# ---- conv_engine_stream ----
conv_engine_stream/placement_by_type.png
Scale: 3 px per um.
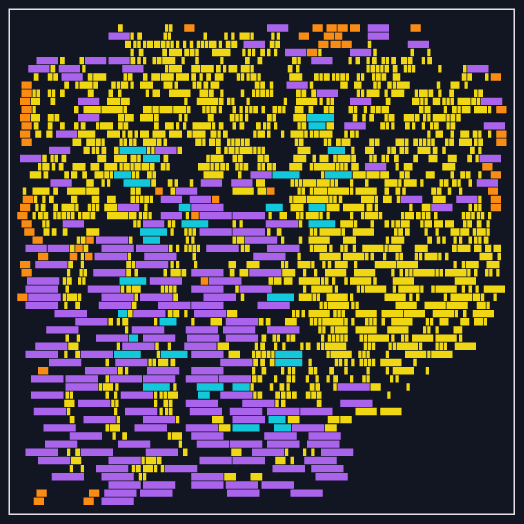

===== src/rtl/conv_engine_stream.sv =====
// Sequential linear convolution y[k] = sum a[i]*b[k-i]; samples and results stream over valid/ready.
// Latency: first result 2 cycles after the final load beat; each output k costs (terms_k + 1) cycles.
// Backpressure: in_ready only in LOAD; a result is held stable in OUT until out_ready, nothing dropped.
module conv_engine_stream #(
  parameter int DATA_W  = 8,
  parameter int MAX_LEN = 8,
  parameter int LEN_W   = $clog2(MAX_LEN + 1),
  parameter int ACC_W   = 2 * DATA_W + $clog2(MAX_LEN)
) (
  input  logic                     clk,
  input  logic                     rst,
  input  logic                     start,
  input  logic [LEN_W-1:0]         len_a,
  input  logic [LEN_W-1:0]         len_b,
  input  logic                     in_valid,
  output logic                     in_ready,
  input  logic [DATA_W-1:0]        in_data,
  output logic                     out_valid,
  input  logic                     out_ready,
  output logic signed [ACC_W-1:0]  out_data,
  output logic                     out_last,
  output logic                     busy,
  output logic                     err
);

  // k runs to 2*MAX_LEN-2; i shares the same width so the index arithmetic never wraps early
  localparam int KW = $clog2(2 * MAX_LEN + 1);
  localparam int CW = LEN_W + 1;
  localparam int IW = (MAX_LEN > 1) ? $clog2(MAX_LEN) : 1;

  typedef enum logic [1:0] {S_IDLE, S_LOAD, S_MAC, S_OUT} state_t;

  state_t                    state_q, state_d;
  logic [LEN_W-1:0]          la_q, la_d, lb_q, lb_d;
  logic [CW-1:0]             cnt_q, cnt_d;
  logic [KW-1:0]             k_q, k_d, i_q, i_d;
  logic signed [ACC_W-1:0]   acc_q, acc_d;
  logic                      err_q, err_d;

  logic signed [DATA_W-1:0]  a_mem [MAX_LEN];
  logic signed [DATA_W-1:0]  b_mem [MAX_LEN];

  logic                      len_ok, beat;
  logic [CW-1:0]             total, b_off;
  logic [KW-1:0]             la_k, lb_k, k_inc, k_inc2, lo_cur, hi_cur, lo_next, last_k, bi;
  logic signed [DATA_W-1:0]  a_sel, b_sel;
  logic signed [2*DATA_W-1:0] prod;
  logic signed [ACC_W-1:0]   prod_ext;

  assign len_ok = (len_a != '0) && (len_a <= LEN_W'(MAX_LEN)) &&
                  (len_b != '0) && (len_b <= LEN_W'(MAX_LEN));
  assign beat   = (state_q == S_LOAD) && in_valid;
  assign total  = CW'(la_q) + CW'(lb_q);
  assign b_off  = cnt_q - CW'(la_q);

  // Term window for output k: lo = max(0, k-Lb+1), hi = min(k, La-1); computed from k+1 to stay unsigned
  assign la_k    = KW'(la_q);
  assign lb_k    = KW'(lb_q);
  assign k_inc   = k_q + KW'(1);
  assign k_inc2  = k_q + KW'(2);
  assign lo_cur  = (k_inc >= lb_k) ? (k_inc - lb_k) : '0;
  assign hi_cur  = (k_inc < la_k) ? k_q : (la_k - KW'(1));
  assign lo_next = (k_inc2 >= lb_k) ? (k_inc2 - lb_k) : '0;
  assign last_k  = la_k + lb_k - KW'(2);
  assign bi      = k_q - i_q;

  assign a_sel    = a_mem[i_q[IW-1:0]];
  assign b_sel    = b_mem[bi[IW-1:0]];
  assign prod     = a_sel * b_sel;
  assign prod_ext = ACC_W'(prod);

  assign in_ready  = (state_q == S_LOAD);
  assign out_valid = (state_q == S_OUT);
  assign out_last  = (state_q == S_OUT) && (k_q == last_k);
  assign busy      = (state_q != S_IDLE);
  assign err       = err_q;
  assign out_data  = acc_q;

  // Sample buffers: written only on load beats, never reset (always reloaded before being read)
  always_ff @(posedge clk) begin
    if (beat && !rst) begin
      if (cnt_q < CW'(la_q)) a_mem[cnt_q[IW-1:0]] <= in_data;
      else                   b_mem[b_off[IW-1:0]] <= in_data;
    end
  end

  // Next-state and datapath decisions for the IDLE/LOAD/MAC/OUT sequence
  always_comb begin
    state_d = state_q;
    la_d    = la_q;
    lb_d    = lb_q;
    cnt_d   = cnt_q;
    k_d     = k_q;
    i_d     = i_q;
    acc_d   = acc_q;
    err_d   = 1'b0;
    case (state_q)
      S_IDLE: begin
        if (start) begin
          if (len_ok) begin
            la_d    = len_a;
            lb_d    = len_b;
            cnt_d   = '0;
            k_d     = '0;
            i_d     = '0;
            state_d = S_LOAD;
          end else begin
            err_d = 1'b1;
          end
        end
      end
      S_LOAD: begin
        if (in_valid) begin
          if (cnt_q == total - CW'(1)) begin
            k_d     = '0;
            i_d     = '0;
            state_d = S_MAC;
          end else begin
            cnt_d = cnt_q + CW'(1);
          end
        end
      end
      S_MAC: begin
        // first term of each output restarts the sum instead of adding to the previous result
        acc_d = ((i_q == lo_cur) ? '0 : acc_q) + prod_ext;
        if (i_q == hi_cur) state_d = S_OUT;
        else               i_d = i_q + KW'(1);
      end
      S_OUT: begin
        if (out_ready) begin
          if (k_q == last_k) begin
            state_d = S_IDLE;
          end else begin
            k_d     = k_inc;
            i_d     = lo_next;
            state_d = S_MAC;
          end
        end
      end
      default: state_d = S_IDLE;
    endcase
  end

  // State and counter registers with synchronous reset
  always_ff @(posedge clk) begin
    if (rst) begin
      state_q <= S_IDLE;
      la_q    <= '0;
      lb_q    <= '0;
      cnt_q   <= '0;
      k_q     <= '0;
      i_q     <= '0;
      acc_q   <= '0;
      err_q   <= 1'b0;
    end else begin
      state_q <= state_d;
      la_q    <= la_d;
      lb_q    <= lb_d;
      cnt_q   <= cnt_d;
      k_q     <= k_d;
      i_q     <= i_d;
      acc_q   <= acc_d;
      err_q   <= err_d;
    end
  end

endmodule


===== config.mk =====
export PLATFORM = sky130hd
export DESIGN_NAME = conv_engine_stream
export DESIGN_NICKNAME = d
export VERILOG_FILES = /design/src/rtl/conv_engine_stream.sv
export SDC_FILE = /design/constraint.sdc
export NUM_CORES = 1
export LEC_CHECK = 0
export ABC_AREA = 1
export ABC_CLOCK_PERIOD_IN_PS = 11400
export CORE_MARGIN = 2
export CORE_UTILIZATION = 45
export CTS_CLUSTER_SIZE = 16
export DETAILED_ROUTE_END_ITERATION = 16
export SYNTH_ARGS = -nofsm -noshare
export SYNTH_HDL_FRONTEND = slang
export SYNTH_SLANG_ARGS = --single-unit

===== constraint.sdc =====
create_clock -name clk -period 11.4 [get_ports clk]
set_input_delay 1.71 -clock clk [delete_from_list [all_inputs] [get_ports clk]]
set_output_delay 1.71 -clock clk [all_outputs]
set_load 0.02 [all_outputs]

# ---- alu_control_pipe ----
`src/rtl/alu_dec_pkg.sv`:
```
// alu_dec_pkg: ALU control encodings, funct/aluop codes, FSM states and the combinational decoder.
package alu_dec_pkg;
    localparam logic [3:0] ALU_AND  = 4'b0000;
    localparam logic [3:0] ALU_OR   = 4'b0001;
    localparam logic [3:0] ALU_ADD  = 4'b0010;
    localparam logic [3:0] ALU_MULT = 4'b0011;
    localparam logic [3:0] ALU_DIV  = 4'b0100;
    localparam logic [3:0] ALU_SUB  = 4'b0110;
    localparam logic [3:0] ALU_SLT  = 4'b0111;
    localparam logic [3:0] ALU_SLL  = 4'b1000;
    localparam logic [3:0] ALU_SRL  = 4'b1001;
    localparam logic [3:0] ALU_SRA  = 4'b1010;
    localparam logic [3:0] ALU_NOR  = 4'b1100;
    localparam logic [3:0] ALU_XOR  = 4'b1101;
    localparam logic [3:0] ALU_SLTU = 4'b1111;

    localparam logic [5:0] FUNCT_ADD   = 6'b100000;
    localparam logic [5:0] FUNCT_ADDU  = 6'b100001;
    localparam logic [5:0] FUNCT_SUB   = 6'b100010;
    localparam logic [5:0] FUNCT_SUBU  = 6'b100011;
    localparam logic [5:0] FUNCT_AND   = 6'b100100;
    localparam logic [5:0] FUNCT_OR    = 6'b100101;
    localparam logic [5:0] FUNCT_XOR   = 6'b100110;
    localparam logic [5:0] FUNCT_NOR   = 6'b100111;
    localparam logic [5:0] FUNCT_SLT   = 6'b101010;
    localparam logic [5:0] FUNCT_SLTU  = 6'b101011;
    localparam logic [5:0] FUNCT_SLL   = 6'b000000;
    localparam logic [5:0] FUNCT_SRL   = 6'b000010;
    localparam logic [5:0] FUNCT_SRA   = 6'b000011;
    localparam logic [5:0] FUNCT_MULT  = 6'b011000;
    localparam logic [5:0] FUNCT_MULTU = 6'b011001;
    localparam logic [5:0] FUNCT_DIV   = 6'b011010;
    localparam logic [5:0] FUNCT_DIVU  = 6'b011011;

    localparam logic [1:0] ALUOP_ADD   = 2'b00;
    localparam logic [1:0] ALUOP_SUB   = 2'b01;
    localparam logic [1:0] ALUOP_RTYPE = 2'b10;
    localparam logic [1:0] ALUOP_SLT   = 2'b11;

    typedef enum logic {IDLE, MD_BUSY} state_t;

    // Unknown R-type funct falls through to ADD.
    function automatic logic [3:0] alu_decode(input logic [1:0] op, input logic [5:0] fn);
        logic [3:0] c;
        c = ALU_ADD;
        if (op == ALUOP_SUB) c = ALU_SUB;
        else if (op == ALUOP_SLT) c = ALU_SLT;
        else if (op == ALUOP_RTYPE) begin
            case (fn)
                FUNCT_SUB, FUNCT_SUBU:   c = ALU_SUB;
                FUNCT_AND:               c = ALU_AND;
                FUNCT_OR:                c = ALU_OR;
                FUNCT_XOR:               c = ALU_XOR;
                FUNCT_NOR:               c = ALU_NOR;
                FUNCT_SLT:               c = ALU_SLT;
                FUNCT_SLTU:              c = ALU_SLTU;
                FUNCT_SLL:               c = ALU_SLL;
                FUNCT_SRL:               c = ALU_SRL;
                FUNCT_SRA:               c = ALU_SRA;
                FUNCT_MULT, FUNCT_MULTU: c = ALU_MULT;
                FUNCT_DIV, FUNCT_DIVU:   c = ALU_DIV;
                default:                 c = ALU_ADD;
            endcase
        end
        return c;
    endfunction

    function automatic logic funct_known(input logic [5:0] fn);
        return fn inside {FUNCT_ADD, FUNCT_ADDU, FUNCT_SUB, FUNCT_SUBU, FUNCT_AND, FUNCT_OR,
                          FUNCT_XOR, FUNCT_NOR, FUNCT_SLT, FUNCT_SLTU, FUNCT_SLL, FUNCT_SRL,
                          FUNCT_SRA, FUNCT_MULT, FUNCT_MULTU, FUNCT_DIV, FUNCT_DIVU};
    endfunction
endpackage

```
`src/rtl/md_latency_counter.sv`:
```
// md_latency_counter: down-counter timing a MULT/DIV; busy while nonzero, done on its last cycle.
module md_latency_counter #(
    parameter int CNT_W = 6
) (
    input  logic             clk,
    input  logic             reset,
    input  logic             load,
    input  logic [CNT_W-1:0] load_val,
    output logic             busy,
    output logic             done
);
    logic [CNT_W-1:0] count;
    always_ff @(posedge clk) begin
        if (reset) count <= '0;
        else if (load) count <= load_val;
        else if (count != '0) count <= count - 1'b1;
    end
    assign busy = count != '0;
    assign done = count == CNT_W'(1);
endmodule

```
`src/rtl/alu_control_pipe.sv`:
```
// alu_control_pipe: registered handshaked ALU decoder with MULT/DIV busy sequencing.
// Optional sticky illegal-funct flag enabled by `ALU_DEC_ILLEGAL_TRAP_EN.
module alu_control_pipe
    import alu_dec_pkg::*;
#(
    parameter int CTRL_W  = 4,
    parameter int TAG_W   = 5,
    parameter int MUL_LAT = 4,
    parameter int DIV_LAT = 32
) (
    input  logic              clk,
    input  logic              reset,
    input  logic              in_valid,
    output logic              in_ready,
    input  logic [1:0]        alu_op,
    input  logic [5:0]        funct,
    input  logic [TAG_W-1:0]  tag_in,
    output logic              out_valid,
    input  logic              out_ready,
    output logic [CTRL_W-1:0] alu_ctrl,
    output logic [TAG_W-1:0]  tag_out,
    output logic              md_start,
    output logic              md_busy
`ifdef ALU_DEC_ILLEGAL_TRAP_EN
   ,output logic              illegal
`endif
);
    localparam int MAX_LAT = MUL_LAT > DIV_LAT ? MUL_LAT : DIV_LAT;
    localparam int CNT_W = $clog2(MAX_LAT + 1);

    state_t           state;
    logic [3:0]       dec_ctrl;
    logic             dec_md, accept, md_done;
    logic [CNT_W-1:0] lat;

    assign dec_ctrl = alu_decode(alu_op, funct);
    // MULT/DIV codes only come out of the R-type lookup, so non-R ops never start the unit.
    assign dec_md   = dec_ctrl == ALU_MULT || dec_ctrl == ALU_DIV;
    assign in_ready = state == IDLE && (!out_valid || out_ready);
    assign accept   = in_valid && in_ready;
    assign lat      = dec_ctrl == ALU_MULT ? CNT_W'(MUL_LAT) : CNT_W'(DIV_LAT);

    md_latency_counter #(.CNT_W(CNT_W)) u_cnt (
        .clk      (clk),
        .reset    (reset),
        .load     (accept && dec_md),
        .load_val (lat),
        .busy     (md_busy),
        .done     (md_done)
    );

    always_ff @(posedge clk) begin
        if (reset) begin
            state     <= IDLE;
            out_valid <= 1'b0;
            alu_ctrl  <= '0;
            tag_out   <= '0;
            md_start  <= 1'b0;
        end else begin
            md_start <= accept && dec_md;
            if (accept) begin
                out_valid <= 1'b1;
                alu_ctrl  <= CTRL_W'(dec_ctrl);
                tag_out   <= tag_in;
            end else if (out_ready) out_valid <= 1'b0;
            if (accept && dec_md) state <= MD_BUSY;
            else if (state == MD_BUSY && md_done) state <= IDLE;
        end
    end

`ifdef ALU_DEC_ILLEGAL_TRAP_EN
    always_ff @(posedge clk) begin
        if (reset) illegal <= 1'b0;
        else if (accept && alu_op == ALUOP_RTYPE && !funct_known(funct)) illegal <= 1'b1;
    end
`endif
endmodule

```
`config.mk`:
```
export PLATFORM = sky130hd
export DESIGN_NAME = alu_control_pipe
export DESIGN_NICKNAME = d
export VERILOG_FILES = /design/src/rtl/alu_dec_pkg.sv /design/src/rtl/md_latency_counter.sv /design/src/rtl/alu_control_pipe.sv
export SDC_FILE = /design/constraint.sdc
export NUM_CORES = 1
export LEC_CHECK = 0
export ABC_AREA = 1
export CAP_MARGIN = 20
export CORE_MARGIN = 3
export CORE_UTILIZATION = 46
export DETAILED_ROUTE_END_ITERATION = 12
export GPL_TIMING_DRIVEN = 0
export PLACE_DENSITY_LB_ADDON = 0.05
export SLEW_MARGIN = 20
export SYNTH_ARGS = -nofsm -noshare
export SYNTH_HDL_FRONTEND = slang
export SYNTH_SLANG_ARGS = --single-unit
```
`constraint.sdc`:
```
create_clock -name clk -period 3.7 [get_ports clk]
set_input_delay 0.555 -clock clk [delete_from_list [all_inputs] [get_ports clk]]
set_output_delay 0.555 -clock clk [all_outputs]
set_load 0.005 [all_outputs]
```
# ---- hilo_ctrl ----
File: config.mk
export PLATFORM = sky130hd
export DESIGN_NAME = hilo_ctrl
export DESIGN_NICKNAME = d
export VERILOG_FILES = /design/src/rtl/hilo_ctrl.sv
export SDC_FILE = /design/constraint.sdc
export NUM_CORES = 1
export LEC_CHECK = 0
export ABC_AREA = 1
export CAP_MARGIN = 10
export CORE_ASPECT_RATIO = 0.7
export CORE_MARGIN = 2
export CORE_UTILIZATION = 41
export DETAILED_ROUTE_END_ITERATION = 7
export PLACE_DENSITY = 0.87
export SETUP_SLACK_MARGIN = 0.3
export SLEW_MARGIN = 20
export SYNTH_ARGS = -nofsm -noshare
export SYNTH_HDL_FRONTEND = slang
export SYNTH_SLANG_ARGS = --single-unit
File: constraint.sdc
create_clock -name clock -period 2 [get_ports clock]
set_clock_uncertainty 0.1 [all_clocks]
set_input_delay 0.2 -clock clock [delete_from_list [all_inputs] [get_ports clock]]
set_output_delay 0.2 -clock clock [all_outputs]
set_load 0.01 [all_outputs]
File: src/rtl/hilo_ctrl.sv
// HI/LO register controller: sequences a fixed-latency mul/div, captures the
// result into HI/LO, services mthi/mtlo writes and stalls mfhi/mflo while busy.
//
// state | meaning
// IDLE  | no op in flight; mthi/mtlo writes and new starts are accepted
// RUN   | op in flight; cnt counts down to the capture edge
module hilo_ctrl #(
    parameter int DATA_W     = 32,
    parameter int DIV_CYCLES = 32,
    parameter int MUL_CYCLES = 4
) (
    input  logic                clock,
    input  logic                clear,
    input  logic                start,
    input  logic                op_div,
    input  logic                divisor_zero,
    input  logic [2*DATA_W-1:0] div_z,
    input  logic [2*DATA_W-1:0] mul_z,
    input  logic                hi_wr,
    input  logic                lo_wr,
    input  logic [DATA_W-1:0]   wr_data,
    input  logic                rd_req,
    output logic [DATA_W-1:0]   hi_out,
    output logic [DATA_W-1:0]   lo_out,
    output logic                busy,
    output logic                done,
    output logic                stall,
    output logic                dz_flag,
    output logic                wr_conflict
);

    localparam int CNT_MAX = (DIV_CYCLES > MUL_CYCLES) ? DIV_CYCLES : MUL_CYCLES;
    localparam int CNT_W   = (CNT_MAX > 1) ? $clog2(CNT_MAX) : 1;

    typedef enum logic {
        IDLE = 1'b0,
        RUN  = 1'b1
    } state_t;

    state_t           state, state_nxt;
    logic [CNT_W-1:0] cnt;
    logic             op_is_div;
    logic             accept;
    logic             dz_start;
    logic             capture;

    always_ff @(posedge clock) begin
        if (clear) state <= IDLE;
        else       state <= state_nxt;
    end

    always_comb begin
        state_nxt = state;
        accept    = 1'b0;
        dz_start  = 1'b0;
        capture   = 1'b0;
        case (state)
            IDLE: begin
                if (start) begin
                    if (op_div && divisor_zero) begin
                        dz_start = 1'b1;
                    end else begin
                        accept    = 1'b1;
                        state_nxt = RUN;
                    end
                end
            end
            RUN: begin
                if (cnt == '0) begin
                    capture   = 1'b1;
                    state_nxt = IDLE;
                end
            end
            default: state_nxt = IDLE;
        endcase
    end

    always_ff @(posedge clock) begin
        if (clear) begin
            hi_out      <= '0;
            lo_out      <= '0;
            cnt         <= '0;
            op_is_div   <= 1'b0;
            done        <= 1'b0;
            dz_flag     <= 1'b0;
            wr_conflict <= 1'b0;
        end else begin
            done <= capture | dz_start;

            if (dz_start)              dz_flag <= 1'b1;
            else if (accept && op_div) dz_flag <= 1'b0;

            if (accept) begin
                op_is_div <= op_div;
                cnt       <= op_div ? CNT_W'(DIV_CYCLES - 1) : CNT_W'(MUL_CYCLES - 1);
            end else if (state == RUN && cnt != '0) begin
                cnt <= cnt - CNT_W'(1);
            end

            // Software writes only land while idle; a write racing an op is lost.
            if (state == IDLE) begin
                if (hi_wr) hi_out <= wr_data;
                if (lo_wr) lo_out <= wr_data;
            end else if (hi_wr || lo_wr) begin
                wr_conflict <= 1'b1;
            end

            // Divider packs quotient high, but architecturally LO holds the quotient.
            if (capture) begin
                if (op_is_div) begin
                    lo_out <= div_z[2*DATA_W-1:DATA_W];
                    hi_out <= div_z[DATA_W-1:0];
                end else begin
                    hi_out <= mul_z[2*DATA_W-1:DATA_W];
                    lo_out <= mul_z[DATA_W-1:0];
                end
            end
        end
    end

    assign busy  = (state == RUN);
    assign stall = busy & rd_req;

endmodule

# ---- text_scroller ----
===== src/rtl/text_overlay_pkg.sv =====
// Shared definitions for the scrolling text overlay.
//   COORD_W  : width of the VGA pixel coordinates (x, y)
//   cell_of  : pixel coordinate -> cell coordinate (right shift by the scale)
//   wrap_add : column add with a single conditional wrap, for a + b < 2*mod
package text_overlay_pkg;

    localparam int COORD_W = 10;

    function automatic logic [COORD_W-1:0] cell_of(
        input logic [COORD_W-1:0] coord,
        input int                 scale_log2
    );
        return coord >> scale_log2;
    endfunction

    // One extra bit of headroom so the raw sum cannot overflow before the wrap.
    function automatic logic [COORD_W:0] wrap_add(
        input logic [COORD_W:0] a,
        input logic [COORD_W:0] b,
        input int               mod
    );
        logic [COORD_W:0] s;
        logic [COORD_W:0] m;
        m = mod[COORD_W:0];
        s = a + b;
        if (s >= m) begin
            s = s - m;
        end
        return s;
    endfunction

endpackage


===== src/rtl/text_scroller_frame_div.sv =====
// Frame-tick divider. Counts tick pulses while cnt_en is high and emits a
// one-cycle step pulse on the tick that completes each group of N ticks.
// Ports:
//   clk, rst (async, active high)
//   tick    : frame pulse; every high cycle counts
//   cnt_en  : count enable; when low the count holds
//   step    : combinational pulse, high on the N-th counted tick
module frame_div #(
    parameter int N = 4
) (
    input  logic clk,
    input  logic rst,
    input  logic tick,
    input  logic cnt_en,
    output logic step
);

    localparam int                CNT_W = (N > 1) ? $clog2(N) : 1;
    localparam logic [CNT_W-1:0] LAST  = CNT_W'(N - 1);

    logic [CNT_W-1:0] cnt_q;
    logic [CNT_W-1:0] cnt_d;
    logic             advance;

    always_comb begin
        advance = tick & cnt_en;
        step    = advance & (cnt_q == LAST);
        cnt_d   = cnt_q;
        if (step) begin
            cnt_d = '0;
        end else if (advance) begin
            cnt_d = cnt_q + 1'b1;
        end
    end

    always_ff @(posedge clk or posedge rst) begin
        if (rst) begin
            cnt_q <= '0;
        end else begin
            cnt_q <= cnt_d;
        end
    end

endmodule


===== src/rtl/text_scroller.sv =====
// Scrolling, blinking one-bit text overlay. Renders a W x H bitmap, scaled by
// 2^SCALE_LOG2 and anchored at (X0_CELL, Y0_CELL), through a VIS_COLS-wide
// window, with frame-rate horizontal scroll and optional blink.
// Ports:
//   clk, rst (async, active high)
//   x, y          : current pixel coordinates from the timing generator
//   frame_tick    : one pulse per frame; all animation state steps on it
//   en            : output enable (animation keeps running when low)
//   scroll_en     : scroll enable; scroll_dir 0 = left (+1), 1 = right (-1)
//   blink_en      : gate the output with the blink phase
//   overlay_active: registered pixel-on flag, one clock after x/y
//   scroll_pos    : current scroll offset into the bitmap columns
module text_scroller
    import text_overlay_pkg::*;
#(
    parameter int             W             = 60,
    parameter int             H             = 10,
    parameter logic [W*H-1:0] BITMAP        = '0,
    parameter int             VIS_COLS      = 60,
    parameter int             X0_CELL       = 11,
    parameter int             Y0_CELL       = 38,
    parameter int             SCALE_LOG2    = 3,
    parameter int             SCROLL_FRAMES = 4,
    parameter int             BLINK_FRAMES  = 30,
    localparam int            POS_W         = (W > 1) ? $clog2(W) : 1
) (
    input  logic               clk,
    input  logic               rst,
    input  logic [9:0]         x,
    input  logic [9:0]         y,
    input  logic               frame_tick,
    input  logic               en,
    input  logic               scroll_en,
    input  logic               scroll_dir,
    input  logic               blink_en,
    output logic               overlay_active,
    output logic [POS_W-1:0]   scroll_pos
);

    localparam int CW1   = COORD_W + 1;
    localparam int IDX_W = (W * H > 1) ? $clog2(W * H) : 1;
    // Number of conditional subtracts that bring (window col + offset) below W.
    // The largest possible sum is VIS_COLS-1 + W-1.
    localparam int NSUB_RAW = (VIS_COLS + W - 2) / W;
    localparam int NSUB     = (NSUB_RAW > 1) ? NSUB_RAW : 1;

    localparam logic [CW1-1:0]   W_V      = CW1'(W);
    localparam logic [POS_W-1:0] LAST_POS = POS_W'(W - 1);

    logic [COORD_W-1:0] cx;
    logic [COORD_W-1:0] cy;
    int                 col_i;
    int                 row_i;
    int                 bit_int;
    logic               in_win;
    logic [CW1-1:0]     col_rel;
    logic [CW1-1:0]     col_stage [NSUB];
    logic [IDX_W-1:0]   bit_idx;
    logic               pixel;

    logic               scroll_step;
    logic               blink_toggle;

    logic [POS_W-1:0]   scroll_pos_q;
    logic [POS_W-1:0]   scroll_pos_d;
    logic               blink_phase_q;
    logic               blink_phase_d;
    logic               active_q;
    logic               active_d;

    // Window test in signed integer arithmetic so coordinates left of or
    // above the window can never alias into it.
    always_comb begin
        cx      = cell_of(x, SCALE_LOG2);
        cy      = cell_of(y, SCALE_LOG2);
        col_i   = int'(cx) - X0_CELL;
        row_i   = int'(cy) - Y0_CELL;
        in_win  = (col_i >= 0) && (col_i < VIS_COLS) && (row_i >= 0) && (row_i < H);
        col_rel = CW1'(col_i);
    end

    assign col_stage[0] = wrap_add(col_rel, CW1'(scroll_pos_q), W);

    // Extra subtract stages only exist when the window is wider than the
    // bitmap, in which case the pattern repeats across the window.
    generate
        for (genvar gi = 1; gi < NSUB; gi++) begin : g_wrap
            assign col_stage[gi] = (col_stage[gi-1] >= W_V) ? (col_stage[gi-1] - W_V)
                                                             : col_stage[gi-1];
        end
    endgenerate

    always_comb begin
        bit_int = 0;
        if (in_win) begin
            bit_int = row_i * W + int'(col_stage[NSUB-1]);
        end
        bit_idx = IDX_W'(bit_int);
        pixel   = in_win & BITMAP[bit_idx];
    end

    frame_div #(
        .N (SCROLL_FRAMES)
    ) u_scroll_div (
        .clk    (clk),
        .rst    (rst),
        .tick   (frame_tick),
        .cnt_en (scroll_en),
        .step   (scroll_step)
    );

    frame_div #(
        .N (BLINK_FRAMES)
    ) u_blink_div (
        .clk    (clk),
        .rst    (rst),
        .tick   (frame_tick),
        .cnt_en (1'b1),
        .step   (blink_toggle)
    );

    always_comb begin
        scroll_pos_d = scroll_pos_q;
        if (scroll_step) begin
            if (!scroll_dir) begin
                scroll_pos_d = (scroll_pos_q == LAST_POS) ? '0 : scroll_pos_q + 1'b1;
            end else begin
                scroll_pos_d = (scroll_pos_q == '0) ? LAST_POS : scroll_pos_q - 1'b1;
            end
        end
        blink_phase_d = blink_phase_q ^ blink_toggle;
        active_d      = en & pixel & ~(blink_en & blink_phase_q);
    end

    always_ff @(posedge clk or posedge rst) begin
        if (rst) begin
            scroll_pos_q  <= '0;
            blink_phase_q <= 1'b0;
            active_q      <= 1'b0;
        end else begin
            scroll_pos_q  <= scroll_pos_d;
            blink_phase_q <= blink_phase_d;
            active_q      <= active_d;
        end
    end

    assign overlay_active = active_q;
    assign scroll_pos     = scroll_pos_q;

endmodule

===== config.mk =====
export PLATFORM = sky130hd
export DESIGN_NAME = text_scroller
export DESIGN_NICKNAME = d
export VERILOG_FILES = /design/src/rtl/text_overlay_pkg.sv /design/src/rtl/text_scroller_frame_div.sv /design/src/rtl/text_scroller.sv
export SDC_FILE = /design/constraint.sdc
export NUM_CORES = 1
export LEC_CHECK = 0
export CAP_MARGIN = 20
export CORE_MARGIN = 3
export CORE_UTILIZATION = 34
export CTS_CLUSTER_SIZE = 10
export DETAILED_ROUTE_END_ITERATION = 12
export GPL_ROUTABILITY_DRIVEN = 0
export PLACE_DENSITY = 0.75
export SLEW_MARGIN = 10
export SYNTH_ARGS = -nofsm -noshare
export SYNTH_HDL_FRONTEND = slang
export SYNTH_SLANG_ARGS = --single-unit

===== constraint.sdc =====
create_clock -name clk -period 1.6 [get_ports clk]
set_clock_uncertainty 0.1 [all_clocks]
set_input_delay 0.48 -clock clk [delete_from_list [all_inputs] [get_ports clk]]
set_output_delay 0.48 -clock clk [all_outputs]
set_load 0.01 [all_outputs]


==> screenshots <==
Placement view.
shot_01.png
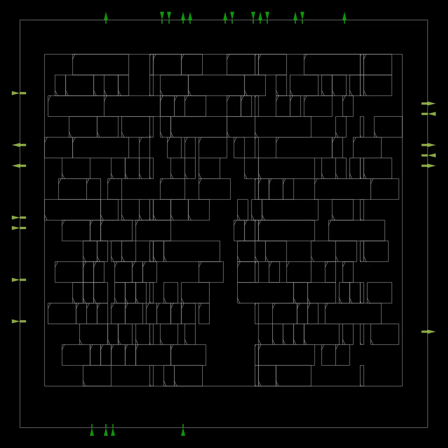
shot_02.png
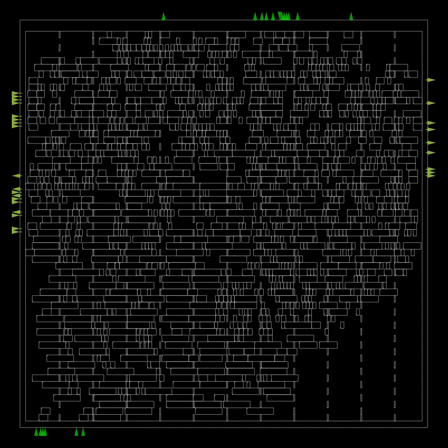
shot_03.png
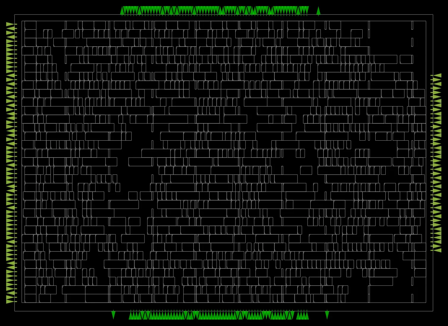
shot_04.png
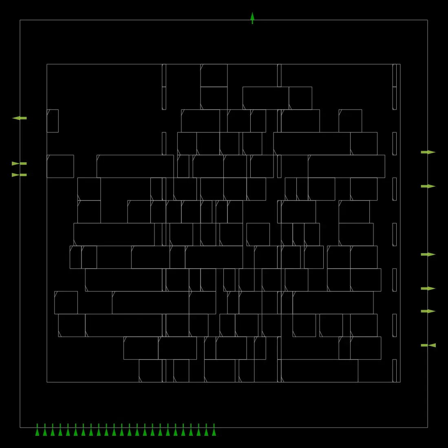
shot_03.png is hilo_ctrl.
shot_04.png is text_scroller.
shot_01.png is alu_control_pipe.
shot_02.png is conv_engine_stream.
- most sequential cells: shot_02.png
- fewest sequential cells: shot_04.png

alu_control_pipe/flops_by_reg.png
Scale: 8 px per um. Other sequential cells in the stronger gray, the rest of the logic in the fainter gray.
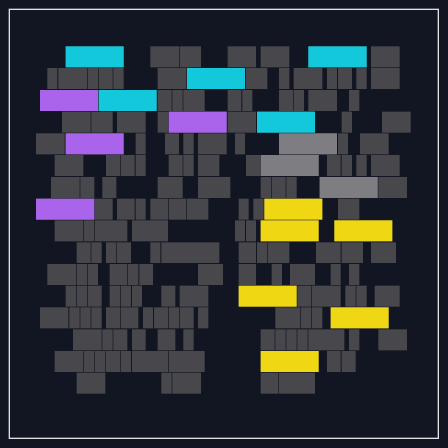
- alu_ctrl: purple (placed flops 4)
- u_cnt.count: yellow (placed flops 6)
- tag_out: cyan (placed flops 5)
- not colored: 3

==> Slide: Implementation Results, alu_control_pipe <==
Flow Results at a Glance

Routing
  – Routed WL: roughly 2200 um
  – DRC Markers: 0
  – Vias: 986

Layout
  – Antenna Cells: 0
  – Number of non-clock buffers: 30
  – Final instance area: approximately 1400 um^2
  – Non-Filler Instances: ~200
  – Biggest Area Class: multi-input combinational cells
  – Nets: a little under 200

Yosys
  – Main logic family after synthesis: simple AND/OR/NAND/NOR gates
  – Count leader, synth: nand2_1
  – Syn nets: between 150 and 200
  – Post-synth cell types: 26
  – Avg Cell Area, Syn: ~7.2 um^2
  – XOR-XNOR Cells, Area Fraction: 4.23%
  – Post-synth ARST share: 0%
  – Yosys warning count: 0
  – Main area contributors after synthesis: dfxtp_1 35%, nand2_1 12%, inv_1 6.5%
  – AND-OR/OR-AND Cells, Area Fraction: around 11%
  – Leading area contributor after synthesis: dfxtp_1
  – YS chip area: 1040 um^2
  – Yosys cell count: 143

Clock tree
  – Hold_buf cts: 0
  – H-tree Lvls: 1
  – Maximum clock path buffer count: 2

GRT
  – Number of global-route vias before repair: 848
  – Initial antenna violation count: 0

Final timing
  – Worst Max-Slew Pin Slew: 0.254 ns
  – F_max: 429 MHz
  – Final tally of hold violations: 0
  – RSZ-0062 raised after global routing: no
  – Fin. max-slew vios: 0
  – Worst Skew: 0.0130 ns

Setup path
  – Worst path arrival time: roughly 1.8 ns
  – Type of origin of the critical path: input pin
  – Crit path kind: in2out

Run status
  – Outcome: completed

Worst hold path
  – Worst min path class: reg2reg

Floorplanning
  – Die Width: ~53 um
-- alu_control_pipe: cell families after synthesis --
family          count (synthesis)
compound gates                 20
xor+xnor                        5
fa+ha+maj                       5
buf+inv                        23
flops                          18
simple gates                   72
-- alu_control_pipe: cells in the final DEF, fill, tap and decap left out, types with 4 or more instances in the layout --
cell             count
xor2_1               4
dfxtp_1             18
clkdlybuf4s50_1     28
nand2_1             33
nand2_2              5
nor2_1               9
a21oi_1             10
inv_1               18
nand4_1              4
nand3_1             12
ha_1                 5
o21ai_0              5
-- alu_control_pipe: critical path, cell delays in order --
cell and delay (ns):
clkdlybuf4s50_1 0.46, inv_1 0.04, nand2_1 0.04, inv_1 0.05
nor2_1 0.11, clkdlybuf4s50_1 0.51
-- alu_control_pipe: per-layer routing --
| layer | part of all wire (%) | vias up | global-route usage (%) |
|---|---|---|---|
| li1 | - | 525 | - |
| met1 | 47 | 440 | 20.9 |
| met2 | 48 | 19 | 26.3 |
| met3 | 4.0 | 2 | 3.38 |
| met4 | 0.60 | 0 | 6.38 |
| met5 | 0 | - | 0 |
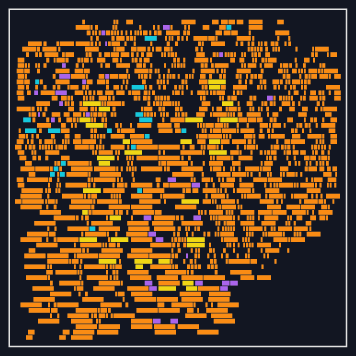
conv_engine_stream/sizes.png
Scale: 2 px per um.
- _3 and _4 cells: cyan (cells 19)
- _2 cells: purple (cells 30)
- _6 and larger: yellow (cells 31)
- _0 and _1 cells: orange (cells 1341)
number of non-clock buffers: 54
worst setup margin: 3.18 ns
final instance area: 13500 um^2

About conv_engine_stream/placement_by_type.png:
- other buffers and delay cells: orange (cells 54; share of their area 3.9%)
- combinational and other logic: yellow (cells 1159; share of their area 54%)
- flops: purple (cells 176; share of their area 37%)
- clock drivers and dummy loads: cyan (cells 32; share of their area 4.9%)
Core Util, Final: 51.5%
core area: 26200 um^2
Seq area share: 35.6%
FP Rows: 59

==> Slide: Implementation Results, conv_engine_stream <==
Flow Results at a Glance

Run status
  – Outcome: completed

Setup path
  – Crit Path Max Fanout: 20
  – Worst path arrival time: 8.56 ns
  – CP required: 11.74 ns
  – Top delay family on crit path: adder cells
  – Buf/Inv on CP: 8
  – Slowest CP cell: fa_1
  – Crit path kind: reg2reg
  – CP endpoint kind: flip-flop

Routing
  – Wire per inst: about 16 um
  – DRC Markers: 0
  – M1 wire length: between 10000 and 15000 um
  – Met2 wire len: around 13000 um
  – Drt via density: 5.19
  – Routed WL: 27300 um

Clock tree
  – Number of CTS-inserted buffers: 17
  – TritonCTS clock tree: done
  – Reg clk slew, reported paths: about 0.080 ns
  – Postcts setup bufs: 0

Floorplanning
  – FP Util: 46.1%
  – DIE AREA: between 20000 and 30000 um^2
  – Count of boundary I/O pins: between 40 and 50
  – Tap cells: roughly 340
  – Die height: about 170 um

Placed design
  – Port bufs: 44
  – Global placement routability congestion: between 0.8 and 0.9

Final timing
  – Final setup TNS: 0 ns
  – Setup-failing EPs final: 0
  – Final tally of hold violations: 0
  – Worst Skew: around 0.022 ns
  – F_max: between 100 and 150 MHz
  – Fin. max-slew vios: 0
  – Post-layout period usage: between 70 and 80%
  – Worst Max-Slew Pin Slew: approximately 1 ns

Layout
  – Comb area share: between 40% and 50%
  – Reg area: about 4800 um^2
  – Buffering overhead: under 10%
  – Top cell excl fill/tap: nand2_1

Yosys
  – Synth mux share: roughly 1.5%
  – Main area contributors after synthesis: edfxtp_1 32%, fa_1 10%, nand2_1 8.1%
  – XOR-XNOR Cells, Area Fraction: 3.68%
  – Cell area after synthesis: roughly 12000 um^2
  – Syn Inst Count: between 1k and 1.5k

GRT
  – Largest net degree at the start of global routing: between 40 and 50
  – GR peak layer: met2
  – Global-route track usage on met1: between 20% and 30%
  – First-pass GRT wire length: between 40000 and 50000 um
-- conv_engine_stream: metrics by stage --
| stage | cells | hold slack, ns |
|---|---|---|
| 6_report | 1756 | 0.471 |
| 5_1_grt | 1756 | 0.519 |
| 4_1_cts | 1756 | 0.473 |
| 3_5_place_dp | 1724 | 0.462 |
| 3_3_place_gp | 1724 | 0.465 |
| 2_1_floorplan | 1369 | 0.465 |
-- conv_engine_stream: registers in the layout, summed over array words and instances, names as in the netlist, named ones only --
signal,cells
k_q,5
state_q,2
out_data,19
i_q,5
err,1
lb_q,4
a_mem,64
b_mem,64
la_q,4
cnt_q,5
-- conv_engine_stream: cells by family after synthesis --
group | after synthesis
xor+xnor | 49
simple gates | 509
flops | 176
fa+ha+maj | 136
mux | 16
buf+inv | 261
compound gates | 222
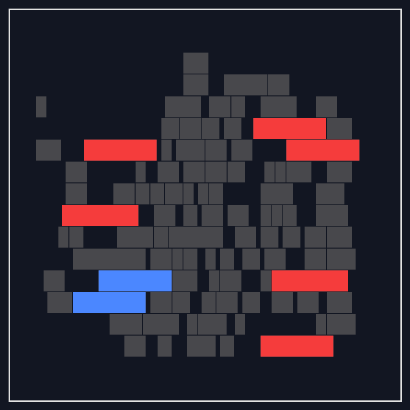
text_scroller/flops_by_reg.png
Scale: 8 px per um. Other cells in gray.
- scroll_pos: red (placed flops 6)
- u_scroll_div.cnt_q: blue (placed flops 2)
Core Util, Final: 56.9%
Seq area share: 22.1%
Reg area: 203 um^2

==> Slide: Implementation Results, text_scroller <==
Flow Results at a Glance

Run status
  – Failing checks: negative setup slack
  – Outcome: finished, violations left

Yosys
  – Synth mux share: around 1.8%
  – Main area contributors after synthesis: dfrtp_1 32%, ha_1 8.0%, nand4_1 4.0%
  – Synth flops: 8
  – Count leader, synth: dfrtp_1
  – Yosys cell count: 75
  – Synth cell count leaders: 8 x dfrtp_1, 6 x nand2_1, 5 x inv_1
  – Post-synth EDFFs: 0
  – Main flop type: dfrtp_1

Final timing
  – Final setup TNS: -0.00626 ns
  – Setup-failing EPs final: 1
  – Worst setup margin: -0.00626 ns

Setup path
  – Worst setup path endpoint: scroll_pos[5]
  – Worst path arrival time: 1.71 ns
  – Buf/Inv on CP: 1

Floorplanning
  – Count of boundary I/O pins: 34
  – Core area: 1610 um^2

Clock tree
  – Maximum clock path buffer count: 2

Placed design
  – Placed inst area: 850 um^2

GRT
  – Initial antenna violation count: 0
text_scroller: stage by stage:
stage / util (%) / cells / setup slack (ns)
final: 56.9 / 125 / -0.00626
after CTS: 54.3 / 124 / 0.00652
after global placement: 52.7 / 120 / -0.346
after floorplan: - / 75 / 0.0231
after detailed placement: 52.7 / 120 / -0.361
after global routing: 56.9 / 125 / -0.0591
text_scroller: metal layers:
layer | up-vias | wire length [um] | global-route usage, %
met5 | - | 0 | 0
li1 | 331 | - | -
met3 | 13 | 132 | 6.42
met4 | 0 | 89 | 10.4
met2 | 28 | 852 | 27.6
met1 | 309 | 694 | 16.8
text_scroller: cell families (layout without fill, tap and decap cells):
kind of cell / Yosys count / count (layout)
simple gates: 27 / 27
compound gates: 22 / 22
buf+inv: 11 / 37
flops: 8 / 8
fa+ha+maj: 4 / 4
other cells: 1 / 1
xor+xnor: 1 / 1
mux: 1 / 1
text_scroller: state kept, by name, indices dropped and copies added, names as in the netlist:
signal,count
scroll_pos,6
u_scroll_div.cnt_q,2
text_scroller: layout make-up:
class                   instances  share of cell area (%)
clock buffers                   4                    2.86
inverters                       6                    2.46
multi-input cells              56                    44.9
flip-flops and latches          8                    22.1
well taps                      24                    3.27
repair buffers                 27                    24.4
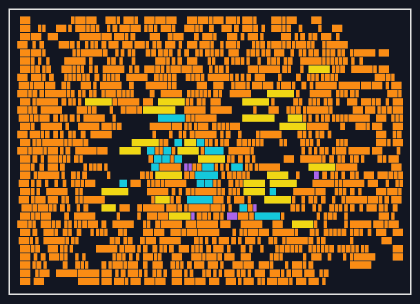
hilo_ctrl/sizes.png
Scale: 3 px per um.
- _6 and larger: yellow (cells 26)
- _0 and _1 cells: orange (cells 1037)
- _2 cells: purple (cells 6)
- _3 and _4 cells: cyan (cells 20)

==> Slide: Implementation Results, hilo_ctrl <==
Flow Results at a Glance

Layout
  – Filler cells: around 1.0k
  – Syn-to-layout area delta: 63.1%
  – Buffering overhead: 34.5%
  – Combinational Area: 2340 um^2

Routing
  – Wire per inst: ~13 um
  – DRT Pass-1 Iters: 5
  – Final ANT Viol Nets: 0

Placed design
  – Global placement routability congestion: 0.863
  – Pre-CTS setup slack: 0.214 ns

Yosys
  – Cell area after synthesis: just under 5000 um^2
  – Avg Cell Area, Syn: between 5 and 6 um^2
  – Yosys top cell area share: 30.9%
  – Syn nets: 1031
  – XOR-XNOR Cells, Area Fraction: 0%

Final timing
  – Final setup TNS: 0 ns
  – Hold Slack: 0.369 ns

Worst hold path
  – Worst min path class: reg2reg

Clock tree
  – Post-CTS sizing: 3
  – Clk root buf: clkbuf_16
  – TritonCTS clock tree: done

Run status
  – Outcome: completed

Setup path
  – R2r startpoint: cnt[1]
hilo_ctrl: worst min-delay path by stage:
stage                 from           to  cells past startpoint
2_1_floorplan        clear         done                      1
3_3_place_gp   wr_conflict  wr_conflict                      2
3_5_place_dp   wr_conflict  wr_conflict                      2
4_1_cts        wr_conflict  wr_conflict                      2
5_1_grt        wr_conflict  wr_conflict                      2
6_report       wr_conflict  wr_conflict                      2
hilo_ctrl: critical path: cells and delay by family (launching register included):
kind | cells | cell delay (ns)
buf+inv | 2 | 0.56
flops | 1 | 0.38
simple gates | 1 | 0.05
hilo_ctrl: logic make-up (layout without fill, tap and decap cells):
logic type / count (synthesis) / count (layout)
AOI/OAI and AO/OA: 138 / 138
and+or+nand+nor: 396 / 396
adders and majority gates: 1 / 1
buffers and inverters: 253 / 480
DFF: 74 / 74
hilo_ctrl: metal layers:
metal,share of wire [%],GRT usage (%)
met1,46,34.3
met3,9.8,8.86
met5,0,0
met2,43,39.5
met4,1.5,6.38

# ---- dma_vp_cmd_sched ----
--- src/rtl/dma_vp_cmd_sched.sv ---
// In-order job scheduler: queues host descriptors, issues one DMA/VP job at a time,
// waits for its done pulse (or timeout) and keeps sticky error flags and a done counter.
module dma_vp_cmd_sched #(
  parameter int DEPTH = 4,
  parameter int TO_W  = 20
) (
  input  logic                     clk,
  input  logic                     rst_n,
  input  logic                     clk_en,
  input  logic                     cmd_valid,
  output logic                     cmd_ready,
  input  logic [1:0]               cmd_op,
  input  logic [31:0]              cmd_spm_ptr,
  input  logic [63:0]              cmd_ddr_ptr,
  input  logic [31:0]              cmd_size,
  input  logic [10:0]              cmd_poly_id,
  input  logic                     abort,
  input  logic                     err_clr,
  output logic                     dma_rd_start,
  output logic                     dma_wr_start,
  output logic                     vp_start,
  output logic [63:0]              base_addr,
  output logic [63:0]              data_ptr,
  output logic [31:0]              data_size_bytes,
  output logic [10:0]              poly_id,
  output logic [31:0]              vp_pc,
  input  logic                     dma_rd_done,
  input  logic                     dma_wr_done,
  input  logic                     vp_done,
  output logic                     busy,
  output logic [$clog2(DEPTH):0]   q_count,
  output logic                     err_timeout,
  output logic                     err_op,
  output logic [15:0]              done_cnt
);

  localparam int PW = $clog2(DEPTH);
  localparam int CW = PW + 1;
  localparam int DW = 2 + 32 + 64 + 32 + 11;

  localparam logic [1:0] OP_RD  = 2'd0;
  localparam logic [1:0] OP_WR  = 2'd1;
  localparam logic [1:0] OP_VP  = 2'd2;
  localparam logic [1:0] OP_BAD = 2'd3;

  // Last counter value before the terminal count 2^TO_W-1.
  localparam logic [TO_W-1:0] TO_LAST = {{(TO_W-1){1'b1}}, 1'b0};

  typedef enum logic [1:0] {
    IDLE  = 2'd0,
    ISSUE = 2'd1,
    WAIT  = 2'd2
  } state_t;

  state_t state_reg, state_next;

  logic [DW-1:0]   mem [DEPTH];
  logic [PW-1:0]   wr_ptr_reg, rd_ptr_reg;
  logic [CW-1:0]   count_reg;

  logic [1:0]      op_reg;
  logic [31:0]     spm_reg;
  logic [63:0]     ddr_reg;
  logic [31:0]     size_reg;
  logic [10:0]     poly_reg;
  logic [TO_W-1:0] to_cnt_reg;
  logic [15:0]     done_cnt_reg;
  logic            err_timeout_reg;
  logic            err_op_reg;

  logic [DW-1:0]   head;
  logic [1:0]      head_op;
  logic            abort_en;
  logic            push;
  logic            pop;
  logic            done_match;
  logic            accept;
  logic            to_hit;
  logic            timeout;

  assign cmd_ready = (count_reg < CW'(DEPTH));

  always_comb begin
    abort_en   = clk_en & abort;
    head       = mem[rd_ptr_reg];
    head_op    = head[DW-1 -: 2];
    push       = clk_en & cmd_valid & cmd_ready & ~abort;
    pop        = clk_en & ~abort & (state_reg == IDLE) & (count_reg != '0);
    done_match = ((op_reg == OP_RD) & dma_rd_done) |
                 ((op_reg == OP_WR) & dma_wr_done) |
                 ((op_reg == OP_VP) & vp_done);
    accept     = clk_en & ~abort & (state_reg != IDLE) & done_match;
    to_hit     = (to_cnt_reg == TO_LAST);
    timeout    = clk_en & ~abort & (state_reg == WAIT) & ~done_match & to_hit;

    state_next = state_reg;
    if (abort_en) begin
      state_next = IDLE;
    end else if (clk_en) begin
      case (state_reg)
        IDLE:    if (pop && head_op != OP_BAD) state_next = ISSUE;
        ISSUE:   state_next = done_match ? IDLE : WAIT;
        WAIT:    if (done_match || to_hit) state_next = IDLE;
        default: state_next = IDLE;
      endcase
    end

    // Start pulses follow the ISSUE state so they hold while clk_en is low.
    dma_rd_start = (state_reg == ISSUE) & ~abort_en & (op_reg == OP_RD);
    dma_wr_start = (state_reg == ISSUE) & ~abort_en & (op_reg == OP_WR);
    vp_start     = (state_reg == ISSUE) & ~abort_en & (op_reg == OP_VP);
  end

  always_ff @(posedge clk or negedge rst_n) begin
    if (!rst_n) state_reg <= IDLE;
    else        state_reg <= state_next;
  end

  always_ff @(posedge clk) begin
    if (push) mem[wr_ptr_reg] <= {cmd_op, cmd_spm_ptr, cmd_ddr_ptr, cmd_size, cmd_poly_id};
  end

  always_ff @(posedge clk or negedge rst_n) begin
    if (!rst_n) begin
      wr_ptr_reg <= '0;
      rd_ptr_reg <= '0;
      count_reg  <= '0;
    end else if (abort_en) begin
      wr_ptr_reg <= '0;
      rd_ptr_reg <= '0;
      count_reg  <= '0;
    end else begin
      if (push) wr_ptr_reg <= wr_ptr_reg + PW'(1);
      if (pop)  rd_ptr_reg <= rd_ptr_reg + PW'(1);
      case ({push, pop})
        2'b10:   count_reg <= count_reg + CW'(1);
        2'b01:   count_reg <= count_reg - CW'(1);
        default: count_reg <= count_reg;
      endcase
    end
  end

  always_ff @(posedge clk or negedge rst_n) begin
    if (!rst_n) begin
      op_reg   <= '0;
      spm_reg  <= '0;
      ddr_reg  <= '0;
      size_reg <= '0;
      poly_reg <= '0;
    end else if (pop) begin
      op_reg   <= head_op;
      spm_reg  <= head[138:107];
      ddr_reg  <= head[106:43];
      size_reg <= head[42:11];
      poly_reg <= (head_op == OP_RD) ? head[10:0] : 11'd0;
    end
  end

  always_ff @(posedge clk or negedge rst_n) begin
    if (!rst_n) begin
      to_cnt_reg      <= '0;
      done_cnt_reg    <= '0;
      err_timeout_reg <= 1'b0;
      err_op_reg      <= 1'b0;
    end else if (clk_en) begin
      if (pop)
        to_cnt_reg <= '0;
      else if (state_reg == WAIT && !abort)
        to_cnt_reg <= to_cnt_reg + TO_W'(1);

      if (accept) done_cnt_reg <= done_cnt_reg + 16'd1;

      // A new error outranks a simultaneous clear.
      if (timeout)      err_timeout_reg <= 1'b1;
      else if (err_clr) err_timeout_reg <= 1'b0;

      if (pop && head_op == OP_BAD) err_op_reg <= 1'b1;
      else if (err_clr)             err_op_reg <= 1'b0;
    end
  end

  assign base_addr       = {32'b0, spm_reg};
  assign data_ptr        = ddr_reg;
  assign data_size_bytes = size_reg;
  assign poly_id         = poly_reg;
  assign vp_pc           = spm_reg;
  assign busy            = (state_reg != IDLE) | (count_reg != '0);
  assign q_count         = count_reg;
  assign err_timeout     = err_timeout_reg;
  assign err_op          = err_op_reg;
  assign done_cnt        = done_cnt_reg;

endmodule

--- config.mk ---
export PLATFORM = sky130hd
export DESIGN_NAME = dma_vp_cmd_sched
export DESIGN_NICKNAME = d
export VERILOG_FILES = /design/src/rtl/dma_vp_cmd_sched.sv
export SDC_FILE = /design/constraint.sdc
export NUM_CORES = 1
export LEC_CHECK = 0
export CAP_MARGIN = 15
export CORE_MARGIN = 3
export CORE_UTILIZATION = 40
export CTS_BUF_LIST = sky130_fd_sc_hd__clkbuf_16
export CTS_CLUSTER_SIZE = 8
export DETAILED_ROUTE_END_ITERATION = 10
export PLACE_DENSITY_LB_ADDON = 0.3
export REMOVE_ABC_BUFFERS = 1
export SLEW_MARGIN = 10
export SYNTH_ARGS = -nofsm -noshare
export SYNTH_HDL_FRONTEND = slang
export SYNTH_SLANG_ARGS = --single-unit
--- constraint.sdc ---
create_clock -name clk -period 11.21 [get_ports clk]
set_input_delay 3.363 -clock clk [delete_from_list [all_inputs] [get_ports clk]]
set_output_delay 3.363 -clock clk [all_outputs]
set_load 0.01 [all_outputs]
# ---- instr_encoder ----
[config.mk]
export PLATFORM = sky130hd
export DESIGN_NAME = instr_encoder
export DESIGN_NICKNAME = d
export VERILOG_FILES = /design/src/rtl/instr_encoder.sv
export SDC_FILE = /design/constraint.sdc
export NUM_CORES = 1
export LEC_CHECK = 0
export ABC_AREA = 1
export CAP_MARGIN = 20
export CORE_AREA = 2 2 67 133
export CTS_CLUSTER_DIAMETER = 200
export DETAILED_ROUTE_END_ITERATION = 12
export DIE_AREA = 0 0 69 135
export PLACE_DENSITY_LB_ADDON = 0.12
export SLEW_MARGIN = 15
export SYNTH_ARGS = -nofsm -noshare
export SYNTH_HDL_FRONTEND = slang
export SYNTH_SLANG_ARGS = --single-unit
[constraint.sdc]
create_clock -name clk -period 1.65 [get_ports clk]
set_input_delay 0.2475 -clock clk [delete_from_list [all_inputs] [get_ports clk]]
set_output_delay 0.2475 -clock clk [all_outputs]
set_load 0.02 [all_outputs]
[src/rtl/instr_encoder.sv]
// instr_encoder: packs MIPS R/I/J field bundles into 32-bit words and writes
// them to instruction memory at an auto-incrementing word address.
// Latency: one cycle from accept to mem_we; one word per cycle sustained.
// Backpressure: in_ready drops while a presented word waits on mem_ready.
//
// Ports:
//   clk, reset                 clock, asynchronous active-high reset
//   start                      opens a new program at address 0 (any state)
//   in_valid/in_ready          field bundle handshake
//   fmt, opcode, rs, rt, rd, shamt, funct, imm, addr   instruction fields
//   mem_we/mem_ready           write handshake; mem_addr/mem_wdata held stable
//   word_count                 words written since the last start
//   full                       memory filled; only start/reset leaves
//   err                        one-cycle pulse when a bundle is dropped
//
// Optional feature: define ENCODER_FIELD_CHECK_EN to reject bundles whose
// opcode does not match the selected format.

module instr_encoder #(
    parameter int ADDR_W = 10
) (
    input  logic              clk,
    input  logic              reset,
    input  logic              start,
    input  logic              in_valid,
    output logic              in_ready,
    input  logic [1:0]        fmt,
    input  logic [5:0]        opcode,
    input  logic [4:0]        rs,
    input  logic [4:0]        rt,
    input  logic [4:0]        rd,
    input  logic [4:0]        shamt,
    input  logic [5:0]        funct,
    input  logic [15:0]       imm,
    input  logic [25:0]       addr,
    output logic              mem_we,
    input  logic              mem_ready,
    output logic [ADDR_W-1:0] mem_addr,
    output logic [31:0]       mem_wdata,
    output logic [ADDR_W:0]   word_count,
    output logic              full,
    output logic              err
);

    typedef enum logic [1:0] {
        ST_IDLE = 2'd0,
        ST_RUN  = 2'd1,
        ST_FULL = 2'd2
    } state_t;

    localparam logic [1:0]        FMT_R    = 2'b00;
    localparam logic [1:0]        FMT_I    = 2'b01;
    localparam logic [1:0]        FMT_J    = 2'b10;
    localparam logic [ADDR_W-1:0] ADDR_ONE = 1;
    localparam logic [ADDR_W:0]   CNT_ONE  = 1;

    state_t      state;
    state_t      next_state;

    logic        done;
    logic        last_addr;
    logic        last_done;
    logic        accept;
    logic        fmt_ok;
    logic        write_new;
    logic        drop;
    logic [31:0] packed_word;

    assign done      = mem_we && mem_ready;
    assign last_addr = (mem_addr == {ADDR_W{1'b1}});
    assign last_done = done && last_addr;
    assign in_ready  = (state == ST_RUN) && (!mem_we || mem_ready);
    // start wins over a same-cycle bundle: the bundle is left unconsumed.
    assign accept    = in_valid && in_ready && !start;
    // A bundle arriving as the final slot is written has nowhere to go.
    assign write_new = accept && fmt_ok && !last_done;
    assign drop      = accept && !write_new;

    always_comb begin
        packed_word = 32'd0;
        case (fmt)
            FMT_R:   packed_word = {opcode, rs, rt, rd, shamt, funct};
            FMT_I:   packed_word = {opcode, rs, rt, imm};
            FMT_J:   packed_word = {opcode, addr};
            default: packed_word = 32'd0;
        endcase
    end

    always_comb begin
        fmt_ok = 1'b0;
`ifdef ENCODER_FIELD_CHECK_EN
        case (fmt)
            FMT_R:   fmt_ok = (opcode == 6'd0);
            FMT_I:   fmt_ok = (opcode != 6'd0) && (opcode != 6'd2) && (opcode != 6'd3);
            FMT_J:   fmt_ok = (opcode == 6'd2) || (opcode == 6'd3);
            default: fmt_ok = 1'b0;
        endcase
`else
        fmt_ok = (fmt != 2'b11);
`endif
    end

    // FSM: state register
    always_ff @(posedge clk or posedge reset) begin
        if (reset) begin
            state <= ST_IDLE;
        end else begin
            state <= next_state;
        end
    end

    // FSM: next state
    always_comb begin
        next_state = state;
        if (start) begin
            next_state = ST_RUN;
        end else if ((state == ST_RUN) && last_done) begin
            next_state = ST_FULL;
        end
    end

    // Datapath: output register, address and count
    always_ff @(posedge clk or posedge reset) begin
        if (reset) begin
            mem_we     <= 1'b0;
            mem_addr   <= '0;
            mem_wdata  <= 32'd0;
            word_count <= '0;
            full       <= 1'b0;
            err        <= 1'b0;
        end else if (start) begin
            mem_we     <= 1'b0;
            mem_addr   <= '0;
            word_count <= '0;
            full       <= 1'b0;
            err        <= 1'b0;
        end else begin
            err <= drop;
            if (done) begin
                // The address wraps to 0 naturally after the last slot.
                mem_addr   <= mem_addr + ADDR_ONE;
                word_count <= word_count + CNT_ONE;
                if (last_addr) begin
                    full <= 1'b1;
                end
            end
            if (write_new) begin
                mem_we    <= 1'b1;
                mem_wdata <= packed_word;
            end else if (done) begin
                mem_we <= 1'b0;
            end
        end
    end

endmodule

# ---- pc_fetch_unit ----
**config.mk**
```make
export PLATFORM = sky130hd
export DESIGN_NAME = pc_fetch_unit
export DESIGN_NICKNAME = d
export VERILOG_FILES = /design/src/rtl/pc_fetch_unit.sv
export SDC_FILE = /design/constraint.sdc
export NUM_CORES = 1
export LEC_CHECK = 0
export ABC_AREA = 1
export CAP_MARGIN = 20
export CORE_ASPECT_RATIO = 0.75
export CORE_MARGIN = 3
export CORE_UTILIZATION = 40
export DETAILED_ROUTE_END_ITERATION = 8
export PLACE_DENSITY = 0.73
export SLEW_MARGIN = 5
export SYNTH_ARGS = -nofsm -noshare
export SYNTH_HDL_FRONTEND = slang
export SYNTH_SLANG_ARGS = --single-unit
export TNS_END_PERCENT = 100
```
**constraint.sdc**
```tcl
create_clock -name i_clk -period 4.5 [get_ports i_clk]
set_clock_uncertainty 0.2 [all_clocks]
set_input_delay 0.675 -clock i_clk [delete_from_list [all_inputs] [get_ports i_clk]]
set_output_delay 0.675 -clock i_clk [all_outputs]
set_load 0.05 [all_outputs]
```
**src/rtl/pc_fetch_unit.sv**
```systemverilog
// pc_fetch_unit: program counter and instruction-fetch sequencer for the RV32I core.
// Fetches one instruction per req/ack handshake and holds it while the datapath
// executes it. On commit it moves to the next PC, which comes from the ALU branch
// flag, the ALU result (jalr) or the decoded immediate. If the next PC is
// misaligned, the unit traps and stays trapped until reset.
`timescale 1ns/1ps

module pc_fetch_unit #(
    parameter logic [31:0] RESET_PC    = 32'h0000_0000,
    parameter bit          ALIGN_CHECK = 1'b1
) (
    input  logic        i_clk,
    input  logic        i_rst_n,
    input  logic [1:0]  i_npc_op,
    input  logic [31:0] i_imm,
    input  logic [31:0] i_alu_c,
    input  logic        i_alu_f,
    input  logic        i_commit,
    output logic        o_imem_req,
    output logic [31:0] o_imem_addr,
    input  logic        i_imem_ack,
    input  logic [31:0] i_imem_rdata,
    output logic [31:0] o_inst,
    output logic        o_inst_valid,
    output logic [31:0] o_pc,
    output logic [31:0] o_pc4,
    output logic        o_misalign
);

    localparam logic [31:0] NOP     = 32'h0000_0013;
    localparam logic [1:0]  OP_SEQ  = 2'b00;
    localparam logic [1:0]  OP_BR   = 2'b01;
    localparam logic [1:0]  OP_JAL  = 2'b10;
    localparam logic [1:0]  OP_JALR = 2'b11;

    typedef enum logic [1:0] {
        ST_RST   = 2'b00,
        ST_FETCH = 2'b01,
        ST_EXEC  = 2'b10,
        ST_TRAP  = 2'b11
    } state_t;

    state_t      r_state;
    state_t      w_state_nxt;
    logic [31:0] r_pc;
    logic [31:0] r_inst;
    logic        r_inst_valid;
    logic        r_imem_req;
    logic        r_misalign;

    logic [31:0] w_pc_nxt;
    logic [31:0] w_inst_nxt;
    logic        w_inst_valid_nxt;
    logic        w_imem_req_nxt;
    logic        w_misalign_nxt;

    logic [31:0] w_pc4;
    logic [31:0] w_pc_imm;
    logic [31:0] w_npc;
    logic        w_npc_bad;

    assign w_pc4    = r_pc + 32'd4;
    assign w_pc_imm = r_pc + i_imm;

    // Next-PC selection; alu_f only matters for branches.
    always_comb begin
        w_npc = w_pc4;
        case (i_npc_op)
            OP_SEQ:  w_npc = w_pc4;
            OP_BR:   w_npc = i_alu_f ? w_pc_imm : w_pc4;
            OP_JAL:  w_npc = w_pc_imm;
            OP_JALR: w_npc = {i_alu_c[31:1], 1'b0};
            default: w_npc = w_pc4;
        endcase
    end

    // Bit 0 is always clear for jalr, so bit 1 is the usual culprit.
    assign w_npc_bad = ALIGN_CHECK && (w_npc[1:0] != 2'b00);

    // Sequencer next state and next register values; everything holds by default.
    always_comb begin
        w_state_nxt      = r_state;
        w_pc_nxt         = r_pc;
        w_inst_nxt       = r_inst;
        w_inst_valid_nxt = r_inst_valid;
        w_imem_req_nxt   = r_imem_req;
        w_misalign_nxt   = r_misalign;
        case (r_state)
            ST_RST: begin
                w_state_nxt    = ST_FETCH;
                w_imem_req_nxt = 1'b1;
            end
            ST_FETCH: begin
                if (i_imem_ack) begin
                    w_inst_nxt       = i_imem_rdata;
                    w_inst_valid_nxt = 1'b1;
                    w_imem_req_nxt   = 1'b0;
                    w_state_nxt      = ST_EXEC;
                end
            end
            ST_EXEC: begin
                if (i_commit) begin
                    w_inst_valid_nxt = 1'b0;
                    if (w_npc_bad) begin
                        w_misalign_nxt = 1'b1;
                        w_state_nxt    = ST_TRAP;
                    end else begin
                        w_pc_nxt       = w_npc;
                        w_imem_req_nxt = 1'b1;
                        w_state_nxt    = ST_FETCH;
                    end
                end
            end
            ST_TRAP: begin
                w_state_nxt = ST_TRAP;
            end
            default: begin
                w_state_nxt = ST_RST;
            end
        endcase
    end

    // State and output registers; reset drops any outstanding fetch.
    always_ff @(posedge i_clk) begin
        if (!i_rst_n) begin
            r_state      <= ST_RST;
            r_pc         <= RESET_PC;
            r_inst       <= NOP;
            r_inst_valid <= 1'b0;
            r_imem_req   <= 1'b0;
            r_misalign   <= 1'b0;
        end else begin
            r_state      <= w_state_nxt;
            r_pc         <= w_pc_nxt;
            r_inst       <= w_inst_nxt;
            r_inst_valid <= w_inst_valid_nxt;
            r_imem_req   <= w_imem_req_nxt;
            r_misalign   <= w_misalign_nxt;
        end
    end

    assign o_imem_req   = r_imem_req;
    assign o_imem_addr  = r_pc;
    assign o_inst       = r_inst;
    assign o_inst_valid = r_inst_valid;
    assign o_pc         = r_pc;
    assign o_pc4        = w_pc4;
    assign o_misalign   = r_misalign;

endmodule

```
instr_encoder/sizes.png
Scale: 4 px per um.
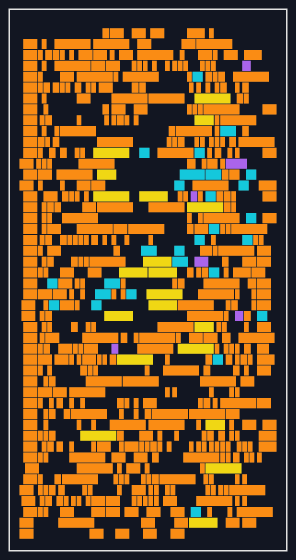
- _6 and larger: yellow (cells 20)
- _3 and _4 cells: cyan (cells 27)
- _0 and _1 cells: orange (cells 532)
- _2 cells: purple (cells 6)

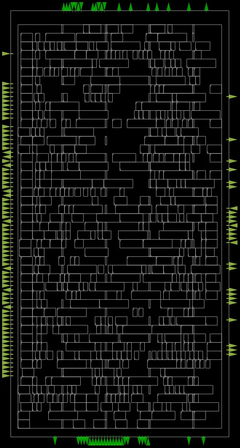
instr_encoder/placement.png
FP Rows: 47
Non-Filler Instances: 683
tap cells: 98
Core Util, Final: 61.5%

==> Slide: Implementation Results, instr_encoder <==
Flow Results at a Glance

Yosys
  – Avg Cell Area, Syn: roughly 7.3 um^2
  – YS chip area: 3080 um^2
  – Seq share, synth: approximately 47%
  – Leading area contributor after synthesis: dfrtp_1
  – Main flop type: dfrtp_1
  – Post-synth EDFFs: 0

Routing
  – WL met3: ~510 um
  – Met2 wire len: 4810 um
  – Top sig layer: met4
  – Vias: roughly 3.2k
  – M1 wire length: 3000 um
  – Wire per inst: roughly 12 um

Setup path
  – R2r setup slk: around 0.14 ns
  – Worst setup path endpoint: word_count[3]
  – Type of origin of the critical path: flip-flop
  – Worst path arrival time: approximately 1.4 ns
  – Cells along the critical path: clkdlybuf4s50_1

Clock tree
  – Maximum clock path buffer count: 2
  – Hold_buf cts: 0
  – Number of CTS-inserted buffers: 9

Layout
  – Nets: roughly 660
  – Mi-comb count: 317
  – Final instance area: between 5000 and 6000 um^2
  – Biggest Area Class: buffers
  – Comb area share: roughly 28%
  – Reg area: roughly 1500 um^2

Run status
  – Outcome: completed

Flow run
  – Max-cap viol count: 0

Power
  – P_sw: between 1 and 1.5 mW
  – Gate power share: 23.8%
  – Pwr/cell area: ~900 nW/um^2
  – Seq pwr share: 36.9%
  – Seq group: 1.66 mW

Final timing
  – Worst Skew: between 0.005 and 0.006 ns
  – Fin. max-slew vios: 0
  – Worst setup margin: ~0.054 ns
  – F_max: around 630 MHz
  – Hold Slack: ~0.34 ns
  – Final setup TNS: 0 ns

Floorplanning
  – Die Width: 69 um

Placed design
  – Placed Instances: about 660
  – Hpwl dp: ~6500 um
  – Port bufs: 137
instr_encoder: placed cells by master, fill, tap and decap left out, drive strengths merged:
cell type and count:
nand2 191, clkdlybuf4s50 129, nand3 65, dfrtp 58, nor2 36, inv 31
buf 26, clkbuf 13, a21oi 9, o21ai 7, dlymetal6s2s 6, nand4 2
clkinv 2, ha 2, a211oi 1, nand3b 1, xor2 1, and2 1
clkinvlp 1, o211a 1, dlygate4sd2 1, clkdlybuf4s15 1
instr_encoder: flip-flops by register name, summed over array words and instances (netlist names):
| name | cells |
|---|---|
| mem_wdata | 32 |
| mem_we | 1 |
| mem_addr | 10 |
| err | 1 |
| word_count | 11 |
| full | 1 |
| state | 2 |
instr_encoder: repair_timing:
item | in CTS | in global routing
buffers inserted | 0 | 4
endpoints found under the hold margin | 0 | 0
pin swaps | 0 | 1
setup endpoints to repair | 2 | 40
gates resized | 2 | 8
instr_encoder: logic make-up after synthesis:
group	after synthesis	synth area share, %
AND/OR/NAND/NOR	296	41.3
flip-flops	58	47.1
buffers and inverters	48	7.31
AND-OR/OR-AND	18	3.17
adder cells (fa/ha/maj)	2	0.813
XOR/XNOR	1	0.284
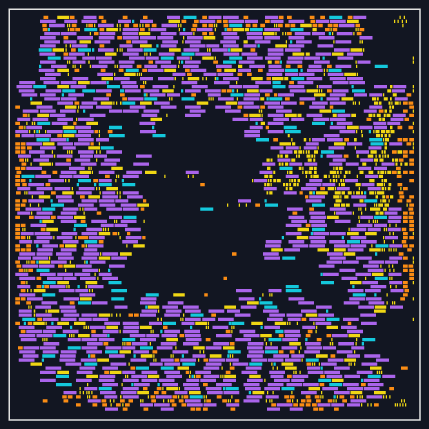
dma_vp_cmd_sched/placement_by_type.png
Scale: 1.5 px per um.
- other buffers and delay cells: orange (cells 365; share of their area 10%)
- combinational and other logic: yellow (cells 776; share of their area 18%)
- flops: purple (cells 752; share of their area 63%)
- clock drivers and dummy loads: cyan (cells 195; share of their area 9.0%)

==> Slide: Implementation Results, dma_vp_cmd_sched <==
Flow Results at a Glance

Worst hold path
  – Hold path depth: 1
  – Worst min path class: reg2reg

Placed design
  – Hpwl dp: about 36000 um
  – Placed Instances: roughly 2.8k

Power
  – Internal power: just under 6 mW
  – Seq group: 3.57 mW
  – Seq pwr share: 43.5%
  – Top Consumer: sequential cells
  – Gate power share: a little over a fifth

Setup path
  – Worst path arrival time: 5.15 ns
  – Worst setup path endpoint: dma_wr_start
  – Cell depth of the worst flop-to-flop path: 5

Final timing
  – Hold Slack: approximately 0.47 ns
  – Final setup TNS: 0 ns
  – Final tally of hold violations: 0
  – Worst setup margin: between 2 and 3 ns

Layout
  – Nets: ~2.2k

Yosys
  – Main flop type: edfxtp_1
  – YS chip area: 28500 um^2

Floorplanning
  – Die height: ~270 um
  – Count of boundary I/O pins: about 380

Routing
  – Drt via density: 5.02
  – Final ANT Viol Nets: 0
  – WL met3: approximately 3600 um
  – M1 wire length: between 20000 and 30000 um

Clock tree
  – Clk root buf: clkbuf_16

Flow run
  – Max-cap viol count: 0

Run status
  – Outcome: completed

GRT
  – Initial antenna violation count: 9
dma_vp_cmd_sched: logic make-up after synthesis:
kind of cell               share of synthesized area, %
other                                            0.0132
DFF                                                76.0
adders and majority gates                         0.378
muxes                                              11.3
buffers and inverters                              2.92
AOI/OAI and AO/OA                                  1.13
and+or+nand+nor                                    7.46
xor gates and xnor gates                          0.769
dma_vp_cmd_sched: layout make-up:
| class | count | area (um^2) |
|---|---|---|
| timing repair buffer | 365 | 3620 |
| tap | 940 | 1180 |
| clock buffer | 104 | 2600 |
| antenna | 3 | 7.51 |
| sequential | 752 | 21600 |
| inverter | 12 | 45.0 |
| fill | 5684 | 34500 |
| clock inverter | 91 | 503 |
| multi-input combinational | 764 | 6150 |
dma_vp_cmd_sched: critical path, delay by kind of cell:
kind / cells / cell delay (ns)
and+or+nand+nor: 3 / 0.68
buffers and inverters: 2 / 1.10
dma_vp_cmd_sched: synthesized netlist by cell type, drive strengths merged (6+ instances only):
cell type	number
nand3	17
clkbuf	34
nand4	10
a22o	12
dfrtp	188
mux4	141
nand2	412
edfxtp	564
inv	12
or4	6
nor3	8
xnor2	20
nor2	13
a21oi	13
ha	7
and2	7
o31ai	8
or3	7
buf	99
o21ai	8
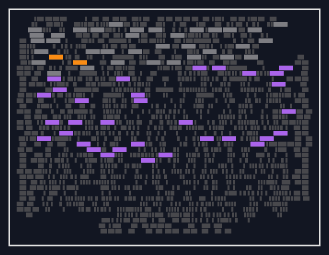
pc_fetch_unit/flops_by_reg.png
Scale: 2 px per um. Other sequential cells in the stronger gray, the rest of the logic in the fainter gray.
- r_state: orange (placed flops 2)
- o_imem_addr: purple (placed flops 32)

==> Slide: Implementation Results, pc_fetch_unit <==
Flow Results at a Glance

Power
  – Leakage: around 4.5 nW
  – IR drop worst, VDD: 0.000154 V
  – Top Consumer: clock

Layout
  – Antenna Cells: 0
  – Buffering overhead: between 20% and 30%
  – Number of non-clock inverters: 221
  – Seq area share: about 15%

Setup path
  – Critical path depth: 6
  – Cell depth of the worst flop-to-flop path: 9

Clock tree
  – H-tree Lvls: 3
  – Reg clk slew, reported paths: approximately 0.060 ns
  – Clock Sinks: 69
  – TritonCTS clock tree: done

GRT
  – GR peak layer: met1
  – M2 GR Usage: approximately two fifths

Placed design
  – Global placement routability congestion: around 0.96
  – Placed inst area: 8890 um^2
  – Placed Instances: 1581

Worst hold path
  – Worst min path class: reg2reg

Floorplanning
  – Core area: around 16000 um^2

Run status
  – Outcome: completed

Final timing
  – Worst setup margin: approximately 0.28 ns

Yosys
  – Post-synth ARST share: 0%
-- pc_fetch_unit: cells in the mapped netlist, drive strengths merged (10+ instances only) --
library cell | count | area [um^2]
inv | 220 | 828
nand3 | 80 | 413
o21ai | 31 | 196
nand2 | 450 | 1690
a21oi | 90 | 454
nand4 | 11 | 68.8
nor3 | 22 | 115
nor2 | 76 | 285
buf | 40 | 300
dfxtp | 69 | 1380
xor2 | 10 | 87.6
clkbuf | 20 | 75.1
ha | 32 | 400
-- pc_fetch_unit: flip-flops by register name (all words and copies together), names as in the netlist --
| name | cells |
|---|---|
| o_imem_addr | 32 |
| o_inst | 32 |
| r_state | 2 |
| o_imem_req | 1 |
| o_inst_valid | 1 |
| o_misalign | 1 |
-- pc_fetch_unit: logic make-up (layout without fill, tap and decap cells) --
family | count (synthesis) | after routing | share of synthesized area, %
simple gates | 657 | 657 | 40.8
buf+inv | 281 | 476 | 18.2
compound gates | 135 | 135 | 11.5
flops | 69 | 69 | 20.9
fa+ha+maj | 33 | 33 | 6.35
xor+xnor | 17 | 17 | 2.25
-- pc_fetch_unit: layer usage --
layer  vias up  wire length (um)
met3        13              2470
li1       4023                 -
met2       370             10700
met1      3558             11900
met4         0               125
met5         -                 0

==> notes/layouts.md <==
Pictures saved along the way, in no particular order.

Met3 routing.
image #1
Scale: 3 px per um. Cells faint in the background.
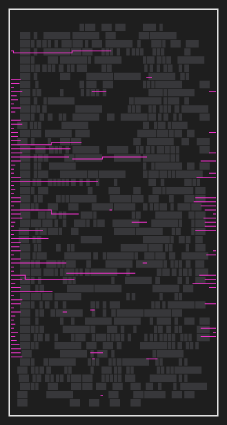
image #2
Scale: 1 px per um. Cells faint in the background.
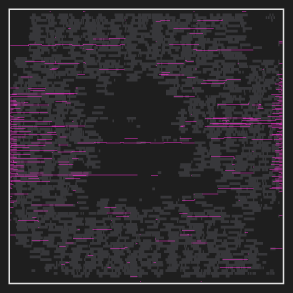
image #3
Scale: 2 px per um. Cells faint in the background.
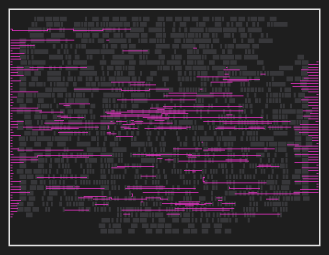
Image #3 is pc_fetch_unit.
Image #1 is instr_encoder.
Image #2 is dma_vp_cmd_sched.
- largest die: image #2
- smallest die: image #1

Key to image #2:
- longest straight run: 120 um
- main direction: horizontal
- share of all routed wire: 5.6%
- wire length on this layer: 3590 um


# ---- mem_access ----
mem_access/placement.png
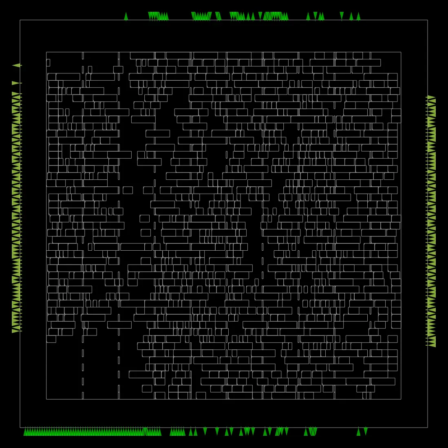

--- src/rtl/mem_access_pkg.sv ---
// Shared types for the memory-access stage: decoded instruction and operand
// structs, FSM state constants and the load/store size code.
package mem_access_pkg;

  typedef struct packed {
    logic [6:0] funct7;
    logic [4:0] rs2;
    logic [4:0] rs1;
    logic [2:0] funct3;
    logic [4:0] rd;
    logic [6:0] opcode;
  } instructions;

  typedef struct packed {
    logic [31:0] rs1;
    logic [31:0] rs2;
  } regvpair;

  localparam logic [6:0] OPC_LOAD  = 7'b0000011;
  localparam logic [6:0] OPC_STORE = 7'b0100011;

  localparam logic [1:0] ST_IDLE = 2'd0;
  localparam logic [1:0] ST_REQ  = 2'd1;
  localparam logic [1:0] ST_WAIT = 2'd2;
  localparam logic [1:0] ST_DONE = 2'd3;

  // Encoding mirrors funct3 so loads and stores share one decoder.
  typedef enum logic [2:0] {
    SZ_B  = 3'd0,
    SZ_H  = 3'd1,
    SZ_W  = 3'd2,
    SZ_BU = 3'd4,
    SZ_HU = 3'd5
  } size_e;

  function automatic size_e size_code(input logic [2:0] funct3);
    case (funct3)
      3'd0:    return SZ_B;
      3'd1:    return SZ_H;
      3'd4:    return SZ_BU;
      3'd5:    return SZ_HU;
      default: return SZ_W;
    endcase
  endfunction

  function automatic logic misaligned(input size_e size, input logic [1:0] off);
    case (size)
      SZ_H, SZ_HU: return off[0];
      SZ_W:        return |off;
      default:     return 1'b0;
    endcase
  endfunction

  // Drops the low offset bits that an access of this size cannot address.
  function automatic logic [1:0] align_off(input size_e size, input logic [1:0] off);
    case (size)
      SZ_H, SZ_HU: return {off[1], 1'b0};
      SZ_W:        return 2'b00;
      default:     return off;
    endcase
  endfunction

endpackage

--- src/rtl/mem_access_lane.sv ---
// mem_lane: combinational byte-lane steering for stores (data replication,
// strobes) and lane extraction plus sign/zero extension for loads.
module mem_lane
  import mem_access_pkg::*;
(
  input  size_e       size,
  input  logic [1:0]  off,
  input  logic [31:0] store_data,
  input  logic [31:0] load_word,
  output logic [31:0] wdata,
  output logic [3:0]  wstrb,
  output logic [31:0] load_data
);

  logic [7:0]  byte_s;
  logic [15:0] half_s;

  always_comb begin
    case (off)
      2'd0:    byte_s = load_word[7:0];
      2'd1:    byte_s = load_word[15:8];
      2'd2:    byte_s = load_word[23:16];
      default: byte_s = load_word[31:24];
    endcase
    if (off[1]) begin
      half_s = load_word[31:16];
    end else begin
      half_s = load_word[15:0];
    end
  end

  always_comb begin
    case (size)
      SZ_B, SZ_BU: begin
        wdata = {4{store_data[7:0]}};
        wstrb = 4'b0001 << off;
      end
      SZ_H, SZ_HU: begin
        wdata = {2{store_data[15:0]}};
        wstrb = off[1] ? 4'b1100 : 4'b0011;
      end
      default: begin
        wdata = store_data;
        wstrb = 4'b1111;
      end
    endcase
  end

  always_comb begin
    case (size)
      SZ_B:    load_data = {{24{byte_s[7]}}, byte_s};
      SZ_BU:   load_data = {24'd0, byte_s};
      SZ_H:    load_data = {{16{half_s[15]}}, half_s};
      SZ_HU:   load_data = {16'd0, half_s};
      default: load_data = load_word;
    endcase
  end

endmodule

--- src/rtl/mem_access.sv ---
// mem_access: load/store stage after the ALU, driving a req/gnt/rvalid data bus.
// Optional MEM_MISALIGN_TRAP_EN: report misaligned accesses instead of aligning them down.
module mem_access
  import mem_access_pkg::*;
#(
  parameter int unsigned TIMEOUT_CYCLES = 255,
  parameter int unsigned CNT_W          = 8
) (
  input  logic        clk,
  input  logic        rst,
  input  logic        enabled,
  input  instructions instr,
  input  regvpair     register,
  input  logic [31:0] alu_result,
  output logic        completed,
  output logic [31:0] result,
  output logic        load_misaligned,
  output logic        store_misaligned,
  output logic        bus_error,
  output logic        mem_req,
  output logic        mem_we,
  output logic [31:0] mem_addr,
  output logic [31:0] mem_wdata,
  output logic [3:0]  mem_wstrb,
  input  logic        mem_gnt,
  input  logic        mem_rvalid,
  input  logic [31:0] mem_rdata
);

  localparam logic [CNT_W-1:0] CNT_LAST = CNT_W'(TIMEOUT_CYCLES - 1);

  logic [1:0]       state_r;
  size_e            size_r;
  logic [1:0]       off_r;
  logic             is_load_r;
  logic [CNT_W-1:0] cnt_r;
  logic [31:0]      done_val_r;
  logic             done_lmis_r;
  logic             done_smis_r;
  logic             done_berr_r;

  logic             is_load_s;
  logic             is_store_s;
  logic             mis_s;
  size_e            size_in_s;
  size_e            lane_size_s;
  logic [1:0]       lane_off_s;
  logic [31:0]      lane_wdata_s;
  logic [3:0]       lane_wstrb_s;
  logic [31:0]      lane_rdata_s;
  logic             unused_s;

  assign unused_s = ^{register.rs1, instr.funct7, instr.rs2, instr.rs1, instr.rd};

  // Decode the incoming instruction; the lane uses live inputs only while idle.
  always_comb begin
    is_load_s  = (instr.opcode == OPC_LOAD);
    is_store_s = (instr.opcode == OPC_STORE);
    size_in_s  = size_code(instr.funct3);
`ifdef MEM_MISALIGN_TRAP_EN
    mis_s      = misaligned(size_in_s, alu_result[1:0]);
`else
    mis_s      = 1'b0;
`endif
    if (state_r == ST_IDLE) begin
      lane_size_s = size_in_s;
      lane_off_s  = align_off(size_in_s, alu_result[1:0]);
    end else begin
      lane_size_s = size_r;
      lane_off_s  = off_r;
    end
  end

  mem_lane u_lane (
    .size       (lane_size_s),
    .off        (lane_off_s),
    .store_data (register.rs2),
    .load_word  (mem_rdata),
    .wdata      (lane_wdata_s),
    .wstrb      (lane_wstrb_s),
    .load_data  (lane_rdata_s)
  );

  // Access sequencer; completed is raised on the DONE->IDLE edge.
  always_ff @(posedge clk or posedge rst) begin
    if (rst) begin
      state_r          <= ST_IDLE;
      size_r           <= SZ_B;
      off_r            <= 2'b00;
      is_load_r        <= 1'b0;
      cnt_r            <= '0;
      done_val_r       <= 32'd0;
      done_lmis_r      <= 1'b0;
      done_smis_r      <= 1'b0;
      done_berr_r      <= 1'b0;
      completed        <= 1'b0;
      result           <= 32'd0;
      load_misaligned  <= 1'b0;
      store_misaligned <= 1'b0;
      bus_error        <= 1'b0;
      mem_req          <= 1'b0;
      mem_we           <= 1'b0;
      mem_addr         <= 32'd0;
      mem_wdata        <= 32'd0;
      mem_wstrb        <= 4'b0000;
    end else begin
      completed <= 1'b0;
      case (state_r)
        ST_IDLE: begin
          if (enabled) begin
            size_r      <= size_in_s;
            off_r       <= lane_off_s;
            is_load_r   <= is_load_s;
            done_berr_r <= 1'b0;
            if (!(is_load_s || is_store_s)) begin
              done_val_r  <= alu_result;
              done_lmis_r <= 1'b0;
              done_smis_r <= 1'b0;
              state_r     <= ST_DONE;
            end else if (mis_s) begin
              done_val_r  <= 32'd0;
              done_lmis_r <= is_load_s;
              done_smis_r <= is_store_s;
              state_r     <= ST_DONE;
            end else begin
              done_lmis_r <= 1'b0;
              done_smis_r <= 1'b0;
              mem_req     <= 1'b1;
              mem_we      <= is_store_s;
              mem_addr    <= {alu_result[31:2], 2'b00};
              mem_wdata   <= is_store_s ? lane_wdata_s : 32'd0;
              mem_wstrb   <= is_store_s ? lane_wstrb_s : 4'b0000;
              state_r     <= ST_REQ;
            end
          end
        end
        ST_REQ: begin
          if (mem_gnt) begin
            mem_req <= 1'b0;
            cnt_r   <= '0;
            state_r <= ST_WAIT;
          end
        end
        ST_WAIT: begin
          // A response in the final timeout cycle still counts as a response.
          if (mem_rvalid) begin
            done_val_r <= is_load_r ? lane_rdata_s : 32'd0;
            state_r    <= ST_DONE;
          end else if (cnt_r == CNT_LAST) begin
            done_val_r  <= 32'd0;
            done_berr_r <= 1'b1;
            state_r     <= ST_DONE;
          end else begin
            cnt_r <= cnt_r + CNT_W'(1);
          end
        end
        ST_DONE: begin
          completed        <= 1'b1;
          result           <= done_val_r;
          load_misaligned  <= done_lmis_r;
          store_misaligned <= done_smis_r;
          bus_error        <= done_berr_r;
          state_r          <= ST_IDLE;
        end
        default: begin
          state_r <= ST_IDLE;
        end
      endcase
    end
  end

endmodule

--- config.mk ---
export PLATFORM = sky130hd
export DESIGN_NAME = mem_access
export DESIGN_NICKNAME = d
export VERILOG_FILES = /design/src/rtl/mem_access_pkg.sv /design/src/rtl/mem_access_lane.sv /design/src/rtl/mem_access.sv
export SDC_FILE = /design/constraint.sdc
export NUM_CORES = 1
export LEC_CHECK = 0
export CAP_MARGIN = 5
export CORE_MARGIN = 10
export CORE_UTILIZATION = 41
export CTS_CLUSTER_SIZE = 8
export DETAILED_ROUTE_END_ITERATION = 10
export PLACE_DENSITY_LB_ADDON = 0.25
export REMOVE_ABC_BUFFERS = 1
export SLEW_MARGIN = 20
export SYNTH_ARGS = -nofsm -noshare
export SYNTH_HDL_FRONTEND = slang
export SYNTH_SLANG_ARGS = --single-unit
--- constraint.sdc ---
create_clock -name clk -period 4.7 [get_ports clk]
set_clock_uncertainty 0.15 [all_clocks]
set_input_delay 0.47 -clock clk [delete_from_list [all_inputs] [get_ports clk]]
set_output_delay 0.47 -clock clk [all_outputs]
set_load 0.05 [all_outputs]
# ---- owl_sctrl ----
### config.mk
export PLATFORM = sky130hd
export DESIGN_NAME = owl_sctrl
export DESIGN_NICKNAME = d
export VERILOG_FILES = /design/src/rtl/owl_pkg.sv /design/src/rtl/owl_crc16.sv /design/src/rtl/owl_sctrl.sv
export SDC_FILE = /design/constraint.sdc
export NUM_CORES = 1
export LEC_CHECK = 0
export CAP_MARGIN = 20
export CORE_UTILIZATION = 53
export CTS_BUF_LIST = sky130_fd_sc_hd__clkbuf_8 sky130_fd_sc_hd__clkbuf_16
export CTS_CLUSTER_SIZE = 28
export DETAILED_ROUTE_END_ITERATION = 7
export HOLD_SLACK_MARGIN = 0.08
export PLACE_DENSITY = 0.75
export SLEW_MARGIN = 40
export SYNTH_ARGS = -nofsm -noshare
export SYNTH_HDL_FRONTEND = slang
export SYNTH_SLANG_ARGS = --single-unit
### constraint.sdc
create_clock -name i_clk -period 4 [get_ports i_clk]
set_input_delay 0.6 -clock i_clk [delete_from_list [all_inputs] [get_ports i_clk]]
set_output_delay 0.6 -clock i_clk [all_outputs]
set_load 0.02 [all_outputs]
### src/rtl/owl_pkg.sv
// ---------------------------------------------------------------------------
// owl_pkg
// Shared definitions for the one-wire link (OWL) slave controller:
//   - owlState_t : controller FSM state encoding
//   - ST_OK / ST_NUM0 : response status codes
//   - CRC_INIT / CRC_POLY : CRC-16/MODBUS constants
//   - crc16Step() : one byte-wide CRC-16/MODBUS update step
// ---------------------------------------------------------------------------
package owl_pkg;

    typedef enum logic [3:0] {
        IDLE,
        RX_HDR,
        RX_NUM,
        RX_DAT,
        RX_C1,
        RX_C0,
        CHK,
        TURN,
        TX_STAT,
        RD,
        TX_DAT,
        TX_C1,
        TX_C0
    } owlState_t;

    localparam logic [7:0]  ST_OK    = 8'h00;
    localparam logic [7:0]  ST_NUM0  = 8'h01;

    localparam logic [15:0] CRC_INIT = 16'hFFFF;
    localparam logic [15:0] CRC_POLY = 16'hA001;

    // Reflected CRC-16: the whole byte is folded into the low half first,
    // then eight LSB-first shift/xor steps are unrolled.
    function automatic logic [15:0] crc16Step(input logic [15:0] crcIn,
                                              input logic [7:0]  din);
        logic [15:0] c;
        c = crcIn ^ {8'h00, din};
        for (int i = 0; i < 8; i++) begin
            c = c[0] ? ((c >> 1) ^ CRC_POLY) : (c >> 1);
        end
        return c;
    endfunction

endpackage

### src/rtl/owl_crc16.sv
// ---------------------------------------------------------------------------
// owl_crc16
// Byte-wise CRC-16/MODBUS accumulator, one byte per clock.
// Ports:
//   i_clk    : system clock, rising edge
//   i_rst_n  : asynchronous active-low reset (register -> CRC_INIT)
//   i_clr    : reload the register to CRC_INIT (has priority over i_calcu)
//   i_calcu  : fold i_din into the running CRC this cycle
//   i_din    : data byte
//   o_dout   : current CRC register value
// ---------------------------------------------------------------------------
module owl_crc16
    import owl_pkg::*;
(
    input  logic        i_clk,
    input  logic        i_rst_n,
    input  logic        i_clr,
    input  logic        i_calcu,
    input  logic [7:0]  i_din,
    output logic [15:0] o_dout
);

    logic [15:0] r_crc;

    // CRC register: clear wins over accumulate so the controller can reload
    // in the same cycle it stops feeding bytes.
    always_ff @(posedge i_clk or negedge i_rst_n) begin
        if (!i_rst_n) begin
            r_crc <= CRC_INIT;
        end else if (i_clr) begin
            r_crc <= CRC_INIT;
        end else if (i_calcu) begin
            r_crc <= crc16Step(r_crc, i_din);
        end
    end

    assign o_dout = r_crc;

endmodule

### src/rtl/owl_sctrl.sv
// ---------------------------------------------------------------------------
// owl_sctrl
// Slave-side controller for the one-wire link. Receives a request frame
// {cmd,addr} / num / [data when cmd=1] / crcLo / crcHi from the byte-level
// transceiver, checks the CRC, commits writes to a 128-byte register bus,
// and returns status / [num read bytes when cmd=0] / crcLo / crcHi.
// Ports:
//   i_clk, i_rst_n          : clock, asynchronous active-low reset
//   o_owl_wctrl/o_owl_wdata : one-cycle load strobe and byte for the transmitter
//   i_owl_wflag             : transmitter busy
//   o_owl_rctrl             : receiver enable
//   i_owl_rdata/i_owl_rflag : received byte and its one-cycle valid pulse
//   i_owl_rxsof/i_owl_rxeof : start / end of frame pulses
//   o_reg_addr/o_reg_wdata  : register bus address and write data
//   o_reg_we/o_reg_re       : one-cycle write / read strobes
//   i_reg_rdata             : read data, valid the cycle after o_reg_re
//   o_frm_ok/o_crc_err/o_to_err : event pulses
// ---------------------------------------------------------------------------
module owl_sctrl
    import owl_pkg::*;
#(
    parameter int                   CNT_WIDTH   = 12,
    parameter logic [CNT_WIDTH-1:0] TO_CYCLES   = 12'hFA0,
    parameter logic [CNT_WIDTH-1:0] TURN_CYCLES = 12'h0C8
)(
    input  logic       i_clk,
    input  logic       i_rst_n,
    output logic       o_owl_wctrl,
    output logic [7:0] o_owl_wdata,
    input  logic       i_owl_wflag,
    output logic       o_owl_rctrl,
    input  logic [7:0] i_owl_rdata,
    input  logic       i_owl_rflag,
    input  logic       i_owl_rxsof,
    input  logic       i_owl_rxeof,
    output logic [6:0] o_reg_addr,
    output logic [7:0] o_reg_wdata,
    output logic       o_reg_we,
    output logic       o_reg_re,
    input  logic [7:0] i_reg_rdata,
    output logic       o_frm_ok,
    output logic       o_crc_err,
    output logic       o_to_err
);

    localparam logic [CNT_WIDTH-1:0] CNT_ONE   = CNT_WIDTH'(1);
    localparam logic [CNT_WIDTH-1:0] TURN_LAST = TURN_CYCLES - CNT_ONE;

    owlState_t r_state;
    owlState_t w_next;

    logic                 r_cmd;
    logic [6:0]           r_addr;
    logic [7:0]           r_num;
    logic [7:0]           r_data;
    logic [15:0]          r_crcRx;
    logic [7:0]           r_byteCnt;
    logic [CNT_WIDTH-1:0] r_cnt;
    logic                 r_sent;

    logic                 w_crcClr;
    logic                 w_crcCalc;
    logic [7:0]           w_crcDin;
    logic [15:0]          w_crc;
    logic                 w_timeout;
    logic [7:0]           w_status;
    logic [7:0]           w_cntInc;
    logic                 w_unusedRxeof;

    // Framing is governed purely by the byte count, so end-of-frame is not needed.
    assign w_unusedRxeof = i_owl_rxeof;

    assign w_timeout = (r_cnt == TO_CYCLES);
    assign w_status  = (!r_cmd && (r_num == 8'h00)) ? ST_NUM0 : ST_OK;
    assign w_cntInc  = r_byteCnt + 8'd1;

    owl_crc16 u_crc (
        .i_clk   (i_clk),
        .i_rst_n (i_rst_n),
        .i_clr   (w_crcClr),
        .i_calcu (w_crcCalc),
        .i_din   (w_crcDin),
        .o_dout  (w_crc)
    );

    // FSM state register.
    always_ff @(posedge i_clk or negedge i_rst_n) begin
        if (!i_rst_n) begin
            r_state <= IDLE;
        end else begin
            r_state <= w_next;
        end
    end

    // Next-state and output decode. Every TX state uses the same two-phase
    // handshake: load the byte once the transmitter is idle (r_sent=0), then
    // leave once it has drained that byte (r_sent=1 and busy low). The CRC is
    // cleared continuously in IDLE and reloaded in CHK for the response.
    always_comb begin
        w_next      = r_state;
        o_owl_rctrl = 1'b0;
        o_owl_wctrl = 1'b0;
        o_owl_wdata = 8'h00;
        o_reg_addr  = 7'h00;
        o_reg_wdata = 8'h00;
        o_reg_we    = 1'b0;
        o_reg_re    = 1'b0;
        o_frm_ok    = 1'b0;
        o_crc_err   = 1'b0;
        o_to_err    = 1'b0;
        w_crcClr    = 1'b0;
        w_crcCalc   = 1'b0;
        w_crcDin    = 8'h00;

        case (r_state)
            IDLE: begin
                w_crcClr = 1'b1;
                if (i_owl_rxsof) w_next = RX_HDR;
            end
            RX_HDR, RX_NUM, RX_DAT, RX_C1, RX_C0: begin
                o_owl_rctrl = 1'b1;
                if (i_owl_rflag) begin
                    w_crcDin = i_owl_rdata;
                    case (r_state)
                        RX_HDR: begin
                            w_crcCalc = 1'b1;
                            w_next    = RX_NUM;
                        end
                        RX_NUM: begin
                            w_crcCalc = 1'b1;
                            w_next    = r_cmd ? RX_DAT : RX_C1;
                        end
                        RX_DAT: begin
                            w_crcCalc = 1'b1;
                            w_next    = RX_C1;
                        end
                        RX_C1:   w_next = RX_C0;
                        default: w_next = CHK;
                    endcase
                end else if (w_timeout) begin
                    o_to_err = 1'b1;
                    w_next   = IDLE;
                end
            end
            CHK: begin
                if (r_crcRx == w_crc) begin
                    o_frm_ok = 1'b1;
                    w_crcClr = 1'b1;
                    w_next   = TURN;
                    if (r_cmd) begin
                        o_reg_we    = 1'b1;
                        o_reg_addr  = r_addr;
                        o_reg_wdata = r_data;
                    end
                end else begin
                    o_crc_err = 1'b1;
                    w_next    = IDLE;
                end
            end
            TURN: begin
                if (r_cnt == TURN_LAST) w_next = TX_STAT;
            end
            TX_STAT: begin
                if (!i_owl_wflag) begin
                    if (!r_sent) begin
                        o_owl_wctrl = 1'b1;
                        o_owl_wdata = w_status;
                        w_crcCalc   = 1'b1;
                        w_crcDin    = w_status;
                    end else begin
                        w_next = (!r_cmd && (r_num != 8'h00)) ? RD : TX_C1;
                    end
                end
            end
            RD: begin
                o_reg_re   = 1'b1;
                o_reg_addr = r_addr + r_byteCnt[6:0];
                w_next     = TX_DAT;
            end
            TX_DAT: begin
                if (!i_owl_wflag) begin
                    if (!r_sent) begin
                        o_owl_wctrl = 1'b1;
                        o_owl_wdata = i_reg_rdata;
                        w_crcCalc   = 1'b1;
                        w_crcDin    = i_reg_rdata;
                    end else begin
                        w_next = (w_cntInc == r_num) ? TX_C1 : RD;
                    end
                end
            end
            TX_C1: begin
                if (!i_owl_wflag) begin
                    if (!r_sent) begin
                        o_owl_wctrl = 1'b1;
                        o_owl_wdata = w_crc[7:0];
                    end else begin
                        w_next = TX_C0;
                    end
                end
            end
            TX_C0: begin
                if (!i_owl_wflag) begin
                    if (!r_sent) begin
                        o_owl_wctrl = 1'b1;
                        o_owl_wdata = w_crc[15:8];
                    end else begin
                        w_next = IDLE;
                    end
                end
            end
            default: w_next = IDLE;
        endcase
    end

    // Datapath: latched request fields, per-state cycle counter, read byte
    // counter and the "byte already loaded" flag for the TX handshake.
    always_ff @(posedge i_clk or negedge i_rst_n) begin
        if (!i_rst_n) begin
            r_cmd     <= 1'b0;
            r_addr    <= 7'h00;
            r_num     <= 8'h00;
            r_data    <= 8'h00;
            r_crcRx   <= 16'h0000;
            r_byteCnt <= 8'h00;
            r_cnt     <= '0;
            r_sent    <= 1'b0;
        end else begin
            r_cnt <= (w_next != r_state) ? '0 : (r_cnt + CNT_ONE);

            if (w_next != r_state) begin
                r_sent <= 1'b0;
            end else if (o_owl_wctrl) begin
                r_sent <= 1'b1;
            end

            if (i_owl_rflag) begin
                case (r_state)
                    RX_HDR: begin
                        r_cmd  <= i_owl_rdata[7];
                        r_addr <= i_owl_rdata[6:0];
                    end
                    RX_NUM:  r_num          <= i_owl_rdata;
                    RX_DAT:  r_data         <= i_owl_rdata;
                    RX_C1:   r_crcRx[7:0]   <= i_owl_rdata;
                    RX_C0:   r_crcRx[15:8]  <= i_owl_rdata;
                    default: ;
                endcase
            end

            if (r_state == CHK) begin
                r_byteCnt <= 8'h00;
            end else if ((r_state == TX_DAT) && (w_next != TX_DAT)) begin
                r_byteCnt <= w_cntInc;
            end
        end
    end

endmodule

# ---- instr_fetch_unit_flat ----
===== src/rtl/instr_fetch_unit_if.sv =====
// rtl/instr_fetch_unit_if.sv - imem request/response, decode and redirect signals of the fetch unit
interface instr_fetch_unit_if;
    logic        imem_req_valid;
    logic        imem_req_ready;
    logic [31:0] imem_addr;
    logic        imem_resp_valid;
    logic [31:0] imem_resp_data;
    logic        instr_valid;
    logic        instr_ready;
    logic [31:0] instr;
    logic [31:0] instr_pc;
    logic        redirect;
    logic [31:0] redirect_pc;
`ifdef FETCH_STATS_EN
    logic [31:0] fetch_count;
    logic [31:0] drop_count;
`endif

    modport master (
        output imem_req_valid, imem_addr, instr_valid, instr, instr_pc,
`ifdef FETCH_STATS_EN
        output fetch_count, drop_count,
`endif
        input  imem_req_ready, imem_resp_valid, imem_resp_data, instr_ready,
        input  redirect, redirect_pc
    );

    modport slave (
        input  imem_req_valid, imem_addr, instr_valid, instr, instr_pc,
`ifdef FETCH_STATS_EN
        input  fetch_count, drop_count,
`endif
        output imem_req_ready, imem_resp_valid, imem_resp_data, instr_ready,
        output redirect, redirect_pc
    );
endinterface


===== src/rtl/instr_fetch_unit.sv =====
// rtl/instr_fetch_unit.sv - PC owner, single-outstanding imem fetch, 2-entry instruction buffer; FETCH_STATS_EN adds fetch/drop counters
module instr_fetch_unit #(
    parameter logic [31:0] RESET_PC   = 32'h0000_0000,
    parameter int          FIFO_DEPTH = 2
) (
    input  logic              clock,
    input  logic              reset_n,
    instr_fetch_unit_if.master bus
);
    typedef enum logic [1:0] {S_FETCH, S_WAIT, S_DROP} state_t;

    state_t      state, state_n;
    logic [31:0] pc;
    logic [31:0] req_pc;
    logic [1:0]  count;
    logic        rd_ptr, wr_ptr;
    logic [31:0] instr_mem [0:1];
    logic [31:0] pc_mem    [0:1];

    logic req_valid, handshake, push, pop, drop_resp;

    always_ff @(posedge clock) begin
        if (!reset_n) state <= S_FETCH;
        else          state <= state_n;
    end

    always_comb begin
        state_n   = state;
        req_valid = 1'b0;
        handshake = 1'b0;
        push      = 1'b0;
        drop_resp = 1'b0;
        case (state)
            S_FETCH: begin
                req_valid = reset_n && (count < 2'(FIFO_DEPTH));
                handshake = req_valid && bus.imem_req_ready;
                if (bus.redirect) state_n = handshake ? S_DROP : S_FETCH;
                else if (handshake) state_n = S_WAIT;
            end
            S_WAIT: begin
                if (bus.redirect) begin
                    state_n   = bus.imem_resp_valid ? S_FETCH : S_DROP;
                    drop_resp = bus.imem_resp_valid;
                end else if (bus.imem_resp_valid) begin
                    state_n = S_FETCH;
                    push    = 1'b1;
                end
            end
            S_DROP: begin
                if (bus.imem_resp_valid) begin
                    state_n   = S_FETCH;
                    drop_resp = 1'b1;
                end
            end
            default: state_n = S_FETCH;
        endcase
    end

    // A redirect flush wins over a concurrent decode pop.
    assign pop = (count != 2'd0) && bus.instr_ready && !bus.redirect;

    always_ff @(posedge clock) begin
        if (!reset_n) begin
            pc     <= RESET_PC & ~32'h3;
            req_pc <= 32'h0;
        end else begin
            if (handshake) req_pc <= pc;
            if (bus.redirect)  pc <= {bus.redirect_pc[31:2], 2'b00};
            else if (handshake) pc <= pc + 32'd4;
        end
    end

    always_ff @(posedge clock) begin
        if (!reset_n || bus.redirect) begin
            count  <= 2'd0;
            rd_ptr <= 1'b0;
            wr_ptr <= 1'b0;
        end else begin
            if (push) begin
                instr_mem[wr_ptr] <= bus.imem_resp_data;
                pc_mem[wr_ptr]    <= req_pc;
                wr_ptr            <= ~wr_ptr;
            end
            if (pop) rd_ptr <= ~rd_ptr;
            case ({push, pop})
                2'b10:   count <= count + 2'd1;
                2'b01:   count <= count - 2'd1;
                default: count <= count;
            endcase
        end
    end

    assign bus.imem_req_valid = req_valid;
    assign bus.imem_addr      = pc;
    assign bus.instr_valid    = (count != 2'd0);
    assign bus.instr          = (count != 2'd0) ? instr_mem[rd_ptr] : 32'h0;
    assign bus.instr_pc       = (count != 2'd0) ? pc_mem[rd_ptr]    : 32'h0;

`ifdef FETCH_STATS_EN
    logic [31:0] fetch_count_q, drop_count_q;

    always_ff @(posedge clock) begin
        if (!reset_n) begin
            fetch_count_q <= 32'h0;
            drop_count_q  <= 32'h0;
        end else begin
            if (push)      fetch_count_q <= fetch_count_q + 32'd1;
            if (drop_resp) drop_count_q  <= drop_count_q + 32'd1;
        end
    end

    assign bus.fetch_count = fetch_count_q;
    assign bus.drop_count  = drop_count_q;
`else
    logic unused_drop;
    assign unused_drop = drop_resp;
`endif
endmodule


===== src/flat_wrapper.sv =====
// flat-port wrapper written by rule: the top's interface ports become plain ports
module instr_fetch_unit_flat 
#(
    parameter logic [31:0] RESET_PC   = 32'h0000_0000,
    parameter int          FIFO_DEPTH = 2
)
  (clock, reset_n, bus_imem_req_valid, bus_imem_addr, bus_instr_valid, bus_instr, bus_instr_pc, bus_imem_req_ready, bus_imem_resp_valid, bus_imem_resp_data, bus_instr_ready, bus_redirect, bus_redirect_pc);
  instr_fetch_unit_if bus_i ();
  input  logic clock;
  input  logic reset_n;
  output wire logic [$bits(bus_i.imem_req_valid)-1:0] bus_imem_req_valid;
  output wire logic [$bits(bus_i.imem_addr)-1:0] bus_imem_addr;
  output wire logic [$bits(bus_i.instr_valid)-1:0] bus_instr_valid;
  output wire logic [$bits(bus_i.instr)-1:0] bus_instr;
  output wire logic [$bits(bus_i.instr_pc)-1:0] bus_instr_pc;
  input wire logic [$bits(bus_i.imem_req_ready)-1:0] bus_imem_req_ready;
  input wire logic [$bits(bus_i.imem_resp_valid)-1:0] bus_imem_resp_valid;
  input wire logic [$bits(bus_i.imem_resp_data)-1:0] bus_imem_resp_data;
  input wire logic [$bits(bus_i.instr_ready)-1:0] bus_instr_ready;
  input wire logic [$bits(bus_i.redirect)-1:0] bus_redirect;
  input wire logic [$bits(bus_i.redirect_pc)-1:0] bus_redirect_pc;
  assign bus_imem_req_valid = bus_i.imem_req_valid;
  assign bus_imem_addr = bus_i.imem_addr;
  assign bus_instr_valid = bus_i.instr_valid;
  assign bus_instr = bus_i.instr;
  assign bus_instr_pc = bus_i.instr_pc;
  assign bus_i.imem_req_ready = bus_imem_req_ready;
  assign bus_i.imem_resp_valid = bus_imem_resp_valid;
  assign bus_i.imem_resp_data = bus_imem_resp_data;
  assign bus_i.instr_ready = bus_instr_ready;
  assign bus_i.redirect = bus_redirect;
  assign bus_i.redirect_pc = bus_redirect_pc;
  instr_fetch_unit #(.RESET_PC(RESET_PC), .FIFO_DEPTH(FIFO_DEPTH)) u_core (.clock(clock), .reset_n(reset_n), .bus(bus_i));
endmodule

===== config.mk =====
export PLATFORM = sky130hd
export DESIGN_NAME = instr_fetch_unit_flat
export DESIGN_NICKNAME = d
export VERILOG_FILES = /design/src/rtl/instr_fetch_unit_if.sv /design/src/rtl/instr_fetch_unit.sv /design/src/flat_wrapper.sv
export SDC_FILE = /design/constraint.sdc
export NUM_CORES = 1
export LEC_CHECK = 0
export CAP_MARGIN = 20
export CORE_ASPECT_RATIO = 0.75
export CORE_MARGIN = 3
export CORE_UTILIZATION = 50
export DETAILED_ROUTE_END_ITERATION = 10
export GPL_TIMING_DRIVEN = 0
export HOLD_SLACK_MARGIN = 0.05
export PLACE_DENSITY = 0.87
export SYNTH_ARGS = -nofsm -noshare
export SYNTH_HDL_FRONTEND = slang
export SYNTH_SLANG_ARGS = --single-unit

===== constraint.sdc =====
create_clock -name clock -period 8.6 [get_ports clock]
set_clock_uncertainty 0.15 [all_clocks]
set_input_delay 1.72 -clock clock [delete_from_list [all_inputs] [get_ports clock]]
set_output_delay 1.72 -clock clock [all_outputs]
set_load 0.1 [all_outputs]

# ---- multiplier_comb ----
[config.mk]
export PLATFORM = sky130hd
export DESIGN_NAME = multiplier_comb
export DESIGN_NICKNAME = d
export VERILOG_FILES = /design/src/rtl/multiplier_comb.sv
export SDC_FILE = /design/constraint.sdc
export NUM_CORES = 2
export LEC_CHECK = 0
export CAP_MARGIN = 40
export CORE_MARGIN = 2
export CORE_UTILIZATION = 63
export DETAILED_ROUTE_END_ITERATION = 16
export PLACE_DENSITY = 0.81
export SLEW_MARGIN = 20
export SYNTH_ARGS = -nofsm -noshare
export SYNTH_HDL_FRONTEND = slang
export SYNTH_SLANG_ARGS = --single-unit
[constraint.sdc]
create_clock -name clk -period 88.8 [get_ports clk]
set_input_delay 26.64 -clock clk [delete_from_list [all_inputs] [get_ports clk]]
set_output_delay 26.64 -clock clk [all_outputs]
set_load 0.01 [all_outputs]
[src/rtl/multiplier_comb.sv]
`default_nettype none
// ============================================================================
// Module      : multiplier_comb
// Description : Unsigned N x N combinational multiplier. The product comes
//               from an AND-gate partial-product array, a carry-save
//               full-adder reduction and a ripple carry-propagate adder.
//               A registered copy of the product is provided on m_q.
// Revision    : 1.0 - initial release
// ============================================================================
module multiplier_comb #(
    parameter int N = 32
) (
    input  logic             clk,
    input  logic             rst,
    input  logic [N-1:0]     a,
    input  logic [N-1:0]     b,
    output logic [2*N-1:0]   m,
    output logic [2*N-1:0]   m_q
);

    localparam int W = 2 * N;

    logic [W-1:0] w_pp  [N];
    logic [W-1:0] w_sum [1:N-1];
    logic [W-1:0] w_cry [1:N-1];
    logic [W-1:0] w_cpa_cy;
    logic [W-1:0] w_prod;
    logic [W-1:0] r_m_q;

    // Row i holds a gated by b[i], shifted into place within the 2N-bit frame.
    generate
        for (genvar i = 0; i < N; i++) begin : g_pp
            assign w_pp[i] = {{N{1'b0}}, (a & {N{b[i]}})} << i;
        end
    endgenerate

    // Stage 1 simply pairs the first two rows; every later stage folds in one
    // more row with a column of full adders, keeping a redundant sum/carry pair.
    assign w_sum[1] = w_pp[0];
    assign w_cry[1] = w_pp[1];

    generate
        for (genvar k = 2; k < N; k++) begin : g_csa_stage
            assign w_cry[k][0] = 1'b0;
            for (genvar j = 0; j < W; j++) begin : g_csa_bit
                assign w_sum[k][j] = w_sum[k-1][j] ^ w_cry[k-1][j] ^ w_pp[k][j];
                // Carry out of the top column is always zero for an exact
                // 2N-bit product, so it is not generated.
                if (j < W - 1) begin : g_csa_carry
                    assign w_cry[k][j+1] = (w_sum[k-1][j] & w_cry[k-1][j])
                                         | (w_sum[k-1][j] & w_pp[k][j])
                                         | (w_cry[k-1][j] & w_pp[k][j]);
                end
            end
        end
    endgenerate

    assign w_cpa_cy[0] = 1'b0;

    generate
        for (genvar j = 0; j < W; j++) begin : g_cpa
            assign w_prod[j] = w_sum[N-1][j] ^ w_cry[N-1][j] ^ w_cpa_cy[j];
            if (j < W - 1) begin : g_cpa_carry
                assign w_cpa_cy[j+1] = (w_sum[N-1][j] & w_cry[N-1][j])
                                     | (w_sum[N-1][j] & w_cpa_cy[j])
                                     | (w_cry[N-1][j] & w_cpa_cy[j]);
            end
        end
    endgenerate

    assign m = w_prod;

    always_ff @(posedge clk or posedge rst) begin
        if (rst) begin
            r_m_q <= '0;
        end else begin
            r_m_q <= w_prod;
        end
    end

    assign m_q = r_m_q;

endmodule
`default_nettype wire

multiplier_comb/metal_density.png
Scale: 1.5 px per um. 22 x 22 tiles, from white (low) to dark blue (high), scaled to the fullest tile. Values are wire area over tile area, all layers added.
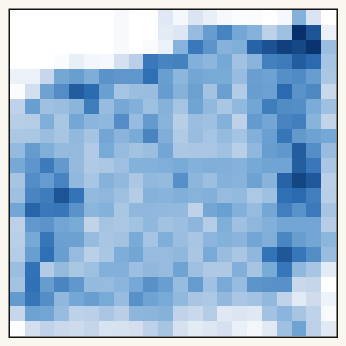
- tiles over half the peak: 33%
- nearly empty tiles: 7.2%
- emptiest ninth of the die: upper left
- fullest tile: 0.38
- mean over tiles: 0.16
Routed WL: 48500 um
GRT Total Usage: 22.5%
Vias: 16.9k
wire per inst: 15.4 um

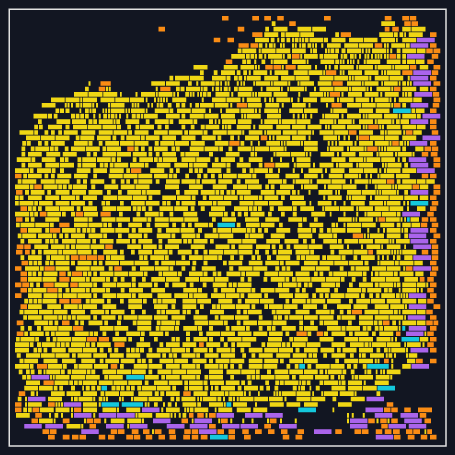
multiplier_comb/placement_by_type.png
Scale: 2 px per um.
- clock drivers and dummy loads: cyan (cells 16; share of their area 1.0%)
- flops: purple (cells 64; share of their area 5.2%)
- other buffers and delay cells: orange (cells 258; share of their area 9.0%)
- combinational and other logic: yellow (cells 2219; share of their area 85%)

==> Slide: Implementation Results, multiplier_comb <==
Flow Results at a Glance

Layout
  – Syn-to-layout area delta: 9.89%
  – Flop count: between 60 and 70
  – Clk_buf instances: 9
  – Number of flip-flops in the largest register: between 60 and 70
  – Antenna Cells: 2
  – Non-Filler Instances: roughly 3.2k
  – Biggest Area Class: multi-input combinational cells
  – Top Layout Cells: 960 x fa_1, 767 x and2_1, 257 x nand2_1
  – Top cell excl fill/tap: fa_1

Setup path
  – CP endpoint kind: primary output
  – Slowest CP cell: clkdlybuf4s50_1
  – Type of origin of the critical path: input pin
  – CP required: slightly above 60 ns

Clock tree
  – Reg clk slew, reported paths: roughly 0.06 ns
  – Clock Sinks: about 64
  – Clk root buf: clkbuf_16
  – Maximum clock path buffer count: 2
  – H-tree Lvls: 3

Floorplanning
  – Count of boundary I/O pins: around 190
  – DIE AREA: ~47000 um^2
  – FP Util: between 60% and 70%

GRT
  – Largest net degree at the start of global routing: around 65
  – Global-route track usage on met1: roughly 28%
  – Number of global-route vias before repair: about 20k
  – Initial antenna violation count: 1

Final timing
  – RSZ-0062 raised after global routing: no
  – Worst Max-Slew Pin Slew: a little over 0.8 ns
  – Hold Slack: about 27 ns
  – F_max: around 12 MHz

Yosys
  – Seq share, synth: about 5.6%
  – Avg Cell Area, Syn: between 10 and 15 um^2

Placed design
  – Pre-CTS setup slack: a little under 5 ns
  – Global placement routability congestion: 0.777

Routing
  – DRC Markers: 0
  – Final ANT Viol Nets: 0

Run status
  – Outcome: completed
multiplier_comb: cells in the mapped netlist:
| master | instances | share of area (%) |
|---|---|---|
| buf_2 | 114 | 2.0 |
| buf_6 | 6 | 0.23 |
| and2_1 | 767 | 17 |
| nand2_1 | 257 | 3.4 |
| fa_1 | 960 | 67 |
| dfrtp_1 | 64 | 5.6 |
| inv_1 | 203 | 2.6 |
| ha_1 | 32 | 1.4 |
| buf_4 | 5 | 0.13 |
| clkbuf_2 | 67 | 1.2 |
multiplier_comb: kinds of logic after synthesis:
logic type    after synthesis  synth area share (%)
simple gates             1024                  20.0
flops                      64                  5.57
fa+ha+maj                 992                  68.2
buf+inv                   395                  6.17
multiplier_comb: worst max-delay path: cells and delay by family:
kind | cells | cell delay (ns)
adders and majority gates | 62 | 28.35
buffers and inverters | 8 | 1.77
and+or+nand+nor | 1 | 0.09
multiplier_comb: path summary, 6_finish.rpt:
kind | start | end | slack [ns] | cells past startpoint
hold / removal | rst | m_q[31] | 26.67 | 3
max in group asynchronous | rst | m_q[0] | 61.59 | 4
setup / recovery | a[28] | m[62] | 5.32 | 71
min in group clk | a[0] | m_q[0] | 27.05 | 2
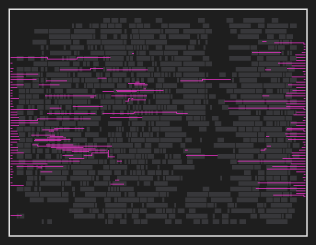
instr_fetch_unit_flat/layer_met3.png
Scale: 2 px per um. Cells faint in the background.
- share of all routed wire: 7.8%
- nets with wire on the layer: 144
- longest straight run: 40.3 um
- main direction: horizontal
Vias: 5385
M3 GR Usage: 5.81%

==> Slide: Implementation Results, instr_fetch_unit_flat <==
Flow Results at a Glance

Run status
  – Outcome: completed

Yosys
  – Adder-Cell Fraction of Synth Area: 0.330%
  – Synth mux share: under 10%
  – Yosys top cell area share: 49.1%
  – Post-synth cell types: 39
  – Post-synth EDFFs: 124
  – Post-synth ARST share: 0%
  – Syn Inst Count: around 630
  – Avg Cell Area, Syn: between 10 and 15 um^2
  – Synth cell count leaders: 124 x edfxtp_1, 79 x nor2_1, 76 x nand2_1, 67 x dfxtp_1, 65 x mux2i_1
  – XOR-XNOR Cells, Area Fraction: roughly 3.5%
  – Main area contributors after synthesis: edfxtp_1 49%, dfxtp_1 18%, mux2i_1 8.6%

Setup path
  – Top delay family on crit path: buffers and inverters
  – Worst setup path endpoint: bus_imem_req_valid
  – Crit Path Max Fanout: 6
  – R2r setup slk: 6.04 ns

Floorplanning
  – FP Rows: 38
  – Die Width: between 100 and 150 um
  – Die height: approximately 110 um
  – FP Util: 51.7%
  – Core area: about 15000 um^2

Final timing
  – Hold Slack: slightly above 0.3 ns
  – Fin. max-slew vios: 0

Clock tree
  – Number of CTS-inserted buffers: 17

GRT
  – First-pass GRT wire length: 27800 um
  – Largest net degree at the start of global routing: around 63
  – Initial antenna violation count: 0

Routing
  – 1st-iter DRT viols: a little over 400
  – DRC Markers: 0

Worst hold path
  – Hold path depth: 0

Layout
  – Core Util, Final: roughly 69%
[instr_fetch_unit_flat: sequential cells by signal, summed over array words and instances, names as in the netlist, named ones only]
signal,flops
u_core.bus.imem_addr,30
u_core.count,2
u_core.instr_mem,64
u_core.pc_mem,60
u_core.rd_ptr,1
u_core.req_pc,30
u_core.state,2
u_core.wr_ptr,1
[instr_fetch_unit_flat: layout make-up]
type	count	area [um^2]	share of cell area, %
plain buffers	39	163	1.61
clock buffers	22	465	4.60
clock inverters	10	125	1.24
inverters	6	22.5	0.223
multi-input cells	396	2350	23.2
flip-flops and latches	191	5060	50.0
well taps	200	250	2.47
repair buffers	167	1680	16.6
[instr_fetch_unit_flat: per-layer routing]
layer	global-route usage, %	vias to the layer above	wire length [um]
li1	-	2601	-
met1	29.0	2554	7830
met2	35.1	216	8390
met3	5.81	14	1390
met4	4.55	0	159
met5	0	-	0
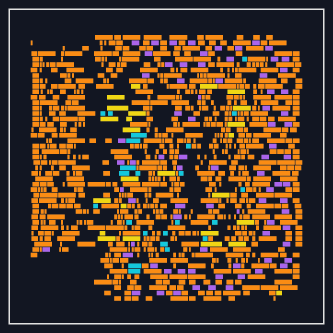
mem_access/sizes.png
Scale: 2 px per um.
- _6 and larger: yellow (cells 25)
- _2 cells: purple (cells 78)
- _0 and _1 cells: orange (cells 830)
- _3 and _4 cells: cyan (cells 23)

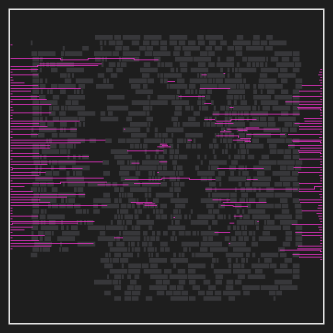
mem_access/layer_met3.png
Scale: 2 px per um. Cells faint in the background.
- nets with wire on the layer: 171
- share of all routed wire: 9.1%
- longest straight run: 48.1 um
- wire length on this layer: 2180 um

About mem_access/placement.png:
FP Rows: 49
flop count: 151
Filler cells: 1580
core area: 18100 um^2

==> Slide: Implementation Results, mem_access <==
Flow Results at a Glance

Run status
  – Outcome: completed

Yosys
  – Main flop type: dfrtp_1
  – XOR-XNOR Cells, Area Fraction: 0%
  – YS chip area: 7640 um^2
  – Post-synth EDFFs: 0
  – Synth mux share: about 14%
  – Cell area after synthesis: approximately 7600 um^2
  – Synth flops: about 150
  – Adder-Cell Fraction of Synth Area: 1.15%

Layout
  – Antenna Cells: 0
  – Core Util, Final: between 50% and 60%
  – Layout cells sized above 1: 13.2%
  – Buffering overhead: a little over a fifth
  – Combinational Area: 3590 um^2
  – Number of non-clock inverters: 13
  – Comb area share: approximately a third
  – Top Layout Cells: 212 x clkdlybuf4s50_1, 151 x dfrtp_1, 116 x nand2_1
  – Top Registers: done_val_r x32, mem_wdata x32, result x32
  – Top cell excl fill/tap: clkdlybuf4s50_1

Final timing
  – RSZ-0062 raised after global routing: no
  – F_max: ~310 MHz
  – Worst Max-Slew Pin Slew: 0.998 ns

Clock tree
  – Maximum clock path buffer count: 2
  – Clock Sinks: between 150 and 200
  – Number of CTS-inserted buffers: 17
  – Hold_buf cts: 0

Floorplanning
  – Tap cells: around 230
  – FP Util: 42.1%

Placed design
  – Global placement routability congestion: approximately 0.84
  – Placed Instances: 1153
  – Pre-CTS setup slack: ~1.4 ns
  – Hpwl dp: 16800 um

Setup path
  – CP max stage delay: 0.52 ns
  – CP required: 4.88 ns

Routing
  – Wire per inst: between 20 and 25 um
  – 1st-iter DRT viols: 369
  – Final ANT Viol Nets: 0

GRT
  – Largest net degree at the start of global routing: 96
-- mem_access: routing by layer --
layer	up-vias	GRT usage, %	part of all wire, %
met5	-	0	0.055
met1	3143	25.0	44
met3	21	7.35	9.1
li1	3102	-	-
met4	2	5.08	1.1
met2	236	30.0	46
-- mem_access: worst paths after layout --
kind	endpoint	slack, ns	cells after the start
worst max-delay path	done_val_r[31]	1.52	8
worst min-delay path	mem_wstrb[0]	0.33	1
worst max register to register	done_val_r[31]	1.52	8
worst min register to register	mem_wstrb[0]	0.33	1
max in group asynchronous	is_load_r	3.01	3
min in group asynchronous	mem_addr[9]	0.47	2
-- mem_access: critical path, delay by kind of cell, from the launching register on --
| family | cells | cell delay, ns |
|---|---|---|
| compound gates | 2 | 0.49 |
| fa+ha+maj | 1 | 0.46 |
| buf+inv | 2 | 0.47 |
| flops | 1 | 0.40 |
| simple gates | 3 | 1.12 |
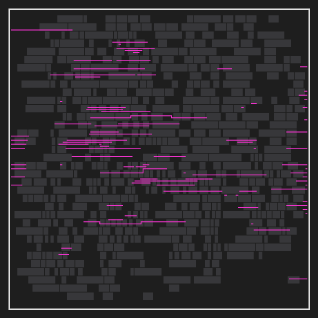
owl_sctrl/layer_met3.png
Scale: 3 px per um. Cells faint in the background.
- main direction: horizontal
- wire length on this layer: 740 um

==> Slide: Implementation Results, owl_sctrl <==
Flow Results at a Glance

Yosys
  – Syn Inst Count: 503
  – Yosys warning count: 0
  – Seq share, synth: between 40% and 50%
  – Post-synth ARST share: 100%
  – AND-OR/OR-AND Cells, Area Fraction: 12.0%
  – Post-synth cell types: 65

Final timing
  – Max-slew headroom: ~49%
  – Hold Slack: roughly 0.26 ns

Layout
  – Layout cells sized above 1: approximately 17%
  – Syn-to-layout area delta: 16.8%

Setup path
  – Critical path depth: 8
  – CP max stage delay: 0.63 ns
  – Buf/Inv on CP: 2

Clock tree
  – Clk root buf: clkbuf_8
  – H-tree Lvls: 3

Floorplanning
  – Die height: a little under 100 um
  – Count of boundary I/O pins: between 50 and 60

Run status
  – Outcome: completed

Routing
  – Final ANT Viol Nets: 0
[owl_sctrl: worst min path at each step]
| stage | to | cells after the start | start | slack, ns |
|---|---|---|---|---|
| global placement | r_data[3] | 1 | r_data[3] | 0.48 |
| global route | r_byteCnt[5] | 1 | i_rst_n | 0.32 |
| floorplan | r_addr[0] | 0 | i_rst_n | 0.30 |
| finish | r_addr[5] | 1 | i_rst_n | 0.26 |
| detailed placement | r_data[6] | 1 | r_data[6] | 0.49 |
| CTS | r_addr[5] | 1 | i_rst_n | 0.30 |
[owl_sctrl: layer usage]
| metal | vias up | global-route usage [%] | wire length, um | share of wire (%) |
|---|---|---|---|---|
| li1 | 1920 | - | - | - |
| met1 | 1963 | 35.2 | 5400 | 45 |
| met2 | 138 | 40.6 | 5440 | 46 |
| met3 | 23 | 4.43 | 739 | 6.2 |
| met4 | 0 | 8.48 | 286 | 2.4 |
| met5 | - | 0 | 0 | 0 |
[owl_sctrl: cell type report]
class,instances,area [um^2],area share [%]
clock buffer,9,124,2.11
clock inverter,7,105,1.79
inverter,12,45.0,0.765
multi-input combinational,389,2850,48.5
sequential,81,2050,34.8
tap,129,161,2.74
timing repair buffer,56,549,9.33

==> layout pictures side by side <==
Placement view.
(a)
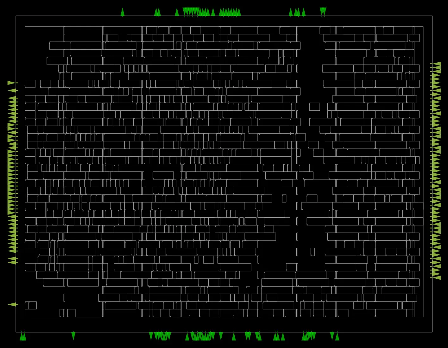
(b)
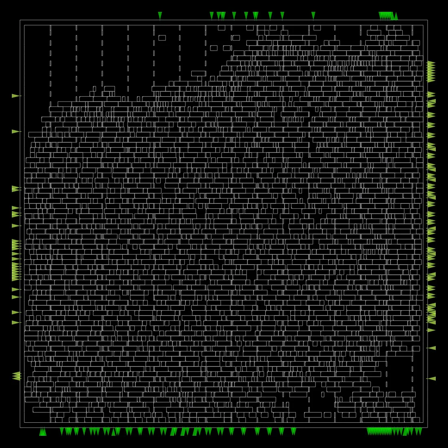
(c)
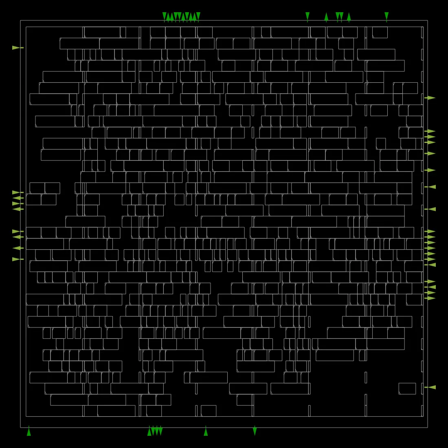
instr_fetch_unit_flat is (a).
owl_sctrl is (c).
multiplier_comb is (b).



==> layout pictures side by side <==
Sequential cells colored by netlist name.
picture 1
Scale: 1.5 px per um. Other sequential cells in the stronger gray, the rest of the logic in the fainter gray.
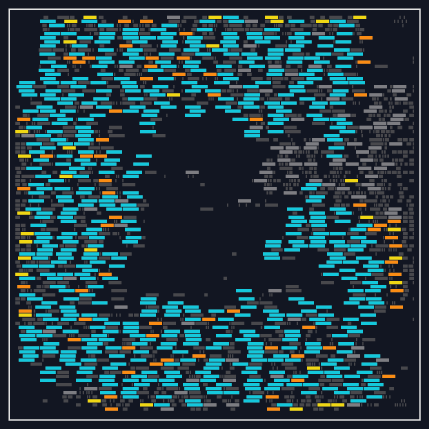
picture 2
Scale: 2 px per um. Other sequential cells in the stronger gray, the rest of the logic in the fainter gray.
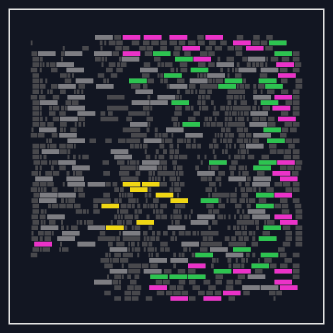
picture 3
Scale: 4 px per um. Other sequential cells in the stronger gray, the rest of the logic in the fainter gray.
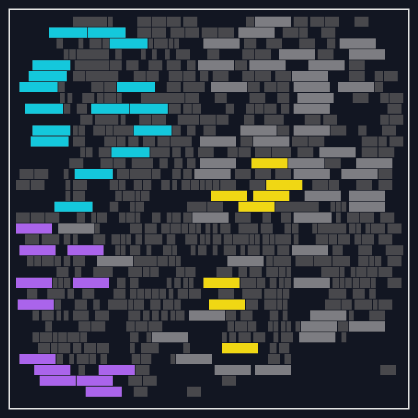
picture 4
Scale: 3 px per um. Other sequential cells in the stronger gray, the rest of the logic in the fainter gray.
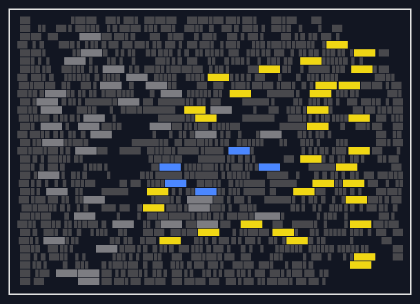
picture 5
Scale: 2 px per um. Other sequential cells in the stronger gray, the rest of the logic in the fainter gray.
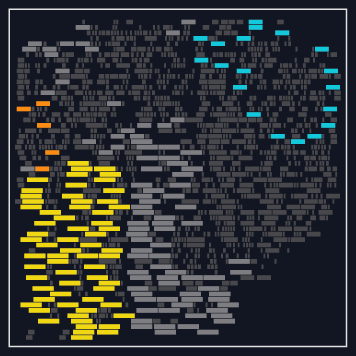
picture 6
Scale: 2 px per um. Other sequential cells in the stronger gray, the rest of the logic in the fainter gray.
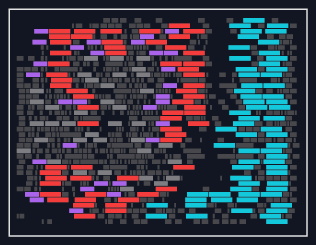
Picture 2 is mem_access.
Picture 4 is hilo_ctrl.
Picture 5 is conv_engine_stream.
Picture 1 is dma_vp_cmd_sched.
Picture 6 is instr_fetch_unit_flat.
Picture 3 is owl_sctrl.

Key to picture 3:
- r_num: yellow (placed flops 8; where center)
- u_crc.o_dout: cyan (placed flops 16)
- r_cnt: purple (placed flops 12; where lower left)


## Gallery

Sizing map.
panel A
Scale: 2 px per um.
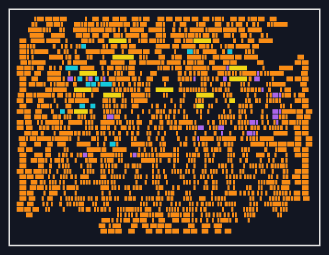
panel B
Scale: 1.5 px per um.
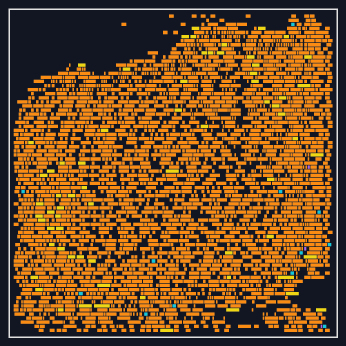
panel C
Scale: 1.5 px per um.
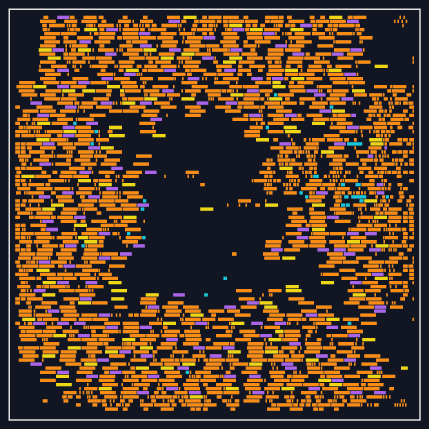
panel D
Scale: 2 px per um.
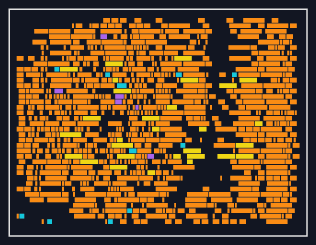
panel E
Scale: 8 px per um.
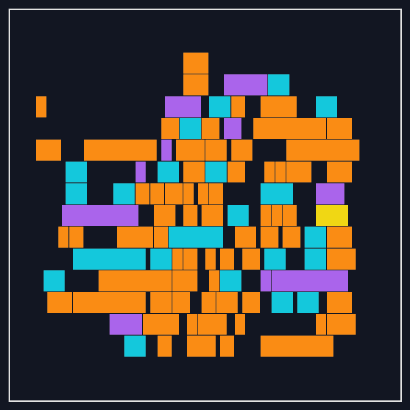
panel F
Scale: 4 px per um.
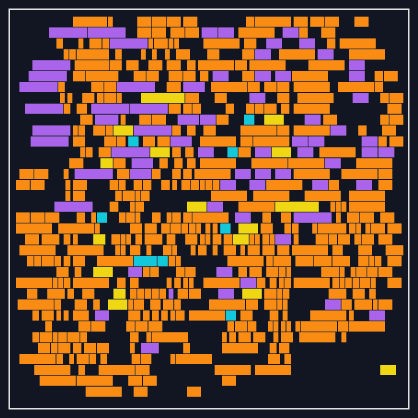
- smallest die: panel E
panel A: pc_fetch_unit
panel D: instr_fetch_unit_flat
panel C: dma_vp_cmd_sched
panel B: multiplier_comb
panel E: text_scroller
panel F: owl_sctrl

Key to panel A:
- _2 cells: purple (cells 26)
- _3 and _4 cells: cyan (cells 13)
- _0 and _1 cells: orange (cells 1335)
- _6 and larger: yellow (cells 13)

No activity file was given, so power comes from the tool's default toggle rates.
